######## design 1 ########
Design 1, logic cells by family:
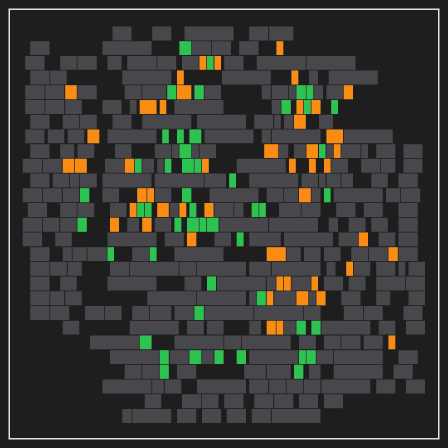

`src/rtl/hazard_ctrl.sv`:
```
// hazard_ctrl
//   Hazard and stall controller for the 5-stage F/D/E/M/W pipeline.
//   Handles load-use and branch hazards, and freezes the pipe while data memory
//   is not ready. Drives the stall/flush enables of every pipeline register.
//   Also provides the E-stage forwarding selects and saturating stall/flush
//   performance counters.
// Parameters
//   MEM_TIMEOUT : consecutive not-ready cycles before mem_err is raised (>= 2)
//   CNT_W       : performance counter width
// Ports
//   clk, rst_n                    : clock, async active-low reset
//   rs1_D/rs2_D, rs1_E/rs2_E      : source registers in D and E
//   rd_E/rd_M/rd_W                : destination registers in E/M/W
//   write_enable_RF_E/M/W         : register-file write enables per stage
//   write_back_E                  : E write-back select (01 = load)
//   pc_src_E                      : branch/jump taken, resolved in E
//   dmem_req_M, dmem_ready        : data memory request / completion
//   stall_F/D/E/M                 : hold PC, F->D, D->E, E->M registers
//   flush_D/E/W                   : bubble into F->D, D->E, M->W registers
//   forward_a_E/forward_b_E       : 00 RF, 01 from W, 10 from M
//   mem_err                       : sticky memory-timeout flag
//   stall_cnt/flush_cnt           : saturating counts of stall_F / flush_E cycles
module hazard_ctrl #(
  parameter int MEM_TIMEOUT = 64,
  parameter int CNT_W       = 16
) (
  input  logic             clk,
  input  logic             rst_n,
  input  logic [4:0]       rs1_D,
  input  logic [4:0]       rs2_D,
  input  logic [4:0]       rs1_E,
  input  logic [4:0]       rs2_E,
  input  logic [4:0]       rd_E,
  input  logic [4:0]       rd_M,
  input  logic [4:0]       rd_W,
  input  logic             write_enable_RF_E,
  input  logic             write_enable_RF_M,
  input  logic             write_enable_RF_W,
  input  logic [1:0]       write_back_E,
  input  logic             pc_src_E,
  input  logic             dmem_req_M,
  input  logic             dmem_ready,
  output logic             stall_F,
  output logic             stall_D,
  output logic             stall_E,
  output logic             stall_M,
  output logic             flush_D,
  output logic             flush_E,
  output logic             flush_W,
  output logic [1:0]       forward_a_E,
  output logic [1:0]       forward_b_E,
  output logic             mem_err,
  output logic [CNT_W-1:0] stall_cnt,
  output logic [CNT_W-1:0] flush_cnt
);

  localparam int WAIT_W = $clog2(MEM_TIMEOUT + 1);

  typedef enum logic [1:0] {
    ST_RUN      = 2'd0,
    ST_MEM_WAIT = 2'd1,
    ST_ERROR    = 2'd2
  } state_t;

  state_t              state_r;
  state_t              state_nxt_s;
  logic [WAIT_W-1:0]   wait_cnt_r;
  logic [WAIT_W-1:0]   wait_cnt_nxt_s;
  logic                mem_err_nxt_s;
  logic                load_use_s;
  logic                mem_busy_s;

  // Forward select for one E source: M result is newer, so it wins over W.
  function automatic logic [1:0] fwd_sel(input logic [4:0] rs,
                                         input logic       we_m,
                                         input logic [4:0] rdm,
                                         input logic       we_w,
                                         input logic [4:0] rdw);
    logic [1:0] sel;
    if (we_m && (rdm != 5'd0) && (rdm == rs)) begin
      sel = 2'b10;
    end else if (we_w && (rdw != 5'd0) && (rdw == rs)) begin
      sel = 2'b01;
    end else begin
      sel = 2'b00;
    end
    return sel;
  endfunction

  // Forwarding selects and hazard detection terms.
  always_comb begin
    forward_a_E = fwd_sel(rs1_E, write_enable_RF_M, rd_M, write_enable_RF_W, rd_W);
    forward_b_E = fwd_sel(rs2_E, write_enable_RF_M, rd_M, write_enable_RF_W, rd_W);
    load_use_s  = write_enable_RF_E && (write_back_E == 2'b01) && (rd_E != 5'd0) &&
                  ((rd_E == rs1_D) || (rd_E == rs2_D));
    mem_busy_s  = dmem_req_M && !dmem_ready;
  end

  // Next-state and stall/flush decode.
  always_comb begin
    state_nxt_s    = state_r;
    wait_cnt_nxt_s = wait_cnt_r;
    mem_err_nxt_s  = mem_err;
    stall_F        = 1'b0;
    stall_D        = 1'b0;
    stall_E        = 1'b0;
    stall_M        = 1'b0;
    flush_D        = 1'b0;
    flush_E        = 1'b0;
    flush_W        = 1'b0;
    case (state_r)
      ST_RUN, ST_MEM_WAIT: begin
        // In MEM_WAIT the memory stays owed until ready, regardless of req.
        if ((state_r == ST_RUN) ? mem_busy_s : !dmem_ready) begin
          // Freeze F..M; the M->W register gets a bubble so nothing retires twice.
          stall_F = 1'b1;
          stall_D = 1'b1;
          stall_E = 1'b1;
          stall_M = 1'b1;
          flush_W = 1'b1;
          if (state_r == ST_RUN) begin
            state_nxt_s    = ST_MEM_WAIT;
            wait_cnt_nxt_s = WAIT_W'(1);
          end else if (wait_cnt_r == WAIT_W'(MEM_TIMEOUT - 1)) begin
            state_nxt_s   = ST_ERROR;
            mem_err_nxt_s = 1'b1;
          end else begin
            wait_cnt_nxt_s = wait_cnt_r + WAIT_W'(1);
          end
        end else begin
          state_nxt_s = ST_RUN;
          if (pc_src_E) begin
            // D holds a wrong-path instruction, so a coincident load-use is moot.
            flush_D = 1'b1;
            flush_E = 1'b1;
          end else if (load_use_s) begin
            stall_F = 1'b1;
            stall_D = 1'b1;
            flush_E = 1'b1;
          end else begin
            flush_E = 1'b0;
          end
        end
      end
      ST_ERROR: begin
        stall_F       = 1'b1;
        stall_D       = 1'b1;
        stall_E       = 1'b1;
        stall_M       = 1'b1;
        flush_W       = 1'b1;
        mem_err_nxt_s = 1'b1;
      end
      default: begin
        state_nxt_s    = ST_RUN;
        wait_cnt_nxt_s = WAIT_W'(0);
      end
    endcase
  end

  // State, wait counter and sticky error flag.
  always_ff @(posedge clk or negedge rst_n) begin
    if (!rst_n) begin
      state_r    <= ST_RUN;
      wait_cnt_r <= WAIT_W'(0);
      mem_err    <= 1'b0;
    end else begin
      state_r    <= state_nxt_s;
      wait_cnt_r <= wait_cnt_nxt_s;
      mem_err    <= mem_err_nxt_s;
    end
  end

  // Saturating performance counters.
  always_ff @(posedge clk or negedge rst_n) begin
    if (!rst_n) begin
      stall_cnt <= {CNT_W{1'b0}};
      flush_cnt <= {CNT_W{1'b0}};
    end else begin
      if (stall_F && (stall_cnt != {CNT_W{1'b1}})) begin
        stall_cnt <= stall_cnt + CNT_W'(1);
      end else begin
        stall_cnt <= stall_cnt;
      end
      if (flush_E && (flush_cnt != {CNT_W{1'b1}})) begin
        flush_cnt <= flush_cnt + CNT_W'(1);
      end else begin
        flush_cnt <= flush_cnt;
      end
    end
  end

endmodule

```
`config.mk`:
```
export PLATFORM = sky130hd
export DESIGN_NAME = hazard_ctrl
export DESIGN_NICKNAME = d
export VERILOG_FILES = /design/src/rtl/hazard_ctrl.sv
export SDC_FILE = /design/constraint.sdc
export NUM_CORES = 1
export LEC_CHECK = 0
export CAP_MARGIN = 15
export CORE_MARGIN = 2
export CORE_UTILIZATION = 45
export CTS_BUF_LIST = sky130_fd_sc_hd__clkbuf_16
export CTS_CLUSTER_DIAMETER = 100
export DETAILED_ROUTE_END_ITERATION = 16
export GPL_ROUTABILITY_DRIVEN = 0
export GPL_TIMING_DRIVEN = 0
export PLACE_DENSITY = 0.86
export SYNTH_ARGS = -nofsm -noshare
export SYNTH_HDL_FRONTEND = slang
export SYNTH_SLANG_ARGS = --single-unit
```
`constraint.sdc`:
```
create_clock -name clk -period 8.29 [get_ports clk]
set_input_delay 2.0725 -clock clk [delete_from_list [all_inputs] [get_ports clk]]
set_output_delay 2.0725 -clock clk [all_outputs]
set_load 0.02 [all_outputs]
```
######## design 2 ########
## src/rtl/axi_stream_fifo_if.sv

```systemverilog
// AXI4-Stream beat bundle shared by the FIFO's input and output sides.
// A beat transfers on a rising edge where tvalid && tready; once tvalid is high the master holds it and
// every payload field stable until that transfer, and tready may change freely without waiting on tvalid.
interface axi_stream_fifo_if #(
  parameter int DATA_WIDTH = 32,
  parameter int USER_WIDTH = 1,
  parameter int DEST_WIDTH = 1,
  parameter int ID_WIDTH   = 1
);
  logic [DATA_WIDTH-1:0]   tdata;
  logic                    tvalid;
  logic                    tready;
  logic                    tlast;
  logic [DATA_WIDTH/8-1:0] tstrb;
  logic [DATA_WIDTH/8-1:0] tkeep;
  logic [USER_WIDTH-1:0]   tuser;
  logic [DEST_WIDTH-1:0]   tdest;
  logic [ID_WIDTH-1:0]     tid;

  modport master (
    output tdata, tvalid, tlast, tstrb, tkeep, tuser, tdest, tid,
    input  tready
  );

  modport slave (
    input  tdata, tvalid, tlast, tstrb, tkeep, tuser, tdest, tid,
    output tready
  );
endinterface

```

## src/rtl/axi_stream_fifo.sv

```systemverilog
// Single-clock AXI4-Stream FIFO carrying every sideband field; registered s_tready, head beat read from storage.
// Optional store-and-forward release is enabled by defining AXIS_FIFO_PACKET_MODE_EN.
module axi_stream_fifo #(
  parameter int DATA_WIDTH = 32,
  parameter int USER_WIDTH = 1,
  parameter int DEST_WIDTH = 1,
  parameter int ID_WIDTH   = 1,
  parameter int DEPTH      = 16,
  localparam int ADDR_WIDTH = $clog2(DEPTH)
) (
  input  logic                  clk,
  input  logic                  rst_n,
  axi_stream_fifo_if.slave      s,
  axi_stream_fifo_if.master     m,
  output logic [ADDR_WIDTH:0]   fill_count,
  output logic                  full,
`ifdef AXIS_FIFO_PACKET_MODE_EN
  output logic [ADDR_WIDTH:0]   pkt_count,
`endif
  output logic                  empty
);

  localparam int STRB_WIDTH = DATA_WIDTH / 8;
  localparam int BEAT_WIDTH = DATA_WIDTH + 1 + 2 * STRB_WIDTH + USER_WIDTH + DEST_WIDTH + ID_WIDTH;
  localparam int LAST_BIT   = DATA_WIDTH;
  localparam logic [ADDR_WIDTH:0] FULL_LEVEL = (ADDR_WIDTH + 1)'(DEPTH);

  logic [BEAT_WIDTH-1:0] mem [DEPTH];
  logic [ADDR_WIDTH-1:0] rd_ptr;
  logic [ADDR_WIDTH-1:0] wr_ptr;
  logic [ADDR_WIDTH:0]   fill_q;
  logic [ADDR_WIDTH:0]   fill_next;
  logic                  s_ready_q;
  logic                  m_valid;
  logic                  push;
  logic                  pop;
  logic                  full_int;
  logic [BEAT_WIDTH-1:0] wr_beat;
  logic [BEAT_WIDTH-1:0] rd_beat;

  assign push = s.tvalid && s_ready_q;
  assign pop  = m_valid && m.tready;

  assign wr_beat = {s.tid, s.tdest, s.tuser, s.tkeep, s.tstrb, s.tlast, s.tdata};

  always_comb begin
    fill_next = fill_q;
    case ({push, pop})
      2'b10:   fill_next = fill_q + 1'b1;
      2'b01:   fill_next = fill_q - 1'b1;
      default: fill_next = fill_q;
    endcase
  end

  always_ff @(posedge clk or negedge rst_n) begin
    if (!rst_n) begin
      rd_ptr    <= '0;
      wr_ptr    <= '0;
      fill_q    <= '0;
      s_ready_q <= 1'b0;
    end else begin
      if (push) wr_ptr <= wr_ptr + 1'b1;
      if (pop)  rd_ptr <= rd_ptr + 1'b1;
      fill_q    <= fill_next;
      s_ready_q <= (fill_next < FULL_LEVEL);
    end
  end

  // Storage is deliberately left out of reset; stale entries are never visible because m_valid gates them.
  always_ff @(posedge clk) begin
    if (push) mem[wr_ptr] <= wr_beat;
  end

  assign full_int = (fill_q == FULL_LEVEL);

`ifdef AXIS_FIFO_PACKET_MODE_EN
  logic [ADDR_WIDTH:0] pkt_q;
  logic                pkt_in;
  logic                pkt_out;

  assign pkt_in  = push && s.tlast;
  assign pkt_out = pop && rd_beat[LAST_BIT];

  always_ff @(posedge clk or negedge rst_n) begin
    if (!rst_n) begin
      pkt_q <= '0;
    end else begin
      case ({pkt_in, pkt_out})
        2'b10:   pkt_q <= pkt_q + 1'b1;
        2'b01:   pkt_q <= pkt_q - 1'b1;
        default: pkt_q <= pkt_q;
      endcase
    end
  end

  // Releasing on full lets a packet longer than the FIFO drain instead of stalling forever.
  assign m_valid   = (fill_q != '0) && ((pkt_q != '0) || full_int);
  assign pkt_count = pkt_q;
`else
  assign m_valid = (fill_q != '0);
`endif

  assign rd_beat = m_valid ? mem[rd_ptr] : '0;

  assign s.tready = s_ready_q;
  assign m.tvalid = m_valid;
  assign {m.tid, m.tdest, m.tuser, m.tkeep, m.tstrb, m.tlast, m.tdata} = rd_beat;

  assign fill_count = fill_q;
  assign full       = full_int;
  assign empty      = (fill_q == '0);

endmodule
```

## src/flat_wrapper.sv

```systemverilog
// flat-port wrapper written by rule: the top's interface ports become plain ports
module axi_stream_fifo_flat 
#(
  parameter int DATA_WIDTH = 32,
  parameter int USER_WIDTH = 1,
  parameter int DEST_WIDTH = 1,
  parameter int ID_WIDTH   = 1,
  parameter int DEPTH      = 16,
  localparam int ADDR_WIDTH = $clog2(DEPTH)
)
  (clk, rst_n, fill_count, full, empty, s_tdata, s_tvalid, s_tlast, s_tstrb, s_tkeep, s_tuser, s_tdest, s_tid, s_tready, m_tdata, m_tvalid, m_tlast, m_tstrb, m_tkeep, m_tuser, m_tdest, m_tid, m_tready);
  axi_stream_fifo_if #(.DATA_WIDTH(DATA_WIDTH), .USER_WIDTH(USER_WIDTH), .DEST_WIDTH(DEST_WIDTH), .ID_WIDTH(ID_WIDTH)) s_i ();
  axi_stream_fifo_if #(.DATA_WIDTH(DATA_WIDTH), .USER_WIDTH(USER_WIDTH), .DEST_WIDTH(DEST_WIDTH), .ID_WIDTH(ID_WIDTH)) m_i ();
  input  logic clk;
  input  logic rst_n;
  output logic [ADDR_WIDTH:0] fill_count;
  output logic full;
  output logic empty;
  input wire logic [$bits(s_i.tdata)-1:0] s_tdata;
  input wire logic [$bits(s_i.tvalid)-1:0] s_tvalid;
  input wire logic [$bits(s_i.tlast)-1:0] s_tlast;
  input wire logic [$bits(s_i.tstrb)-1:0] s_tstrb;
  input wire logic [$bits(s_i.tkeep)-1:0] s_tkeep;
  input wire logic [$bits(s_i.tuser)-1:0] s_tuser;
  input wire logic [$bits(s_i.tdest)-1:0] s_tdest;
  input wire logic [$bits(s_i.tid)-1:0] s_tid;
  output wire logic [$bits(s_i.tready)-1:0] s_tready;
  output wire logic [$bits(m_i.tdata)-1:0] m_tdata;
  output wire logic [$bits(m_i.tvalid)-1:0] m_tvalid;
  output wire logic [$bits(m_i.tlast)-1:0] m_tlast;
  output wire logic [$bits(m_i.tstrb)-1:0] m_tstrb;
  output wire logic [$bits(m_i.tkeep)-1:0] m_tkeep;
  output wire logic [$bits(m_i.tuser)-1:0] m_tuser;
  output wire logic [$bits(m_i.tdest)-1:0] m_tdest;
  output wire logic [$bits(m_i.tid)-1:0] m_tid;
  input wire logic [$bits(m_i.tready)-1:0] m_tready;
  assign s_i.tdata = s_tdata;
  assign s_i.tvalid = s_tvalid;
  assign s_i.tlast = s_tlast;
  assign s_i.tstrb = s_tstrb;
  assign s_i.tkeep = s_tkeep;
  assign s_i.tuser = s_tuser;
  assign s_i.tdest = s_tdest;
  assign s_i.tid = s_tid;
  assign s_tready = s_i.tready;
  assign m_tdata = m_i.tdata;
  assign m_tvalid = m_i.tvalid;
  assign m_tlast = m_i.tlast;
  assign m_tstrb = m_i.tstrb;
  assign m_tkeep = m_i.tkeep;
  assign m_tuser = m_i.tuser;
  assign m_tdest = m_i.tdest;
  assign m_tid = m_i.tid;
  assign m_i.tready = m_tready;
  axi_stream_fifo #(.DATA_WIDTH(DATA_WIDTH), .USER_WIDTH(USER_WIDTH), .DEST_WIDTH(DEST_WIDTH), .ID_WIDTH(ID_WIDTH), .DEPTH(DEPTH)) u_core (.clk(clk), .rst_n(rst_n), .s(s_i), .m(m_i), .fill_count(fill_count), .full(full), .empty(empty));
endmodule
```

## config.mk

```make
export PLATFORM = sky130hd
export DESIGN_NAME = axi_stream_fifo_flat
export DESIGN_NICKNAME = d
export VERILOG_FILES = /design/src/rtl/axi_stream_fifo_if.sv /design/src/rtl/axi_stream_fifo.sv /design/src/flat_wrapper.sv
export SDC_FILE = /design/constraint.sdc
export NUM_CORES = 1
export LEC_CHECK = 0
export CAP_MARGIN = 20
export CORE_UTILIZATION = 49
export CTS_CLUSTER_DIAMETER = 150
export DETAILED_ROUTE_END_ITERATION = 10
export PLACE_DENSITY_LB_ADDON = 0.05
export SLEW_MARGIN = 20
export SYNTH_ARGS = -nofsm -noshare
export SYNTH_HDL_FRONTEND = slang
export SYNTH_SLANG_ARGS = --single-unit
```

## constraint.sdc

```tcl
create_clock -name clk -period 9.05 [get_ports clk]
set_input_delay 2.2625 -clock clk [delete_from_list [all_inputs] [get_ports clk]]
set_output_delay 2.2625 -clock clk [all_outputs]
set_load 0.01 [all_outputs]
```

######## design 3 ########
===== config.mk =====
export PLATFORM = sky130hd
export DESIGN_NAME = video_frame_ctrl_flat
export DESIGN_NICKNAME = d
export VERILOG_FILES = /design/src/rtl/video_frame_ctrl_if.sv /design/src/rtl/video_frame_ctrl.sv /design/src/flat_wrapper.sv
export SDC_FILE = /design/constraint.sdc
export NUM_CORES = 1
export LEC_CHECK = 0
export CELL_PAD_IN_SITES_DETAIL_PLACEMENT = 1
export CELL_PAD_IN_SITES_GLOBAL_PLACEMENT = 2
export CORE_UTILIZATION = 22
export DETAILED_ROUTE_END_ITERATION = 16
export PLACE_DENSITY_LB_ADDON = 0.1
export SYNTH_ARGS = -nofsm -noshare
export SYNTH_HDL_FRONTEND = slang
export SYNTH_SLANG_ARGS = --single-unit

===== constraint.sdc =====
create_clock -name clk -period 1.73 [get_ports clk]
set_input_delay 0.346 -clock clk [delete_from_list [all_inputs] [get_ports clk]]
set_output_delay 0.346 -clock clk [all_outputs]
set_load 0.005 [all_outputs]

===== src/rtl/video_frame_ctrl_if.sv =====
// ---------------------------------------------------------------------------
// video_frame_ctrl_if
// Monitor tap on the video IP's Avalon-ST sink, plus the stream gate that
// goes back from the frame controller.
//   mon_valid     : valid at the IP sink
//   mon_ready     : ready at the IP sink, before gating
//   mon_sop       : startofpacket at the IP sink
//   mon_eop       : endofpacket at the IP sink
//   stream_enable : the top level ANDs this into ready_out and valid_out
// Modports:
//   master : the stream side (drives the monitor taps, sees the gate)
//   slave  : the frame controller (watches the taps, drives the gate)
// ---------------------------------------------------------------------------
interface video_frame_ctrl_if;
  logic mon_valid;
  logic mon_ready;
  logic mon_sop;
  logic mon_eop;
  logic stream_enable;

  modport master (
    output mon_valid,
    output mon_ready,
    output mon_sop,
    output mon_eop,
    input  stream_enable
  );

  modport slave (
    input  mon_valid,
    input  mon_ready,
    input  mon_sop,
    input  mon_eop,
    output stream_enable
  );
endinterface


===== src/rtl/video_frame_ctrl.sv =====
// ---------------------------------------------------------------------------
// video_frame_ctrl
// Frame-level controller for the video IP stream path. It watches accepted
// beats on the IP sink, tracks frame boundaries, freezes the effect
// configuration for the duration of each frame, carries out pause requests
// at frame boundaries, counts pixels and frames, raises the end-of-frame
// interrupt and flags framing errors.
//
// Ports:
//   clk, reset          : clock, synchronous active-low reset
//   mon (slave)         : sink monitor taps in, stream_enable out
//   pause_req           : hold the stream at the next frame boundary
//   irq_enable          : allow frame ends to set irq
//   irq_clear           : one-cycle pulse, clears irq
//   err_clear           : one-cycle pulse, clears sop_err and orphan_err
//   cfg_*               : live effect configuration from the registers
//   act_*               : frozen configuration seen by video_effects
//   irq                 : sticky end-of-frame interrupt (level)
//   state               : 00 IDLE, 01 IN_FRAME, 10 PAUSED
//   frame_count         : completed frames (wrapping)
//   pixel_count         : beats accepted in the current frame (saturating)
//   last_frame_pixels   : size of the last completed frame (saturating)
//   sop_err             : sticky, SOP accepted inside a frame
//   orphan_err          : sticky, non-SOP beat accepted in IDLE
//
// State table:
//   state    | meaning
//   IDLE     | between frames, config tracks registers, waiting for SOP
//   IN_FRAME | frame in progress, config frozen
//   PAUSED   | stream gated off, config tracks registers
// ---------------------------------------------------------------------------
module video_frame_ctrl #(
  parameter int PIX_CNT_W   = 20,
  parameter int FRAME_CNT_W = 16
) (
  input  logic                   clk,
  input  logic                   reset,
  video_frame_ctrl_if.slave      mon,
  input  logic                   pause_req,
  input  logic                   irq_enable,
  input  logic                   irq_clear,
  input  logic                   err_clear,
  input  logic [4:0]             cfg_effect,
  input  logic [1:0]             cfg_delete_rgb,
  input  logic [1:0]             cfg_quantif,
  input  logic [15:0]            cfg_color_key,
  input  logic [15:0]            cfg_color_mask,
  input  logic [15:0]            cfg_color_sub,
  output logic [4:0]             act_effect,
  output logic [1:0]             act_delete_rgb,
  output logic [1:0]             act_quantif,
  output logic [15:0]            act_color_key,
  output logic [15:0]            act_color_mask,
  output logic [15:0]            act_color_sub,
  output logic                   irq,
  output logic [1:0]             state,
  output logic [FRAME_CNT_W-1:0] frame_count,
  output logic [PIX_CNT_W-1:0]   pixel_count,
  output logic [PIX_CNT_W-1:0]   last_frame_pixels,
  output logic                   sop_err,
  output logic                   orphan_err
);

  typedef enum logic [1:0] {
    ST_IDLE     = 2'b00,
    ST_IN_FRAME = 2'b01,
    ST_PAUSED   = 2'b10
  } state_e;

  state_e                 state_q, state_d;
  logic [PIX_CNT_W-1:0]   pix_q, pix_d;
  logic [PIX_CNT_W-1:0]   last_q, last_d;
  logic [FRAME_CNT_W-1:0] fcnt_q, fcnt_d;
  logic                   irq_q, irq_d;
  logic                   sop_err_q, sop_err_d;
  logic                   orphan_err_q, orphan_err_d;

  logic [4:0]             act_effect_q;
  logic [1:0]             act_delete_rgb_q;
  logic [1:0]             act_quantif_q;
  logic [15:0]            act_color_key_q;
  logic [15:0]            act_color_mask_q;
  logic [15:0]            act_color_sub_q;

  logic                   stream_en;
  logic                   acc;
  logic                   frame_end;
  logic [PIX_CNT_W-1:0]   end_size;
  logic [PIX_CNT_W-1:0]   pix_inc;
  logic                   sop_err_set;
  logic                   orphan_set;
  logic                   cfg_load;

  // The gate is a pure function of state: only PAUSED blocks the stream.
  assign stream_en         = (state_q != ST_PAUSED);
  assign mon.stream_enable = stream_en;

  assign acc = mon.mon_valid & mon.mon_ready & stream_en;

  // Saturating increment of the running pixel count.
  assign pix_inc = (&pix_q) ? pix_q : pix_q + PIX_CNT_W'(1);

  // Configuration follows the registers everywhere except inside a frame.
  // The SOP cycle in IDLE still loads, so the frame uses that cycle's values.
  assign cfg_load = (state_q != ST_IN_FRAME);

  always_comb begin
    state_d     = state_q;
    pix_d       = pix_q;
    last_d      = last_q;
    fcnt_d      = fcnt_q;
    frame_end   = 1'b0;
    end_size    = '0;
    sop_err_set = 1'b0;
    orphan_set  = 1'b0;

    unique case (state_q)
      ST_IDLE: begin
        if (acc && mon.mon_sop) begin
          // An accepted SOP wins over a pending pause; the pause is
          // honoured at the end of this frame instead.
          pix_d = PIX_CNT_W'(1);
          if (mon.mon_eop) begin
            frame_end = 1'b1;
            end_size  = PIX_CNT_W'(1);
          end else begin
            state_d = ST_IN_FRAME;
          end
        end else begin
          if (acc) begin
            orphan_set = 1'b1;
          end
          if (pause_req) begin
            state_d = ST_PAUSED;
          end
        end
      end

      ST_IN_FRAME: begin
        if (acc) begin
          if (mon.mon_sop) begin
            // Restart: the partial frame is dropped, not counted.
            sop_err_set = 1'b1;
            pix_d       = PIX_CNT_W'(1);
            if (mon.mon_eop) begin
              frame_end = 1'b1;
              end_size  = PIX_CNT_W'(1);
            end
          end else if (mon.mon_eop) begin
            frame_end = 1'b1;
            end_size  = pix_inc;
          end else begin
            pix_d = pix_inc;
          end
        end
      end

      ST_PAUSED: begin
        if (!pause_req) begin
          state_d = ST_IDLE;
        end
      end

      default: begin
        state_d = ST_IDLE;
      end
    endcase

    if (frame_end) begin
      pix_d   = end_size;
      last_d  = end_size;
      fcnt_d  = fcnt_q + FRAME_CNT_W'(1);
      state_d = pause_req ? ST_PAUSED : ST_IDLE;
    end
  end

  // Sticky flags: a set in the same cycle as a clear wins.
  always_comb begin
    irq_d        = (frame_end & irq_enable) | (irq_q & ~irq_clear);
    sop_err_d    = sop_err_set | (sop_err_q & ~err_clear);
    orphan_err_d = orphan_set | (orphan_err_q & ~err_clear);
  end

  always_ff @(posedge clk) begin
    if (!reset) begin
      state_q      <= ST_IDLE;
      pix_q        <= '0;
      last_q       <= '0;
      fcnt_q       <= '0;
      irq_q        <= 1'b0;
      sop_err_q    <= 1'b0;
      orphan_err_q <= 1'b0;
    end else begin
      state_q      <= state_d;
      pix_q        <= pix_d;
      last_q       <= last_d;
      fcnt_q       <= fcnt_d;
      irq_q        <= irq_d;
      sop_err_q    <= sop_err_d;
      orphan_err_q <= orphan_err_d;
    end
  end

  always_ff @(posedge clk) begin
    if (!reset) begin
      act_effect_q     <= '0;
      act_delete_rgb_q <= '0;
      act_quantif_q    <= '0;
      act_color_key_q  <= '0;
      act_color_mask_q <= '0;
      act_color_sub_q  <= '0;
    end else if (cfg_load) begin
      act_effect_q     <= cfg_effect;
      act_delete_rgb_q <= cfg_delete_rgb;
      act_quantif_q    <= cfg_quantif;
      act_color_key_q  <= cfg_color_key;
      act_color_mask_q <= cfg_color_mask;
      act_color_sub_q  <= cfg_color_sub;
    end
  end

  assign act_effect        = act_effect_q;
  assign act_delete_rgb    = act_delete_rgb_q;
  assign act_quantif       = act_quantif_q;
  assign act_color_key     = act_color_key_q;
  assign act_color_mask    = act_color_mask_q;
  assign act_color_sub     = act_color_sub_q;

  assign irq               = irq_q;
  assign state             = state_q;
  assign frame_count       = fcnt_q;
  assign pixel_count       = pix_q;
  assign last_frame_pixels = last_q;
  assign sop_err           = sop_err_q;
  assign orphan_err        = orphan_err_q;

endmodule


===== src/flat_wrapper.sv =====
// flat-port wrapper written by rule: the top's interface ports become plain ports
module video_frame_ctrl_flat 
#(
  parameter int PIX_CNT_W   = 20,
  parameter int FRAME_CNT_W = 16
)
  (clk, reset, pause_req, irq_enable, irq_clear, err_clear, cfg_effect, cfg_delete_rgb, cfg_quantif, cfg_color_key, cfg_color_mask, cfg_color_sub, act_effect, act_delete_rgb, act_quantif, act_color_key, act_color_mask, act_color_sub, irq, state, frame_count, pixel_count, last_frame_pixels, sop_err, orphan_err, mon_mon_valid, mon_mon_ready, mon_mon_sop, mon_mon_eop, mon_stream_enable);
  video_frame_ctrl_if mon_i ();
  input  logic clk;
  input  logic reset;
  input  logic pause_req;
  input  logic irq_enable;
  input  logic irq_clear;
  input  logic err_clear;
  input  logic [4:0] cfg_effect;
  input  logic [1:0] cfg_delete_rgb;
  input  logic [1:0] cfg_quantif;
  input  logic [15:0] cfg_color_key;
  input  logic [15:0] cfg_color_mask;
  input  logic [15:0] cfg_color_sub;
  output logic [4:0] act_effect;
  output logic [1:0] act_delete_rgb;
  output logic [1:0] act_quantif;
  output logic [15:0] act_color_key;
  output logic [15:0] act_color_mask;
  output logic [15:0] act_color_sub;
  output logic irq;
  output logic [1:0] state;
  output logic [FRAME_CNT_W-1:0] frame_count;
  output logic [PIX_CNT_W-1:0] pixel_count;
  output logic [PIX_CNT_W-1:0] last_frame_pixels;
  output logic sop_err;
  output logic orphan_err;
  input wire logic [$bits(mon_i.mon_valid)-1:0] mon_mon_valid;
  input wire logic [$bits(mon_i.mon_ready)-1:0] mon_mon_ready;
  input wire logic [$bits(mon_i.mon_sop)-1:0] mon_mon_sop;
  input wire logic [$bits(mon_i.mon_eop)-1:0] mon_mon_eop;
  output wire logic [$bits(mon_i.stream_enable)-1:0] mon_stream_enable;
  assign mon_i.mon_valid = mon_mon_valid;
  assign mon_i.mon_ready = mon_mon_ready;
  assign mon_i.mon_sop = mon_mon_sop;
  assign mon_i.mon_eop = mon_mon_eop;
  assign mon_stream_enable = mon_i.stream_enable;
  video_frame_ctrl #(.PIX_CNT_W(PIX_CNT_W), .FRAME_CNT_W(FRAME_CNT_W)) u_core (.clk(clk), .reset(reset), .mon(mon_i), .pause_req(pause_req), .irq_enable(irq_enable), .irq_clear(irq_clear), .err_clear(err_clear), .cfg_effect(cfg_effect), .cfg_delete_rgb(cfg_delete_rgb), .cfg_quantif(cfg_quantif), .cfg_color_key(cfg_color_key), .cfg_color_mask(cfg_color_mask), .cfg_color_sub(cfg_color_sub), .act_effect(act_effect), .act_delete_rgb(act_delete_rgb), .act_quantif(act_quantif), .act_color_key(act_color_key), .act_color_mask(act_color_mask), .act_color_sub(act_color_sub), .irq(irq), .state(state), .frame_count(frame_count), .pixel_count(pixel_count), .last_frame_pixels(last_frame_pixels), .sop_err(sop_err), .orphan_err(orphan_err));
endmodule

Design 1, placement by cell class:
Scale bar: 20 µm.
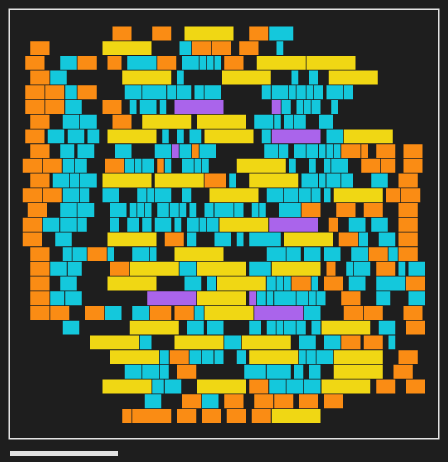
- registers: yellow (cells 42; share of their area 29%)
- remaining buffers and delay cells: orange (cells 98; share of their area 27%)
- remaining logic cells: cyan (cells 214; share of their area 40%)
- clock drivers and dummy loads: purple (cells 8; share of their area 3.9%)

Notes on 'logic cells by family' of design 1 above:
- nand cells: green (cells 49)
- nor cells: orange (cells 48)

==> results.toml, design 1 <==
# implementation run metrics
[run_status]
status = "finished, final reports clean"

[drt]
wl_per_cell_um = 14.8

[global_route]
grt_pass1_wl_um = 10400
grt_max_degree = 34

[logic_synthesis]
flop_cell = "dfrtp_1"
synth.most_common_cell = "dfrtp_1"

[clock_tree]
htree_num_levels = 2
cts_inserted_buffers = 5
cts_setup_buffers = 0

[sta]
fin_ws_ns = 1.55
finalClockPeriodUsage = 0.813

[placed_design]
place_hpwl_um = 4940
dp_slack_ns = 1.58

[critical_path]
crit_required_ns = 6.22
cp_num_cells = 9

[pwr]
p_switching_mw = 0.309
p_clk_mw = 0.186

[min_path]
hp-start = "mem_err"

[layout]
comb_share = 0.382
-- design 1: layout by cell type, fill, tap and decap left out, drive strengths merged, types with 3 or more instances in the layout --
cell type	synthesis	final
a21oi	5	5
and3	6	6
dfrtp	42	42
nand4	8	8
nor3	13	13
nand2	23	23
clkdlybuf4s50	0	86
o21ai	9	9
xnor2	17	17
nand3	18	18
buf	7	9
or4	5	5
and4	3	3
ha	3	3
mux2	3	3
xor2	41	41
nor2	23	23
nor4	7	7
clkbuf	3	8
inv	7	8
-- design 1: state kept, by name (all words and copies together), names as in the netlist --
| signal | cells |
|---|---|
| mem_err | 1 |
| stall_cnt | 16 |
| state_r | 2 |
| wait_cnt_r | 7 |
| flush_cnt | 16 |
-- design 1: metrics by stage --
| stage | std cells | total power [mW] |
|---|---|---|
| after floorplan | 266 | 0.497 |
| after global placement | 425 | 0.650 |
| after detailed placement | 426 | 0.659 |
| after CTS | 434 | 0.849 |
| after global routing | 434 | 0.891 |
| final | 434 | 0.842 |
-- design 1: per-layer routing --
layer	global-route usage	up-vias	routed length (µm)
li1	-	1127	-
met1	0.238	1088	2560
met2	0.387	86	3250
met3	0.0682	5	524
met4	0.0517	0	69
met5	0	-	0
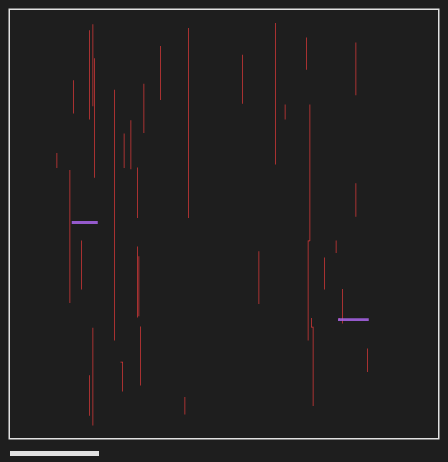
Design 2: metal layers overlaid
Scale bar: 50 µm. Two of the layers only.
- M4: red (wire length 1,320 µm)
- M5: purple (wire length 28.5 µm)

==> results.toml, design 2 <==
# implementation run metrics
[clock_tree]
clkTransAtPathRegs_ns = 0.06
root_buffer = "clkbuf_16"

[global_route]
grt_usage = 0.209
grt_pass1_wl_um = 84900

[logic_synthesis]
ys_warn_count = 0
ys_sh_mux = 0.176
ys_seq_share = 0.776

[layout]
drive_gt1_frac = 0.225
layout_top_cells = "edfxtp_1, mux4_2, clkdlybuf4s50_1"
buf_share = 0.0344

[run_status]
status = "finished, final reports clean"

[critical_path]
arrival_ns = 3.87

[sta]
worstMarginPinSlew_ns = 1.09

[drt]
dr_total_vias = 12200

[pwr]
power.leakage_nw = 10.0
design 2: final timing paths:
kind                                      start                to  slack [ns]  depth (start not counted)
max                        u_core.fill_count[2]           m_tuser        2.92                          6
min                                    register          register        0.52                          1
max reg2reg                u_core.fill_count[2]          register        5.75                          9
min reg2reg                            register          register        0.52                          1
max in group asynchronous                 rst_n  u_core.rd_ptr[3]        6.44                          1
min in group asynchronous                 rst_n   u_core.s.tready        2.09                          1
design 2: flip-flops by register name (all words and copies together) (netlist names), named ones only:
signal / flops
u_core.fill_count: 4
u_core.mem: 704
u_core.rd_ptr: 4
u_core.s.tready: 1
u_core.wr_ptr: 4
design 2: metrics by stage:
stage,power (mW),setup slack (ns),area [µm²],hold slack [ns]
after floorplan,6.10,4.65,27700,0.482
after global placement,7.09,3.44,29300,0.500
after detailed placement,7.11,3.50,29300,0.506
after CTS,9.99,2.83,31600,0.520
after global routing,10.3,2.66,31600,0.546
final,9.86,2.92,31600,0.522
design 2: power by group through the flow:
stage	sequential [mW]	combinational [mW]	clock, mW
after CTS	4.14	2.90	2.94
after detailed placement	4.21	2.90	0
after global placement	4.20	2.89	0
after global routing	4.17	3.05	3.07
after floorplan	4.02	2.07	0
final	4.13	2.84	2.88
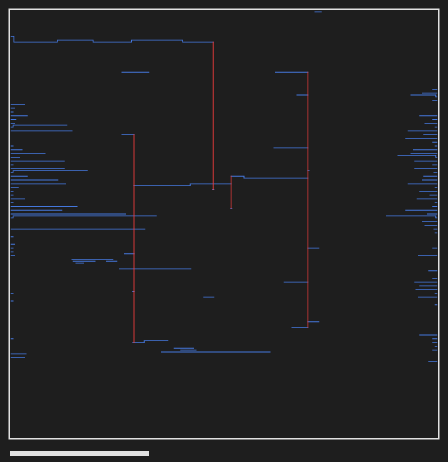
Design 3: metal layers overlaid
Scale bar: 50 µm. Two of the layers only.
- M3: blue (wire length 983 µm)
- M4: red (wire length 231 µm)

==> results.toml, design 3 <==
# implementation run metrics
[run_status]
status = "finished, final reports clean"

[critical_path]
timing_worst_setup_path_type = "register to register"
regToRegStartpoint = "u_core.pixel_count[2]"
arrival_ns = 2.06
slowest_stage = "dfxtp_4"

[logic_synthesis]
synthArstFlopShare = 0
fp_nets = 677
synthCells = 608
ys_sh_mux = 0.00615

[layout]
post-route-util = 0.380
syn2layout_area_growth_pct = 69.3

[placed_design]
routabilityCongestion = 0.769
post-place-cells = 1116

[floorplan]
fp.coreArea_um2 = 22600
row_count = 55

[sta]
rsz0062_at_grt = "true"
finClkSkew_ns = 0.0102

[pwr]
p_clk_mw = 3.79
intPower_mw = 5.54
p_comb_frac = 0.087
pwr-share-clk = 0.521
largestPowerGroup = "the clock network"

[clock_tree]
worstSkewPairLatency_ns = 0.42

[min_path]
hold_depth = 2

[global_route]
grt_max_degree = 58
-- design 3: synthesized netlist by cell type, types with 3 or more instances --
cell type  number
nand2_1       152
dfxtp_1       118
a21oi_1        84
nor2_1         23
o21ai_0        20
xnor2_1        18
nor3_1         17
clkbuf_1       16
nand3_1        12
o21ai_1        12
buf_2          10
inv_1          10
a31oi_1         9
or3_1           7
and3_1          6
nand2b_1        6
buf_1           4
nand4_1         4
nor2b_1         4
xor2_1          4
a211oi_2        3
a21o_1          3
and2_1          3
and4_1          3
buf_4           3
nor3_4          3
nor4_1          3
nor4_2          3
o21a_1          3
o31ai_1         3
-- design 3: sequential cells by signal, summed over array words and instances, names as in the netlist --
name / cells
u_core.act_color_key: 16
u_core.act_color_mask: 16
u_core.act_color_sub: 16
u_core.act_delete_rgb: 2
u_core.act_effect: 5
u_core.act_quantif: 2
u_core.frame_count: 16
u_core.irq: 1
u_core.last_frame_pixels: 20
u_core.orphan_err: 1
u_core.pixel_count: 20
u_core.sop_err: 1
u_core.state: 2
-- design 3: area by class of cell --
class	count	area, µm²
clock buffers	19	453
clock inverters	13	173
fillers	2614	14000
inverters	10	37.5
multi-input cells	445	2610
flip-flops and latches	118	2410
well taps	285	357
repair buffers	274	2560

######## design 4 ########
==> src/rtl/seg_pkg.sv <==
// Shared definitions for the seven-segment scan driver.
//   - scan_state_t : two-state scan FSM encoding (blanking gap / digit shown)
//   - SEG_*        : active-low cathode patterns, bit 0 = a ... bit 6 = g
//   - idx_width()  : counter/index width helper, never narrower than one bit
package seg_pkg;

    typedef enum logic {
        SCAN_BLANK = 1'b0,
        SCAN_SHOW  = 1'b1
    } scan_state_t;

    // Active-low segment patterns, ordered {g,f,e,d,c,b,a}
    localparam logic [6:0] SEG_0    = 7'b1000000;
    localparam logic [6:0] SEG_1    = 7'b1111001;
    localparam logic [6:0] SEG_2    = 7'b0100100;
    localparam logic [6:0] SEG_3    = 7'b0110000;
    localparam logic [6:0] SEG_4    = 7'b0011001;
    localparam logic [6:0] SEG_5    = 7'b0010010;
    localparam logic [6:0] SEG_6    = 7'b0000010;
    localparam logic [6:0] SEG_7    = 7'b1111000;
    localparam logic [6:0] SEG_8    = 7'b0000000;
    localparam logic [6:0] SEG_9    = 7'b0010000;
    localparam logic [6:0] SEG_DASH = 7'b0111111;
    localparam logic [6:0] SEG_OFF  = 7'b1111111;

    // Bits needed to hold values 0..n-1 (minimum one bit)
    function automatic int idx_width(input int n);
        return (n > 1) ? $clog2(n) : 1;
    endfunction

endpackage

==> src/rtl/seg_scan_driver_if.sv <==
// Bundle between the BCD digit producers and the scan driver.
//   digits/dp/digit_en/lz_blank/load : producer -> driver
//   load_pending/frame_start         : driver status back to the producer
//   anodes/cathodes/dp_n             : driver -> board pins (active-low)
// master = producer side, slave = scan driver.
interface seg_scan_driver_if #(
    parameter int NUM_DIGITS = 8
);
    logic [4*NUM_DIGITS-1:0] digits;
    logic [NUM_DIGITS-1:0]   dp;
    logic [NUM_DIGITS-1:0]   digit_en;
    logic                    lz_blank;
    logic                    load;
    logic                    load_pending;
    logic                    frame_start;
    logic [NUM_DIGITS-1:0]   anodes;
    logic [6:0]              cathodes;
    logic                    dp_n;

    modport master (
        output digits, dp, digit_en, lz_blank, load,
        input  load_pending, frame_start, anodes, cathodes, dp_n
    );

    modport slave (
        input  digits, dp, digit_en, lz_blank, load,
        output load_pending, frame_start, anodes, cathodes, dp_n
    );
endinterface

==> src/rtl/seg_decode_bcd.sv <==
// Combinational BCD to seven-segment decoder.
//   bcd  : 4-bit nibble
//   segs : active-low cathodes {g..a}; non-BCD nibbles (A-F) show a dash
module seg_decode_bcd
    import seg_pkg::*;
(
    input  logic [3:0] bcd,
    output logic [6:0] segs
);
    always_comb begin
        segs = SEG_DASH;
        case (bcd)
            4'd0:    segs = SEG_0;
            4'd1:    segs = SEG_1;
            4'd2:    segs = SEG_2;
            4'd3:    segs = SEG_3;
            4'd4:    segs = SEG_4;
            4'd5:    segs = SEG_5;
            4'd6:    segs = SEG_6;
            4'd7:    segs = SEG_7;
            4'd8:    segs = SEG_8;
            4'd9:    segs = SEG_9;
            default: segs = SEG_DASH;
        endcase
    end
endmodule

==> src/rtl/seg_scan_driver.sv <==
// Multiplexed seven-segment scan driver.
//   clk_5MHz : system clock
//   reset    : asynchronous, active-high
//   bus      : slave side of seg_scan_driver_if (digit data in, pins out)
// Each digit owns a slot of TICK_DIV cycles: BLANK_CYCLES with all anodes
// off (anti-ghosting), then the digit is shown. New data is held in a
// pending shadow and only copied to the displayed set at the frame wrap,
// so a frame never mixes old and new digits.
module seg_scan_driver
    import seg_pkg::*;
#(
    parameter int NUM_DIGITS   = 8,
    parameter int TICK_DIV     = 10000,
    parameter int BLANK_CYCLES = 16
) (
    input logic          clk_5MHz,
    input logic          reset,
    seg_scan_driver_if.slave bus
);
    localparam int IDX_W   = idx_width(NUM_DIGITS);
    localparam int PRESC_W = idx_width(TICK_DIV);
    localparam int BLANK_W = idx_width(BLANK_CYCLES);

    localparam logic [PRESC_W-1:0] PRESC_RELOAD = PRESC_W'(TICK_DIV - 1);
    localparam logic [BLANK_W-1:0] BLANK_RELOAD = BLANK_W'(BLANK_CYCLES - 1);
    localparam logic [IDX_W-1:0]   LAST_IDX     = IDX_W'(NUM_DIGITS - 1);

    scan_state_t             state_reg, state_next;
    logic [PRESC_W-1:0]      presc_reg, presc_next;
    logic [BLANK_W-1:0]      blank_cnt_reg, blank_cnt_next;
    logic [IDX_W-1:0]        idx_reg, idx_next;

    logic [4*NUM_DIGITS-1:0] act_digits_reg, act_digits_next;
    logic [NUM_DIGITS-1:0]   act_dp_reg, act_dp_next;
    logic [NUM_DIGITS-1:0]   act_en_reg, act_en_next;
    logic [4*NUM_DIGITS-1:0] pend_digits_reg, pend_digits_next;
    logic [NUM_DIGITS-1:0]   pend_dp_reg, pend_dp_next;
    logic [NUM_DIGITS-1:0]   pend_en_reg, pend_en_next;
    logic                    load_pending_reg, load_pending_next;

    logic                    frame_start_reg, frame_start_next;
    logic [NUM_DIGITS-1:0]   anodes_reg, anodes_next;
    logic [6:0]              cathodes_reg, cathodes_next;
    logic                    dp_n_reg, dp_n_next;

    logic                    tick;
    logic                    frame_wrap;
    logic [NUM_DIGITS-1:0]   lz_hide;
    logic [3:0]              sel_nibble;
    logic [6:0]              sel_segs;

    assign tick       = (presc_reg == '0);
    assign frame_wrap = tick && (idx_reg == LAST_IDX);

    // Digit i (i > 0) is suppressed when it and all higher digits are zero.
    // Each bit looks at the whole upper slice directly rather than chaining.
    genvar gi;
    generate
        for (gi = 0; gi < NUM_DIGITS; gi++) begin : g_lz
            if (gi == 0) begin : g_lsd
                assign lz_hide[gi] = 1'b0;
            end else begin : g_upper
                assign lz_hide[gi] = bus.lz_blank &&
                    (act_digits_reg[4*NUM_DIGITS-1:4*gi] == '0);
            end
        end
    endgenerate

    assign sel_nibble = act_digits_reg[{idx_reg, 2'b00} +: 4];

    seg_decode_bcd u_decode (
        .bcd  (sel_nibble),
        .segs (sel_segs)
    );

    // Scan FSM, prescaler and blank counter: next state
    always_comb begin
        presc_next     = tick ? PRESC_RELOAD : presc_reg - 1'b1;
        state_next     = state_reg;
        blank_cnt_next = blank_cnt_reg;
        idx_next       = idx_reg;
        if (tick) begin
            // Slot boundary wins over anything the blank counter is doing
            idx_next       = (idx_reg == LAST_IDX) ? '0 : idx_reg + 1'b1;
            state_next     = SCAN_BLANK;
            blank_cnt_next = BLANK_RELOAD;
        end else begin
            case (state_reg)
                SCAN_BLANK: begin
                    if (blank_cnt_reg == '0) begin
                        state_next = SCAN_SHOW;
                    end else begin
                        blank_cnt_next = blank_cnt_reg - 1'b1;
                    end
                end
                SCAN_SHOW: state_next = SCAN_SHOW;
                default:   state_next = SCAN_BLANK;
            endcase
        end
    end

    // Pin outputs follow the state being entered, so they line up with it.
    // When SHOW is entered or held, the index is unchanged this cycle.
    always_comb begin
        anodes_next      = '1;
        cathodes_next    = SEG_OFF;
        dp_n_next        = 1'b1;
        frame_start_next = frame_wrap;
        if (state_next == SCAN_SHOW) begin
            anodes_next   = ~((NUM_DIGITS'(1) << idx_reg) & act_en_reg);
            cathodes_next = lz_hide[idx_reg] ? SEG_OFF : sel_segs;
            dp_n_next     = ~act_dp_reg[idx_reg];
        end
    end

    // Shadow loading: pending data is promoted only at the frame wrap; a load
    // coinciding with the wrap bypasses the shadow and is shown immediately.
    always_comb begin
        act_digits_next   = act_digits_reg;
        act_dp_next       = act_dp_reg;
        act_en_next       = act_en_reg;
        pend_digits_next  = pend_digits_reg;
        pend_dp_next      = pend_dp_reg;
        pend_en_next      = pend_en_reg;
        load_pending_next = load_pending_reg;
        if (frame_wrap) begin
            load_pending_next = 1'b0;
            if (bus.load) begin
                act_digits_next = bus.digits;
                act_dp_next     = bus.dp;
                act_en_next     = bus.digit_en;
            end else if (load_pending_reg) begin
                act_digits_next = pend_digits_reg;
                act_dp_next     = pend_dp_reg;
                act_en_next     = pend_en_reg;
            end
        end else if (bus.load) begin
            pend_digits_next  = bus.digits;
            pend_dp_next      = bus.dp;
            pend_en_next      = bus.digit_en;
            load_pending_next = 1'b1;
        end
    end

    always_ff @(posedge clk_5MHz or posedge reset) begin
        if (reset) begin
            state_reg     <= SCAN_BLANK;
            presc_reg     <= PRESC_RELOAD;
            blank_cnt_reg <= BLANK_RELOAD;
            idx_reg       <= '0;
        end else begin
            state_reg     <= state_next;
            presc_reg     <= presc_next;
            blank_cnt_reg <= blank_cnt_next;
            idx_reg       <= idx_next;
        end
    end

    always_ff @(posedge clk_5MHz or posedge reset) begin
        if (reset) begin
            act_digits_reg   <= '0;
            act_dp_reg       <= '0;
            act_en_reg       <= '0;
            pend_digits_reg  <= '0;
            pend_dp_reg      <= '0;
            pend_en_reg      <= '0;
            load_pending_reg <= 1'b0;
            frame_start_reg  <= 1'b0;
            anodes_reg       <= '1;
            cathodes_reg     <= SEG_OFF;
            dp_n_reg         <= 1'b1;
        end else begin
            act_digits_reg   <= act_digits_next;
            act_dp_reg       <= act_dp_next;
            act_en_reg       <= act_en_next;
            pend_digits_reg  <= pend_digits_next;
            pend_dp_reg      <= pend_dp_next;
            pend_en_reg      <= pend_en_next;
            load_pending_reg <= load_pending_next;
            frame_start_reg  <= frame_start_next;
            anodes_reg       <= anodes_next;
            cathodes_reg     <= cathodes_next;
            dp_n_reg         <= dp_n_next;
        end
    end

    assign bus.load_pending = load_pending_reg;
    assign bus.frame_start  = frame_start_reg;
    assign bus.anodes       = anodes_reg;
    assign bus.cathodes     = cathodes_reg;
    assign bus.dp_n         = dp_n_reg;

endmodule

==> src/flat_wrapper.sv <==
// flat-port wrapper written by rule: the top's interface ports become plain ports
module seg_scan_driver_flat import seg_pkg::*;
#(
    parameter int NUM_DIGITS   = 8,
    parameter int TICK_DIV     = 10000,
    parameter int BLANK_CYCLES = 16
)
  (clk_5MHz, reset, bus_digits, bus_dp, bus_digit_en, bus_lz_blank, bus_load, bus_load_pending, bus_frame_start, bus_anodes, bus_cathodes, bus_dp_n);
  seg_scan_driver_if #(.NUM_DIGITS(NUM_DIGITS)) bus_i ();
  input logic clk_5MHz;
  input logic reset;
  input wire logic [$bits(bus_i.digits)-1:0] bus_digits;
  input wire logic [$bits(bus_i.dp)-1:0] bus_dp;
  input wire logic [$bits(bus_i.digit_en)-1:0] bus_digit_en;
  input wire logic [$bits(bus_i.lz_blank)-1:0] bus_lz_blank;
  input wire logic [$bits(bus_i.load)-1:0] bus_load;
  output wire logic [$bits(bus_i.load_pending)-1:0] bus_load_pending;
  output wire logic [$bits(bus_i.frame_start)-1:0] bus_frame_start;
  output wire logic [$bits(bus_i.anodes)-1:0] bus_anodes;
  output wire logic [$bits(bus_i.cathodes)-1:0] bus_cathodes;
  output wire logic [$bits(bus_i.dp_n)-1:0] bus_dp_n;
  assign bus_i.digits = bus_digits;
  assign bus_i.dp = bus_dp;
  assign bus_i.digit_en = bus_digit_en;
  assign bus_i.lz_blank = bus_lz_blank;
  assign bus_i.load = bus_load;
  assign bus_load_pending = bus_i.load_pending;
  assign bus_frame_start = bus_i.frame_start;
  assign bus_anodes = bus_i.anodes;
  assign bus_cathodes = bus_i.cathodes;
  assign bus_dp_n = bus_i.dp_n;
  seg_scan_driver #(.NUM_DIGITS(NUM_DIGITS), .TICK_DIV(TICK_DIV), .BLANK_CYCLES(BLANK_CYCLES)) u_core (.clk_5MHz(clk_5MHz), .reset(reset), .bus(bus_i));
endmodule
==> config.mk <==
export PLATFORM = sky130hd
export DESIGN_NAME = seg_scan_driver_flat
export DESIGN_NICKNAME = d
export VERILOG_FILES = /design/src/rtl/seg_pkg.sv /design/src/rtl/seg_scan_driver_if.sv /design/src/rtl/seg_decode_bcd.sv /design/src/rtl/seg_scan_driver.sv /design/src/flat_wrapper.sv
export SDC_FILE = /design/constraint.sdc
export NUM_CORES = 1
export LEC_CHECK = 0
export CORE_MARGIN = 10
export CORE_UTILIZATION = 51
export DETAILED_ROUTE_END_ITERATION = 16
export GPL_ROUTABILITY_DRIVEN = 1
export PLACE_DENSITY = 0.72
export SETUP_SLACK_MARGIN = 0.05
export SKIP_CTS_REPAIR_TIMING = 1
export SLEW_MARGIN = 30
export SYNTH_ARGS = -nofsm -noshare
export SYNTH_HDL_FRONTEND = slang
export SYNTH_SLANG_ARGS = --single-unit
==> constraint.sdc <==
create_clock -name clk_5MHz -period 4.2 [get_ports clk_5MHz]
set_input_delay 0.63 -clock clk_5MHz [delete_from_list [all_inputs] [get_ports clk_5MHz]]
set_output_delay 0.63 -clock clk_5MHz [all_outputs]
set_load 0.005 [all_outputs]
######## design 5 ########
--- src/rtl/fetch_decode.sv ---
// fetch_decode: multi-cycle RV32I fetch/decode stage (ADDI/SLTI/XORI/ORI/ANDI/
// SLLI/SRLI, ADD/SUB/SLL/SLT/XOR/SRL/OR/AND, BEQ/BNE) with a valid/ready fetch port.
// Define FETCH_DECODE_INSTRET_EN to add the 32-bit retired-instruction counter output.
module fetch_decode #(
  parameter int unsigned          ADDRESS_WIDTH = 5,
  parameter int unsigned          DATA_WIDTH    = 32,
  parameter int unsigned          PC_WIDTH      = 32,
  parameter logic [PC_WIDTH-1:0]  RESET_PC      = '0
) (
  input  logic                     clk,
  input  logic                     rst,
  output logic                     imem_req,
  output logic [PC_WIDTH-1:0]      imem_addr,
  input  logic                     imem_ready,
  input  logic                     imem_rvalid,
  input  logic [31:0]              imem_rdata,
  output logic [ADDRESS_WIDTH-1:0] ad1,
  output logic [ADDRESS_WIDTH-1:0] ad2,
  output logic [ADDRESS_WIDTH-1:0] ad3,
  output logic                     we3,
  output logic                     aluSrc,
  output logic [3:0]               aluCTR,
  output logic [DATA_WIDTH-1:0]    immOp,
  input  logic                     eq,
  output logic [PC_WIDTH-1:0]      pc,
  output logic                     illegal
`ifdef FETCH_DECODE_INSTRET_EN
  ,
  output logic [31:0]              instret
`endif
);

  typedef enum logic [2:0] {
    S_RESET_WAIT,
    S_FETCH,
    S_WAIT,
    S_EXEC,
    S_HALT
  } state_e;

  typedef enum logic [3:0] {
    ALU_ADD = 4'b0000,
    ALU_SUB = 4'b0001,
    ALU_AND = 4'b0010,
    ALU_OR  = 4'b0011,
    ALU_XOR = 4'b0100,
    ALU_SLL = 4'b0101,
    ALU_SRL = 4'b0110,
    ALU_SLT = 4'b0111
  } alu_e;

  typedef enum logic [6:0] {
    OP_IMM    = 7'b0010011,
    OP_REG    = 7'b0110011,
    OP_BRANCH = 7'b1100011
  } opcode_e;

  state_e              state_q;
  logic [PC_WIDTH-1:0] pc_q;
  logic [PC_WIDTH-1:0] pc_d;
  logic [31:0]         ir_q;
  logic                req_q;
  logic                ill_q;

  logic [2:0]  f3;
  logic [6:0]  f7;
  logic        dec_we;
  logic        dec_src;
  logic        dec_ill;
  logic        dec_br;
  logic        dec_bne;
  alu_e        dec_ctr;
  logic [31:0] dec_imm;

  logic                exec_ok;
  logic                br_taken;
  logic [PC_WIDTH-1:0] br_target;
  logic                halt_now;

  assign f3 = ir_q[14:12];
  assign f7 = ir_q[31:25];

  // Decode the held instruction word into datapath controls and legality.
  always_comb begin
    dec_we  = 1'b0;
    dec_src = 1'b0;
    dec_ill = 1'b0;
    dec_br  = 1'b0;
    dec_bne = 1'b0;
    dec_ctr = ALU_ADD;
    dec_imm = '0;
    case (ir_q[6:0])
      OP_IMM: begin
        dec_we  = 1'b1;
        dec_src = 1'b1;
        dec_imm = {{20{ir_q[31]}}, ir_q[31:20]};
        case (f3)
          3'b000: dec_ctr = ALU_ADD;
          3'b010: dec_ctr = ALU_SLT;
          3'b100: dec_ctr = ALU_XOR;
          3'b110: dec_ctr = ALU_OR;
          3'b111: dec_ctr = ALU_AND;
          3'b001: begin
            dec_ctr = ALU_SLL;
            dec_imm = {27'd0, ir_q[24:20]};
            dec_ill = (f7 != 7'd0);
          end
          3'b101: begin
            dec_ctr = ALU_SRL;
            dec_imm = {27'd0, ir_q[24:20]};
            dec_ill = (f7 != 7'd0);
          end
          default: dec_ill = 1'b1;
        endcase
      end
      OP_REG: begin
        dec_we = 1'b1;
        case (f3)
          3'b000:  dec_ctr = (f7 == 7'b0100000) ? ALU_SUB : ALU_ADD;
          3'b001:  dec_ctr = ALU_SLL;
          3'b010:  dec_ctr = ALU_SLT;
          3'b100:  dec_ctr = ALU_XOR;
          3'b101:  dec_ctr = ALU_SRL;
          3'b110:  dec_ctr = ALU_OR;
          3'b111:  dec_ctr = ALU_AND;
          default: dec_ill = 1'b1;
        endcase
        if (f7 != 7'd0 && !(f3 == 3'b000 && f7 == 7'b0100000)) begin
          dec_ill = 1'b1;
        end
      end
      OP_BRANCH: begin
        dec_ctr = ALU_SUB;
        dec_imm = {{20{ir_q[31]}}, ir_q[7], ir_q[30:25], ir_q[11:8], 1'b0};
        case (f3)
          3'b000:  dec_br = 1'b1;
          3'b001: begin
            dec_br  = 1'b1;
            dec_bne = 1'b1;
          end
          default: dec_ill = 1'b1;
        endcase
      end
      default: dec_ill = 1'b1;
    endcase
  end

  // Controls are a function of registered state/IR only, so they are held
  // to zero outside EXEC and for an illegal word.
  assign exec_ok = (state_q == S_EXEC) && !dec_ill;
  assign ad1     = exec_ok ? ADDRESS_WIDTH'(ir_q[19:15]) : '0;
  assign ad2     = exec_ok ? ADDRESS_WIDTH'(ir_q[24:20]) : '0;
  assign ad3     = exec_ok ? ADDRESS_WIDTH'(ir_q[11:7])  : '0;
  assign we3     = exec_ok & dec_we;
  assign aluSrc  = exec_ok & dec_src;
  assign aluCTR  = exec_ok ? dec_ctr : ALU_ADD;
  assign immOp   = exec_ok ? DATA_WIDTH'(dec_imm) : '0;

  assign br_taken  = dec_br && (eq != dec_bne);
  assign br_target = pc_q + PC_WIDTH'($signed(dec_imm));
  assign pc_d      = br_taken ? br_target : pc_q + PC_WIDTH'(4);
  assign halt_now  = dec_ill || (br_taken && br_target[1]);

  assign imem_req  = req_q;
  assign imem_addr = pc_q;
  assign pc        = pc_q;
  assign illegal   = ill_q;

  // Control FSM: fetch handshake, IR capture, PC update and halt.
  always_ff @(posedge clk) begin
    if (rst) begin
      state_q <= S_RESET_WAIT;
      pc_q    <= RESET_PC;
      ir_q    <= 32'h0000_0013;
      req_q   <= 1'b0;
      ill_q   <= 1'b0;
    end else begin
      case (state_q)
        S_RESET_WAIT: begin
          state_q <= S_FETCH;
          req_q   <= 1'b1;
        end
        S_FETCH: begin
          if (imem_ready) begin
            state_q <= S_WAIT;
            req_q   <= 1'b0;
          end
        end
        S_WAIT: begin
          if (imem_rvalid) begin
            ir_q    <= imem_rdata;
            state_q <= S_EXEC;
          end
        end
        S_EXEC: begin
          if (halt_now) begin
            state_q <= S_HALT;
            ill_q   <= 1'b1;
          end else begin
            pc_q    <= pc_d;
            state_q <= S_FETCH;
            req_q   <= 1'b1;
          end
        end
        S_HALT:  state_q <= S_HALT;
        default: state_q <= S_RESET_WAIT;
      endcase
    end
  end

`ifdef FETCH_DECODE_INSTRET_EN
  logic [31:0] instret_q;

  // Count each EXEC cycle that completes without halting.
  always_ff @(posedge clk) begin
    if (rst) begin
      instret_q <= '0;
    end else if (state_q == S_EXEC && !halt_now) begin
      instret_q <= instret_q + 32'd1;
    end
  end

  assign instret = instret_q;
`endif

endmodule

--- config.mk ---
export PLATFORM = sky130hd
export DESIGN_NAME = fetch_decode
export DESIGN_NICKNAME = d
export VERILOG_FILES = /design/src/rtl/fetch_decode.sv
export SDC_FILE = /design/constraint.sdc
export NUM_CORES = 1
export LEC_CHECK = 0
export ABC_AREA = 0
export CORE_ASPECT_RATIO = 1.1
export CORE_UTILIZATION = 25
export DETAILED_ROUTE_END_ITERATION = 7
export SLEW_MARGIN = 20
export SYNTH_ARGS = -nofsm -noshare
export SYNTH_HDL_FRONTEND = slang
export SYNTH_SLANG_ARGS = --single-unit
--- constraint.sdc ---
create_clock -name clk -period 5.8 [get_ports clk]
set_clock_uncertainty 0.05 [all_clocks]
set_input_delay 1.16 -clock clk [delete_from_list [all_inputs] [get_ports clk]]
set_output_delay 1.16 -clock clk [all_outputs]
set_load 0.01 [all_outputs]
######## design 6 ########
**src/rtl/blackjack_table_fsm.sv**
```systemverilog
`default_nettype none
// ============================================================================
// Module   : blackjack_table_fsm
// Brief    : N-seat blackjack round controller (deal, seat turns, dealer, settle)
// Revision : 1.0
// ============================================================================
module blackjack_table_fsm #(
   parameter int NUM_SEATS    = 2,
   parameter int SCORE_W      = 5,
   parameter int TARGET       = 21,
   parameter int DEALER_STAND = 17,
   parameter bit HIT_SOFT17   = 1'b0
) (
   input  logic                         clk,
   input  logic                         rst,
   input  logic                         deal_pressed,
   input  logic                         hit_pressed,
   input  logic                         stand_pressed,
   output logic                         card_req,
   input  logic                         card_valid,
   input  logic [3:0]                   card_value,
   output logic [NUM_SEATS*SCORE_W-1:0] seat_scores,
   output logic [SCORE_W-1:0]           dealer_score,
   output logic                         show_dealer_hole,
   output logic [1:0]                   active_seat,
   output logic [2:0]                   game_state,
   output logic [NUM_SEATS*2-1:0]       seat_result,
   output logic [NUM_SEATS-1:0]         seat_blackjack,
   output logic                         round_done
);

   localparam int HANDS      = NUM_SEATS + 1;
   localparam int DEAL_CARDS = 2 * NUM_SEATS + 2;

   typedef enum logic [2:0] {
      S_IDLE   = 3'd0,
      S_DEAL   = 3'd1,
      S_PLAYER = 3'd2,
      S_DEALER = 3'd3,
      S_SETTLE = 3'd4,
      S_DONE   = 3'd5
   } state_t;

   state_t                 r_state;
   logic [SCORE_W-1:0]     r_score [HANDS];
   logic [HANDS-1:0]       r_soft;
   logic [SCORE_W-1:0]     r_up;
   logic                   r_card_req;
   logic                   r_add_pend;
   logic [3:0]             r_card;
   logic [2:0]             r_tgt;
   logic [3:0]             r_deal_cnt;
   logic [NUM_SEATS-1:0]   r_bj;
   logic                   r_dealer_bj;
   logic [1:0]             r_active;
   logic [NUM_SEATS*2-1:0] r_result;
   logic                   r_show;
   logic                   r_round_done;

   logic                   w_busy;
   logic [SCORE_W-1:0]     w_cur_score;
   logic                   w_cur_soft;
   logic [SCORE_W:0]       w_sum;
   logic [SCORE_W-1:0]     w_new_score;
   logic                   w_new_soft;
   logic [2:0]             w_deal_tgt;
   logic [SCORE_W-1:0]     w_act_score;
   logic [NUM_SEATS-1:0]   w_at_target;
   logic [NUM_SEATS-1:0]   w_bust;
   logic                   w_all_bust;
   logic                   w_dealer_bust;
   logic                   w_dlr_hit;
   logic                   w_first_ok;
   logic [1:0]             w_first_seat;
   logic                   w_next_ok;
   logic [1:0]             w_next_seat;
   logic [NUM_SEATS*2-1:0] w_settle;

   assign w_busy        = r_card_req | r_add_pend;
   assign w_dealer_bust = r_score[NUM_SEATS] > SCORE_W'(TARGET);
   assign w_all_bust    = &w_bust;
   assign w_dlr_hit     = (r_score[NUM_SEATS] < SCORE_W'(DEALER_STAND)) ||
                          (HIT_SOFT17 && (r_score[NUM_SEATS] == SCORE_W'(DEALER_STAND)) &&
                           r_soft[NUM_SEATS]);

   always_comb begin
      w_cur_score = '0;
      w_cur_soft  = 1'b0;
      w_act_score = '0;
      for (int h = 0; h < HANDS; h++) begin
         if (int'(r_tgt) == h) begin
            w_cur_score = r_score[h];
            w_cur_soft  = r_soft[h];
         end
         if (int'(r_active) == h && h < NUM_SEATS) w_act_score = r_score[h];
      end
   end

   // One soft ace per hand: ace counts 11 only if it cannot bust the hand
   always_comb begin
      w_new_soft = w_cur_soft;
      if (r_card == 4'd1) begin
         if (w_cur_score <= SCORE_W'(TARGET - 11)) begin
            w_sum      = (SCORE_W+1)'(w_cur_score) + (SCORE_W+1)'(11);
            w_new_soft = 1'b1;
         end else begin
            w_sum = (SCORE_W+1)'(w_cur_score) + (SCORE_W+1)'(1);
         end
      end else begin
         w_sum = (SCORE_W+1)'(w_cur_score) + (SCORE_W+1)'(r_card);
         if (w_cur_soft && w_sum > (SCORE_W+1)'(TARGET)) begin
            w_sum      = w_sum - (SCORE_W+1)'(10);
            w_new_soft = 1'b0;
         end
      end
      w_new_score = w_sum[SCORE_W-1:0];
   end

   always_comb begin
      if (int'(r_deal_cnt) < NUM_SEATS)
         w_deal_tgt = r_deal_cnt[2:0];
      else if (int'(r_deal_cnt) == NUM_SEATS || int'(r_deal_cnt) == DEAL_CARDS - 1)
         w_deal_tgt = 3'(NUM_SEATS);
      else
         w_deal_tgt = 3'(int'(r_deal_cnt) - NUM_SEATS - 1);
   end

   always_comb begin
      w_first_ok   = 1'b0;
      w_first_seat = 2'd0;
      w_next_ok    = 1'b0;
      w_next_seat  = 2'd0;
      w_settle     = '0;
      for (int s = NUM_SEATS - 1; s >= 0; s--) begin
         w_at_target[s] = (r_score[s] == SCORE_W'(TARGET));
         w_bust[s]      = (r_score[s] >  SCORE_W'(TARGET));
         if (!w_at_target[s]) begin
            w_first_ok   = 1'b1;
            w_first_seat = 2'(s);
         end
         if (s > int'(r_active) && !r_bj[s]) begin
            w_next_ok   = 1'b1;
            w_next_seat = 2'(s);
         end
         if (w_bust[s])                                 w_settle[2*s +: 2] = 2'b01;
         else if (r_bj[s])                              w_settle[2*s +: 2] = r_dealer_bj ? 2'b11 : 2'b10;
         else if (r_dealer_bj)                          w_settle[2*s +: 2] = 2'b01;
         else if (w_dealer_bust)                        w_settle[2*s +: 2] = 2'b10;
         else if (r_score[s] > r_score[NUM_SEATS])      w_settle[2*s +: 2] = 2'b10;
         else if (r_score[s] == r_score[NUM_SEATS])     w_settle[2*s +: 2] = 2'b11;
         else                                           w_settle[2*s +: 2] = 2'b01;
      end
   end

   always_ff @(posedge clk) begin
      if (rst) begin
         r_state      <= S_IDLE;
         r_soft       <= '0;
         r_up         <= '0;
         r_card_req   <= 1'b0;
         r_add_pend   <= 1'b0;
         r_card       <= 4'd0;
         r_tgt        <= 3'd0;
         r_deal_cnt   <= 4'd0;
         r_bj         <= '0;
         r_dealer_bj  <= 1'b0;
         r_active     <= 2'd0;
         r_result     <= '0;
         r_show       <= 1'b0;
         r_round_done <= 1'b0;
         for (int h = 0; h < HANDS; h++) r_score[h] <= '0;
      end else begin
         r_round_done <= 1'b0;
         if (r_card_req && card_valid) begin
            r_card     <= card_value;
            r_add_pend <= 1'b1;
            r_card_req <= 1'b0;
         end
         if (r_add_pend) begin
            r_add_pend <= 1'b0;
            for (int h = 0; h < HANDS; h++) begin
               if (int'(r_tgt) == h) begin
                  r_score[h] <= w_new_score;
                  r_soft[h]  <= w_new_soft;
               end
            end
            if (r_state == S_DEAL && int'(r_deal_cnt) == NUM_SEATS + 1) r_up <= w_new_score;
         end
         case (r_state)
            S_IDLE, S_DONE: begin
               if (deal_pressed) begin
                  for (int h = 0; h < HANDS; h++) r_score[h] <= '0;
                  r_soft      <= '0;
                  r_up        <= '0;
                  r_result    <= '0;
                  r_bj        <= '0;
                  r_dealer_bj <= 1'b0;
                  r_show      <= 1'b0;
                  r_active    <= 2'd0;
                  r_deal_cnt  <= 4'd0;
                  r_state     <= S_DEAL;
               end
            end
            S_DEAL: begin
               if (!w_busy) begin
                  if (int'(r_deal_cnt) < DEAL_CARDS) begin
                     r_card_req <= 1'b1;
                     r_tgt      <= w_deal_tgt;
                     r_deal_cnt <= r_deal_cnt + 4'd1;
                  end else begin
                     r_bj <= w_at_target;
                     if (r_score[NUM_SEATS] == SCORE_W'(TARGET)) begin
                        r_dealer_bj <= 1'b1;
                        r_show      <= 1'b1;
                        r_state     <= S_SETTLE;
                     end else if (w_first_ok) begin
                        r_active <= w_first_seat;
                        r_state  <= S_PLAYER;
                     end else begin
                        r_show  <= 1'b1;
                        r_state <= S_DEALER;
                     end
                  end
               end
            end
            S_PLAYER: begin
               if (!w_busy) begin
                  if (w_act_score >= SCORE_W'(TARGET) || (!hit_pressed && stand_pressed)) begin
                     if (w_next_ok) begin
                        r_active <= w_next_seat;
                     end else begin
                        r_active <= 2'd0;
                        r_show   <= 1'b1;
                        r_state  <= S_DEALER;
                     end
                  end else if (hit_pressed) begin
                     r_card_req <= 1'b1;
                     r_tgt      <= 3'(r_active);
                  end
               end
            end
            S_DEALER: begin
               if (!w_busy) begin
                  if (!w_all_bust && w_dlr_hit) begin
                     r_card_req <= 1'b1;
                     r_tgt      <= 3'(NUM_SEATS);
                  end else begin
                     r_state <= S_SETTLE;
                  end
               end
            end
            S_SETTLE: begin
               r_result     <= w_settle;
               r_round_done <= 1'b1;
               r_state      <= S_DONE;
            end
            default: r_state <= S_IDLE;
         endcase
      end
   end

   generate
      for (genvar s = 0; s < NUM_SEATS; s++) begin : g_seat
         assign seat_scores[s*SCORE_W +: SCORE_W] = r_score[s];
      end
   endgenerate

   assign card_req         = r_card_req;
   assign dealer_score     = r_show ? r_score[NUM_SEATS] : r_up;
   assign show_dealer_hole = r_show;
   assign active_seat      = r_active;
   assign game_state       = r_state;
   assign seat_result      = r_result;
   assign seat_blackjack   = r_bj;
   assign round_done       = r_round_done;

endmodule
`default_nettype wire
```
**config.mk**
```make
export PLATFORM = sky130hd
export DESIGN_NAME = blackjack_table_fsm
export DESIGN_NICKNAME = d
export VERILOG_FILES = /design/src/rtl/blackjack_table_fsm.sv
export SDC_FILE = /design/constraint.sdc
export NUM_CORES = 1
export LEC_CHECK = 0
export ABC_CLOCK_PERIOD_IN_PS = 6800
export CORE_MARGIN = 1
export CORE_UTILIZATION = 46
export DETAILED_ROUTE_END_ITERATION = 10
export HOLD_SLACK_MARGIN = 0.1
export PLACE_DENSITY = 0.74
export SLEW_MARGIN = 25
export SYNTH_ARGS = -nofsm -noshare
export SYNTH_HDL_FRONTEND = slang
export SYNTH_SLANG_ARGS = --single-unit
```
**constraint.sdc**
```tcl
create_clock -name clk -period 6.8 [get_ports clk]
set_clock_uncertainty 0.05 [all_clocks]
set_input_delay 1.36 -clock clk [delete_from_list [all_inputs] [get_ports clk]]
set_output_delay 1.36 -clock clk [all_outputs]
set_load 0.02 [all_outputs]
```
Design 6, logic cells by family:
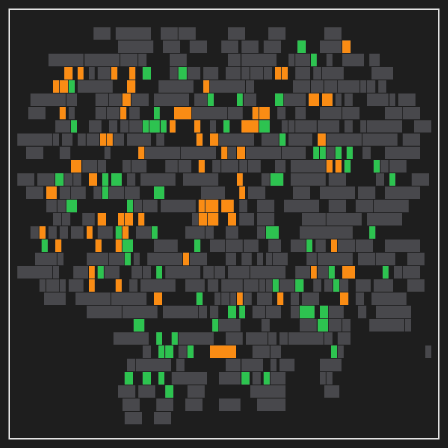
- nand cells: green (cells 67)
- nor cells: orange (cells 66)

==> results.toml, design 6 <==
# implementation run metrics
[global_route]
grt_pass1_wl_um = 14700

[pwr]
finalPower_mw = 0.916

[clock_tree]
tritoncts = "yes"
cts_num_sinks = 49

[floorplan]
row_count = 30
die_x_um = 87.8

[layout]
clock_area_frac = 0.0303
largest_reg_flops = 15
buf_share = 0.0964
seq_share = 0.255
final_common_cell = "dfxtp_1"

[sta]
setup_violations = 0
min_period_ns = 3.93

[drt]
viasPerCell = 6.04
drt-total-wl_um = 8950
wl_per_cell_um = 16.4
drtPass1Iterations = 5

[min_path]
hold_class = "register to register"

[logic_synthesis]
synth.most_common_cell = "dfxtp_1"
synth.distinct_cells = 64
ys_ff = 49
synthCells = 433

[critical_path]
arrival_ns = 4.07
endpoint_kind = "register"
critPathTopFamily = "AND-OR/OR-AND gates"

[run_status]
status = "finished, final reports clean"
==> design 6: power by group <==
group          switching, mW  leakage [nW]  internal (mW)
sequential            0.0742         0.396          0.314
clock                 0.0935        0.0585          0.120
combinational          0.188         0.961          0.127
total                  0.355          1.42          0.561
==> design 6: kinds of logic (layout without fill, tap and decap cells) <==
kind of cell / Yosys count / count (layout) / share of synthesized area
simple gates: 151 / 151 / 0.218
fa+ha+maj: 23 / 23 / 0.0894
xor+xnor: 9 / 9 / 0.0255
mux: 13 / 13 / 0.0399
other cells: 1 / 1 / 0.00111
buf+inv: 57 / 74 / 0.0761
flops: 49 / 49 / 0.290
compound gates: 130 / 130 / 0.260
==> design 6: routing by layer <==
layer,GRT usage,vias to the layer above,wire (µm)
met5,0,-,0
li1,-,1593,-
met2,0.401,132,4120
met4,0.0760,0,176
met3,0.0349,22,564
met1,0.329,1549,4090
==> design 6: how the worst max path moves through the flow <==
stage                    endpoint  slack (ns)  depth (start not counted)
floorplan                 r_up[4]        3.41                         13
global placement    r_score[0][9]        3.02                         12
CTS                 r_score[0][4]        2.88                         12
detailed placement  r_score[0][4]        2.91                         12
finish              r_score[0][4]        2.87                         12
global route        r_score[0][4]        2.68                         12
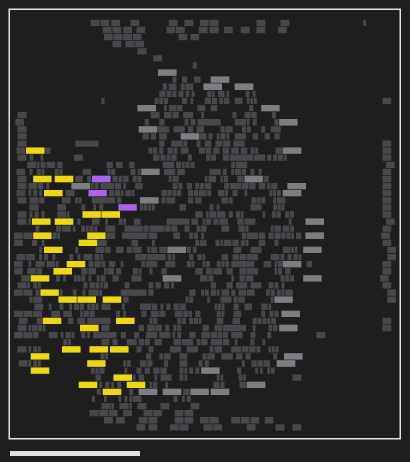
Design 5: sequential cells grouped by signal name
Scale bar: 50 µm. Other sequential cells in the stronger gray, the rest of the logic in the fainter gray.
- state_q: purple (flops 3)
- ir_q: yellow (flops 32)

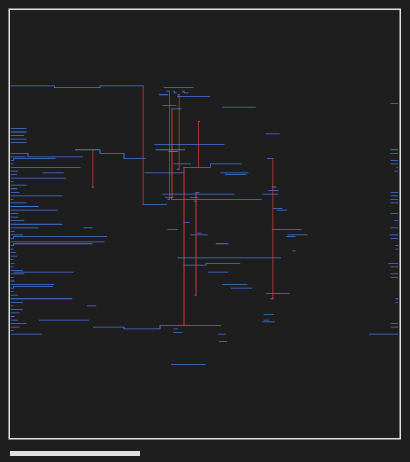
Design 5: metal layers overlaid
Scale bar: 50 µm. Two of the layers only.
- M4: red (wire length 335 µm)
- M3: blue (wire length 1,150 µm)

==> results.toml, design 5 <==
# implementation run metrics
[pwr]
p_comb_frac = 0.100
finalPower_mw = 1.14
pwr-share-clk = 0.470
seq_power_share = 0.430

[layout]
largest_class = "multi-input combinational cells"
layout.area.seq_um2 = 1380
comb_share = 0.518

[logic_synthesis]
top_area_frac = 0.231
ys_top_logic_family = "simple AND/OR/NAND/NOR gates"
synth.cellmix.simpleShare = 0.283

[critical_path]
arrival_ns = 3.63
slowest_stage = "clkdlybuf4s50_1"
crit_start = "ir_q[3]"

[floorplan]
fp_util = 0.258
row_count = 58

[sta]
rsz0062_at_grt = "false"
max_freq_mhz = 207
setup_violations = 0
max_slew_margin = 0.479
finalMaxSlewViolations = 0

[clock_tree]
cts_hold_buf = 0

[run_status]
status = "finished, final reports clean"

[drt]
viasPerCell = 5.09
drt_iter0_drc = 353

[global_route]
use_met3 = 0.0356
top_usage_layer = "met2"
use_met1 = 0.207

[placed_design]
dp_slack_ns = 1.22
## design 5: layout by cell type (no fill, tap or decap), types with 12 or more instances in the layout
cell type	instances
clkdlybuf4s50_1	153
nand2_1	128
a21oi_1	97
dfxtp_1	69
o21ai_0	42
nor2_1	40
and2_1	35
ha_1	32
nor3_1	23
nand3_1	22
a21o_1	18
and3_1	16
nand4_1	16
inv_1	14
a211oi_1	13
a31oi_1	13
xor2_1	12
## design 5: final timing paths
kind | to | slack, ns | depth (start not counted)
worst max-delay path | immOp[28] | 0.96 | 6
worst min-delay path | ir_q[15] | 0.40 | 2
worst max register to register | imem_addr[29] | 1.42 | 14
worst min register to register | ir_q[15] | 0.40 | 2
## design 5: metal layers
layer	up-vias	routed length (µm)
met4	0	335
met5	-	0
met1	2836	8760
li1	3082	-
met3	22	1150
met2	206	8920
## design 5: worst register-to-register path, cell delays in order, from the launching register on
cell	delay, ns
dfxtp_1	0.32
nand4bb_1	0.43
nor2_1	0.50
a21o_1	0.30
and2_1	0.47
buf_4	0.29
ha_1	0.34
a21oi_1	0.24
o21bai_1	0.09
a21o_1	0.19
a21o_1	0.17
a21oi_1	0.14
o31ai_1	0.14
a2111o_1	0.43
and3_1	0.18
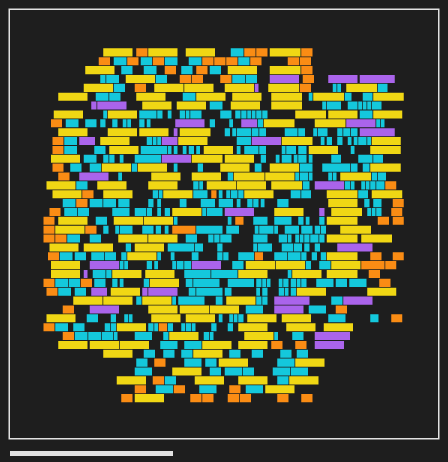
Design 4: placement by cell class
Scale bar: 50 µm.
- clock drivers and dummy loads: purple (cells 32; share of their area 8.7%)
- remaining logic cells: cyan (cells 354; share of their area 36%)
- registers: yellow (cells 136; share of their area 45%)
- remaining buffers and delay cells: orange (cells 74; share of their area 9.9%)

==> results.toml, design 4 <==
# implementation run metrics
[run_status]
status = "finished, final reports clean"

[drt]
wl_met1_um = 5860
dr_total_vias = 4044

[pwr]
power.leakage_nw = 3.45

[layout]
final_common_cell = "dfrtp_1"

[floorplan]
fp.coreArea_um2 = 12100

[logic_synthesis]
ys_seq_share = 0.544
edf_count = 0
synth_area_per_cell_um2 = 12.2
flop_cell = "dfrtp_1"
top_area_frac = 0.428
synthCells = 517

[critical_path]
cp-start-kind = "register"
crit_required_ns = 4.50

[placed_design]
dp_slack_ns = 1.35
design 4: final timing paths:
kind | start | to | slack [ns] | depth (start not counted)
max in group asynchronous | reset | u_core.act_dp_reg[2] | 2.58 | 3
worst max-delay path | u_core.idx_reg[1] | u_core.pend_digits_reg[26] | 1.37 | 6
min in group asynchronous | reset | u_core.pend_digits_reg[7] | 0.70 | 2
worst max register to register | u_core.idx_reg[1] | u_core.pend_digits_reg[26] | 1.37 | 6
worst min register to register | u_core.act_en_reg[3] | u_core.bus.anodes[3] | 0.42 | 1
worst min-delay path | u_core.act_en_reg[3] | u_core.bus.anodes[3] | 0.42 | 1
design 4: kinds of logic after synthesis:
family,after synthesis
buffers and inverters,40
AOI/OAI and AO/OA,72
and+or+nand+nor,130
adders and majority gates,13
muxes,115
DFF,136
xor gates and xnor gates,11
design 4: cell type report:
class	count	share of cell area
Clock buffer	24	0.0631
Clock inverter	8	0.0212
Inverter	13	0.00674
Multi-Input combinational cell	341	0.345
Timing Repair Buffer	74	0.0960
Antenna cell	1	0.000321
Sequential cell	136	0.441
Tap cell	168	0.0270
design 4: where the power goes:
group / switching, mW / internal, mW
sequential: 0.0246 / 1.36
clock: 0.525 / 1.11
combinational: 0.0903 / 0.131


==> layout pictures side by side <==
Sequential cells grouped by signal name.
image #1
Scale bar: 50 µm. Other sequential cells in the stronger gray, the rest of the logic in the fainter gray.
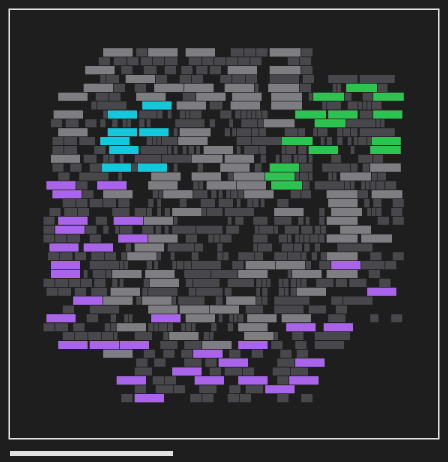
image #2
Scale bar: 50 µm. Other sequential cells in the stronger gray, the rest of the logic in the fainter gray.
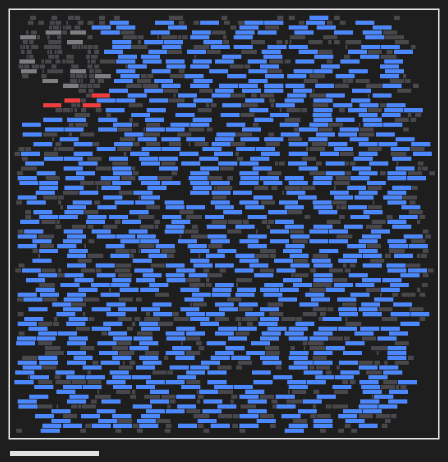
image #3
Scale bar: 50 µm. Other sequential cells in the stronger gray, the rest of the logic in the fainter gray.
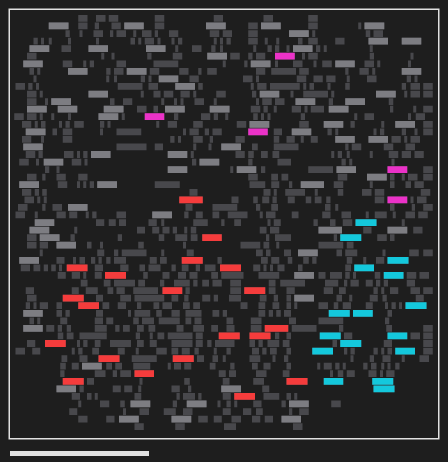
image #4
Scale bar: 20 µm. Other sequential cells in the stronger gray, the rest of the logic in the fainter gray.
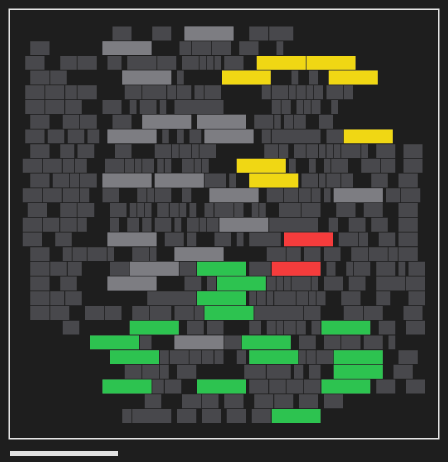
image #5
Scale bar: 20 µm. Other sequential cells in the stronger gray, the rest of the logic in the fainter gray.
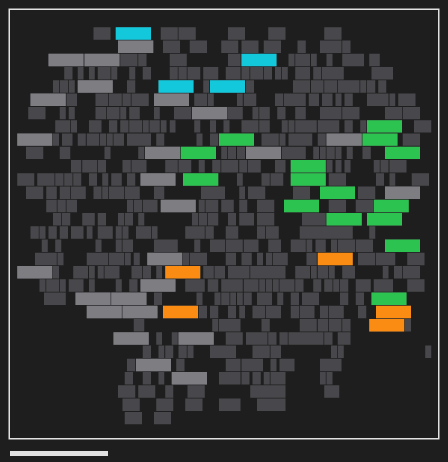
| picture | from |
|---|---|
| image #4 | design 1 |
| image #3 | design 3 |
| image #2 | design 2 |
| image #1 | design 4 |
| image #5 | design 6 |

Key to image #1:
- u_core.presc_reg: green (flops 14)
- u_core.pend_digits_reg: purple (flops 32)
- u_core.act_dp_reg: cyan (flops 8)
- not colored: 82


## Gallery

Metal layers overlaid.
shot_01.png
Scale bar: 20 µm. Two of the layers only.
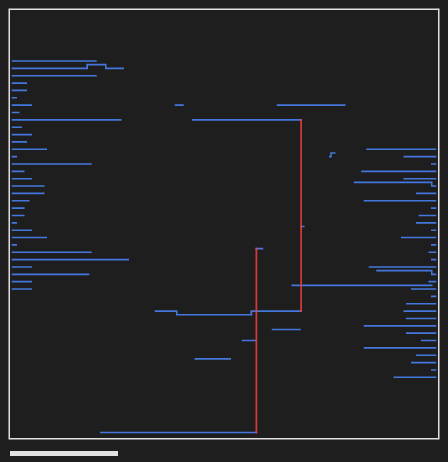
shot_02.png
Scale bar: 20 µm. Two of the layers only.
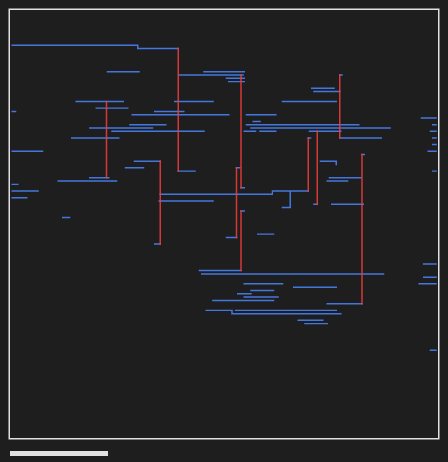
shot_03.png
Scale bar: 50 µm. Two of the layers only.
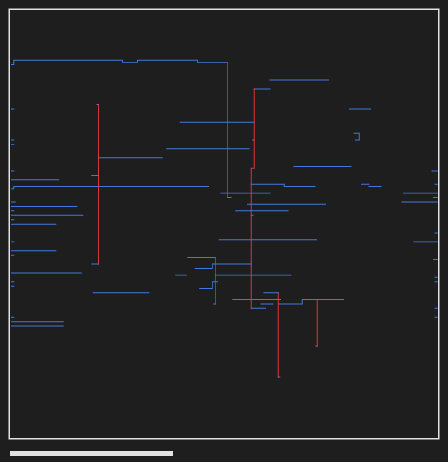
Of these, least wire: shot_01.png
design 6: shot_02.png
design 1: shot_01.png
design 4: shot_03.png

Key to shot_01.png:
- M3: blue (wire length 524 µm)
- M4: red (wire length 69.4 µm)

Power figures rest on the tool's default switching activity, not on a simulated workload.
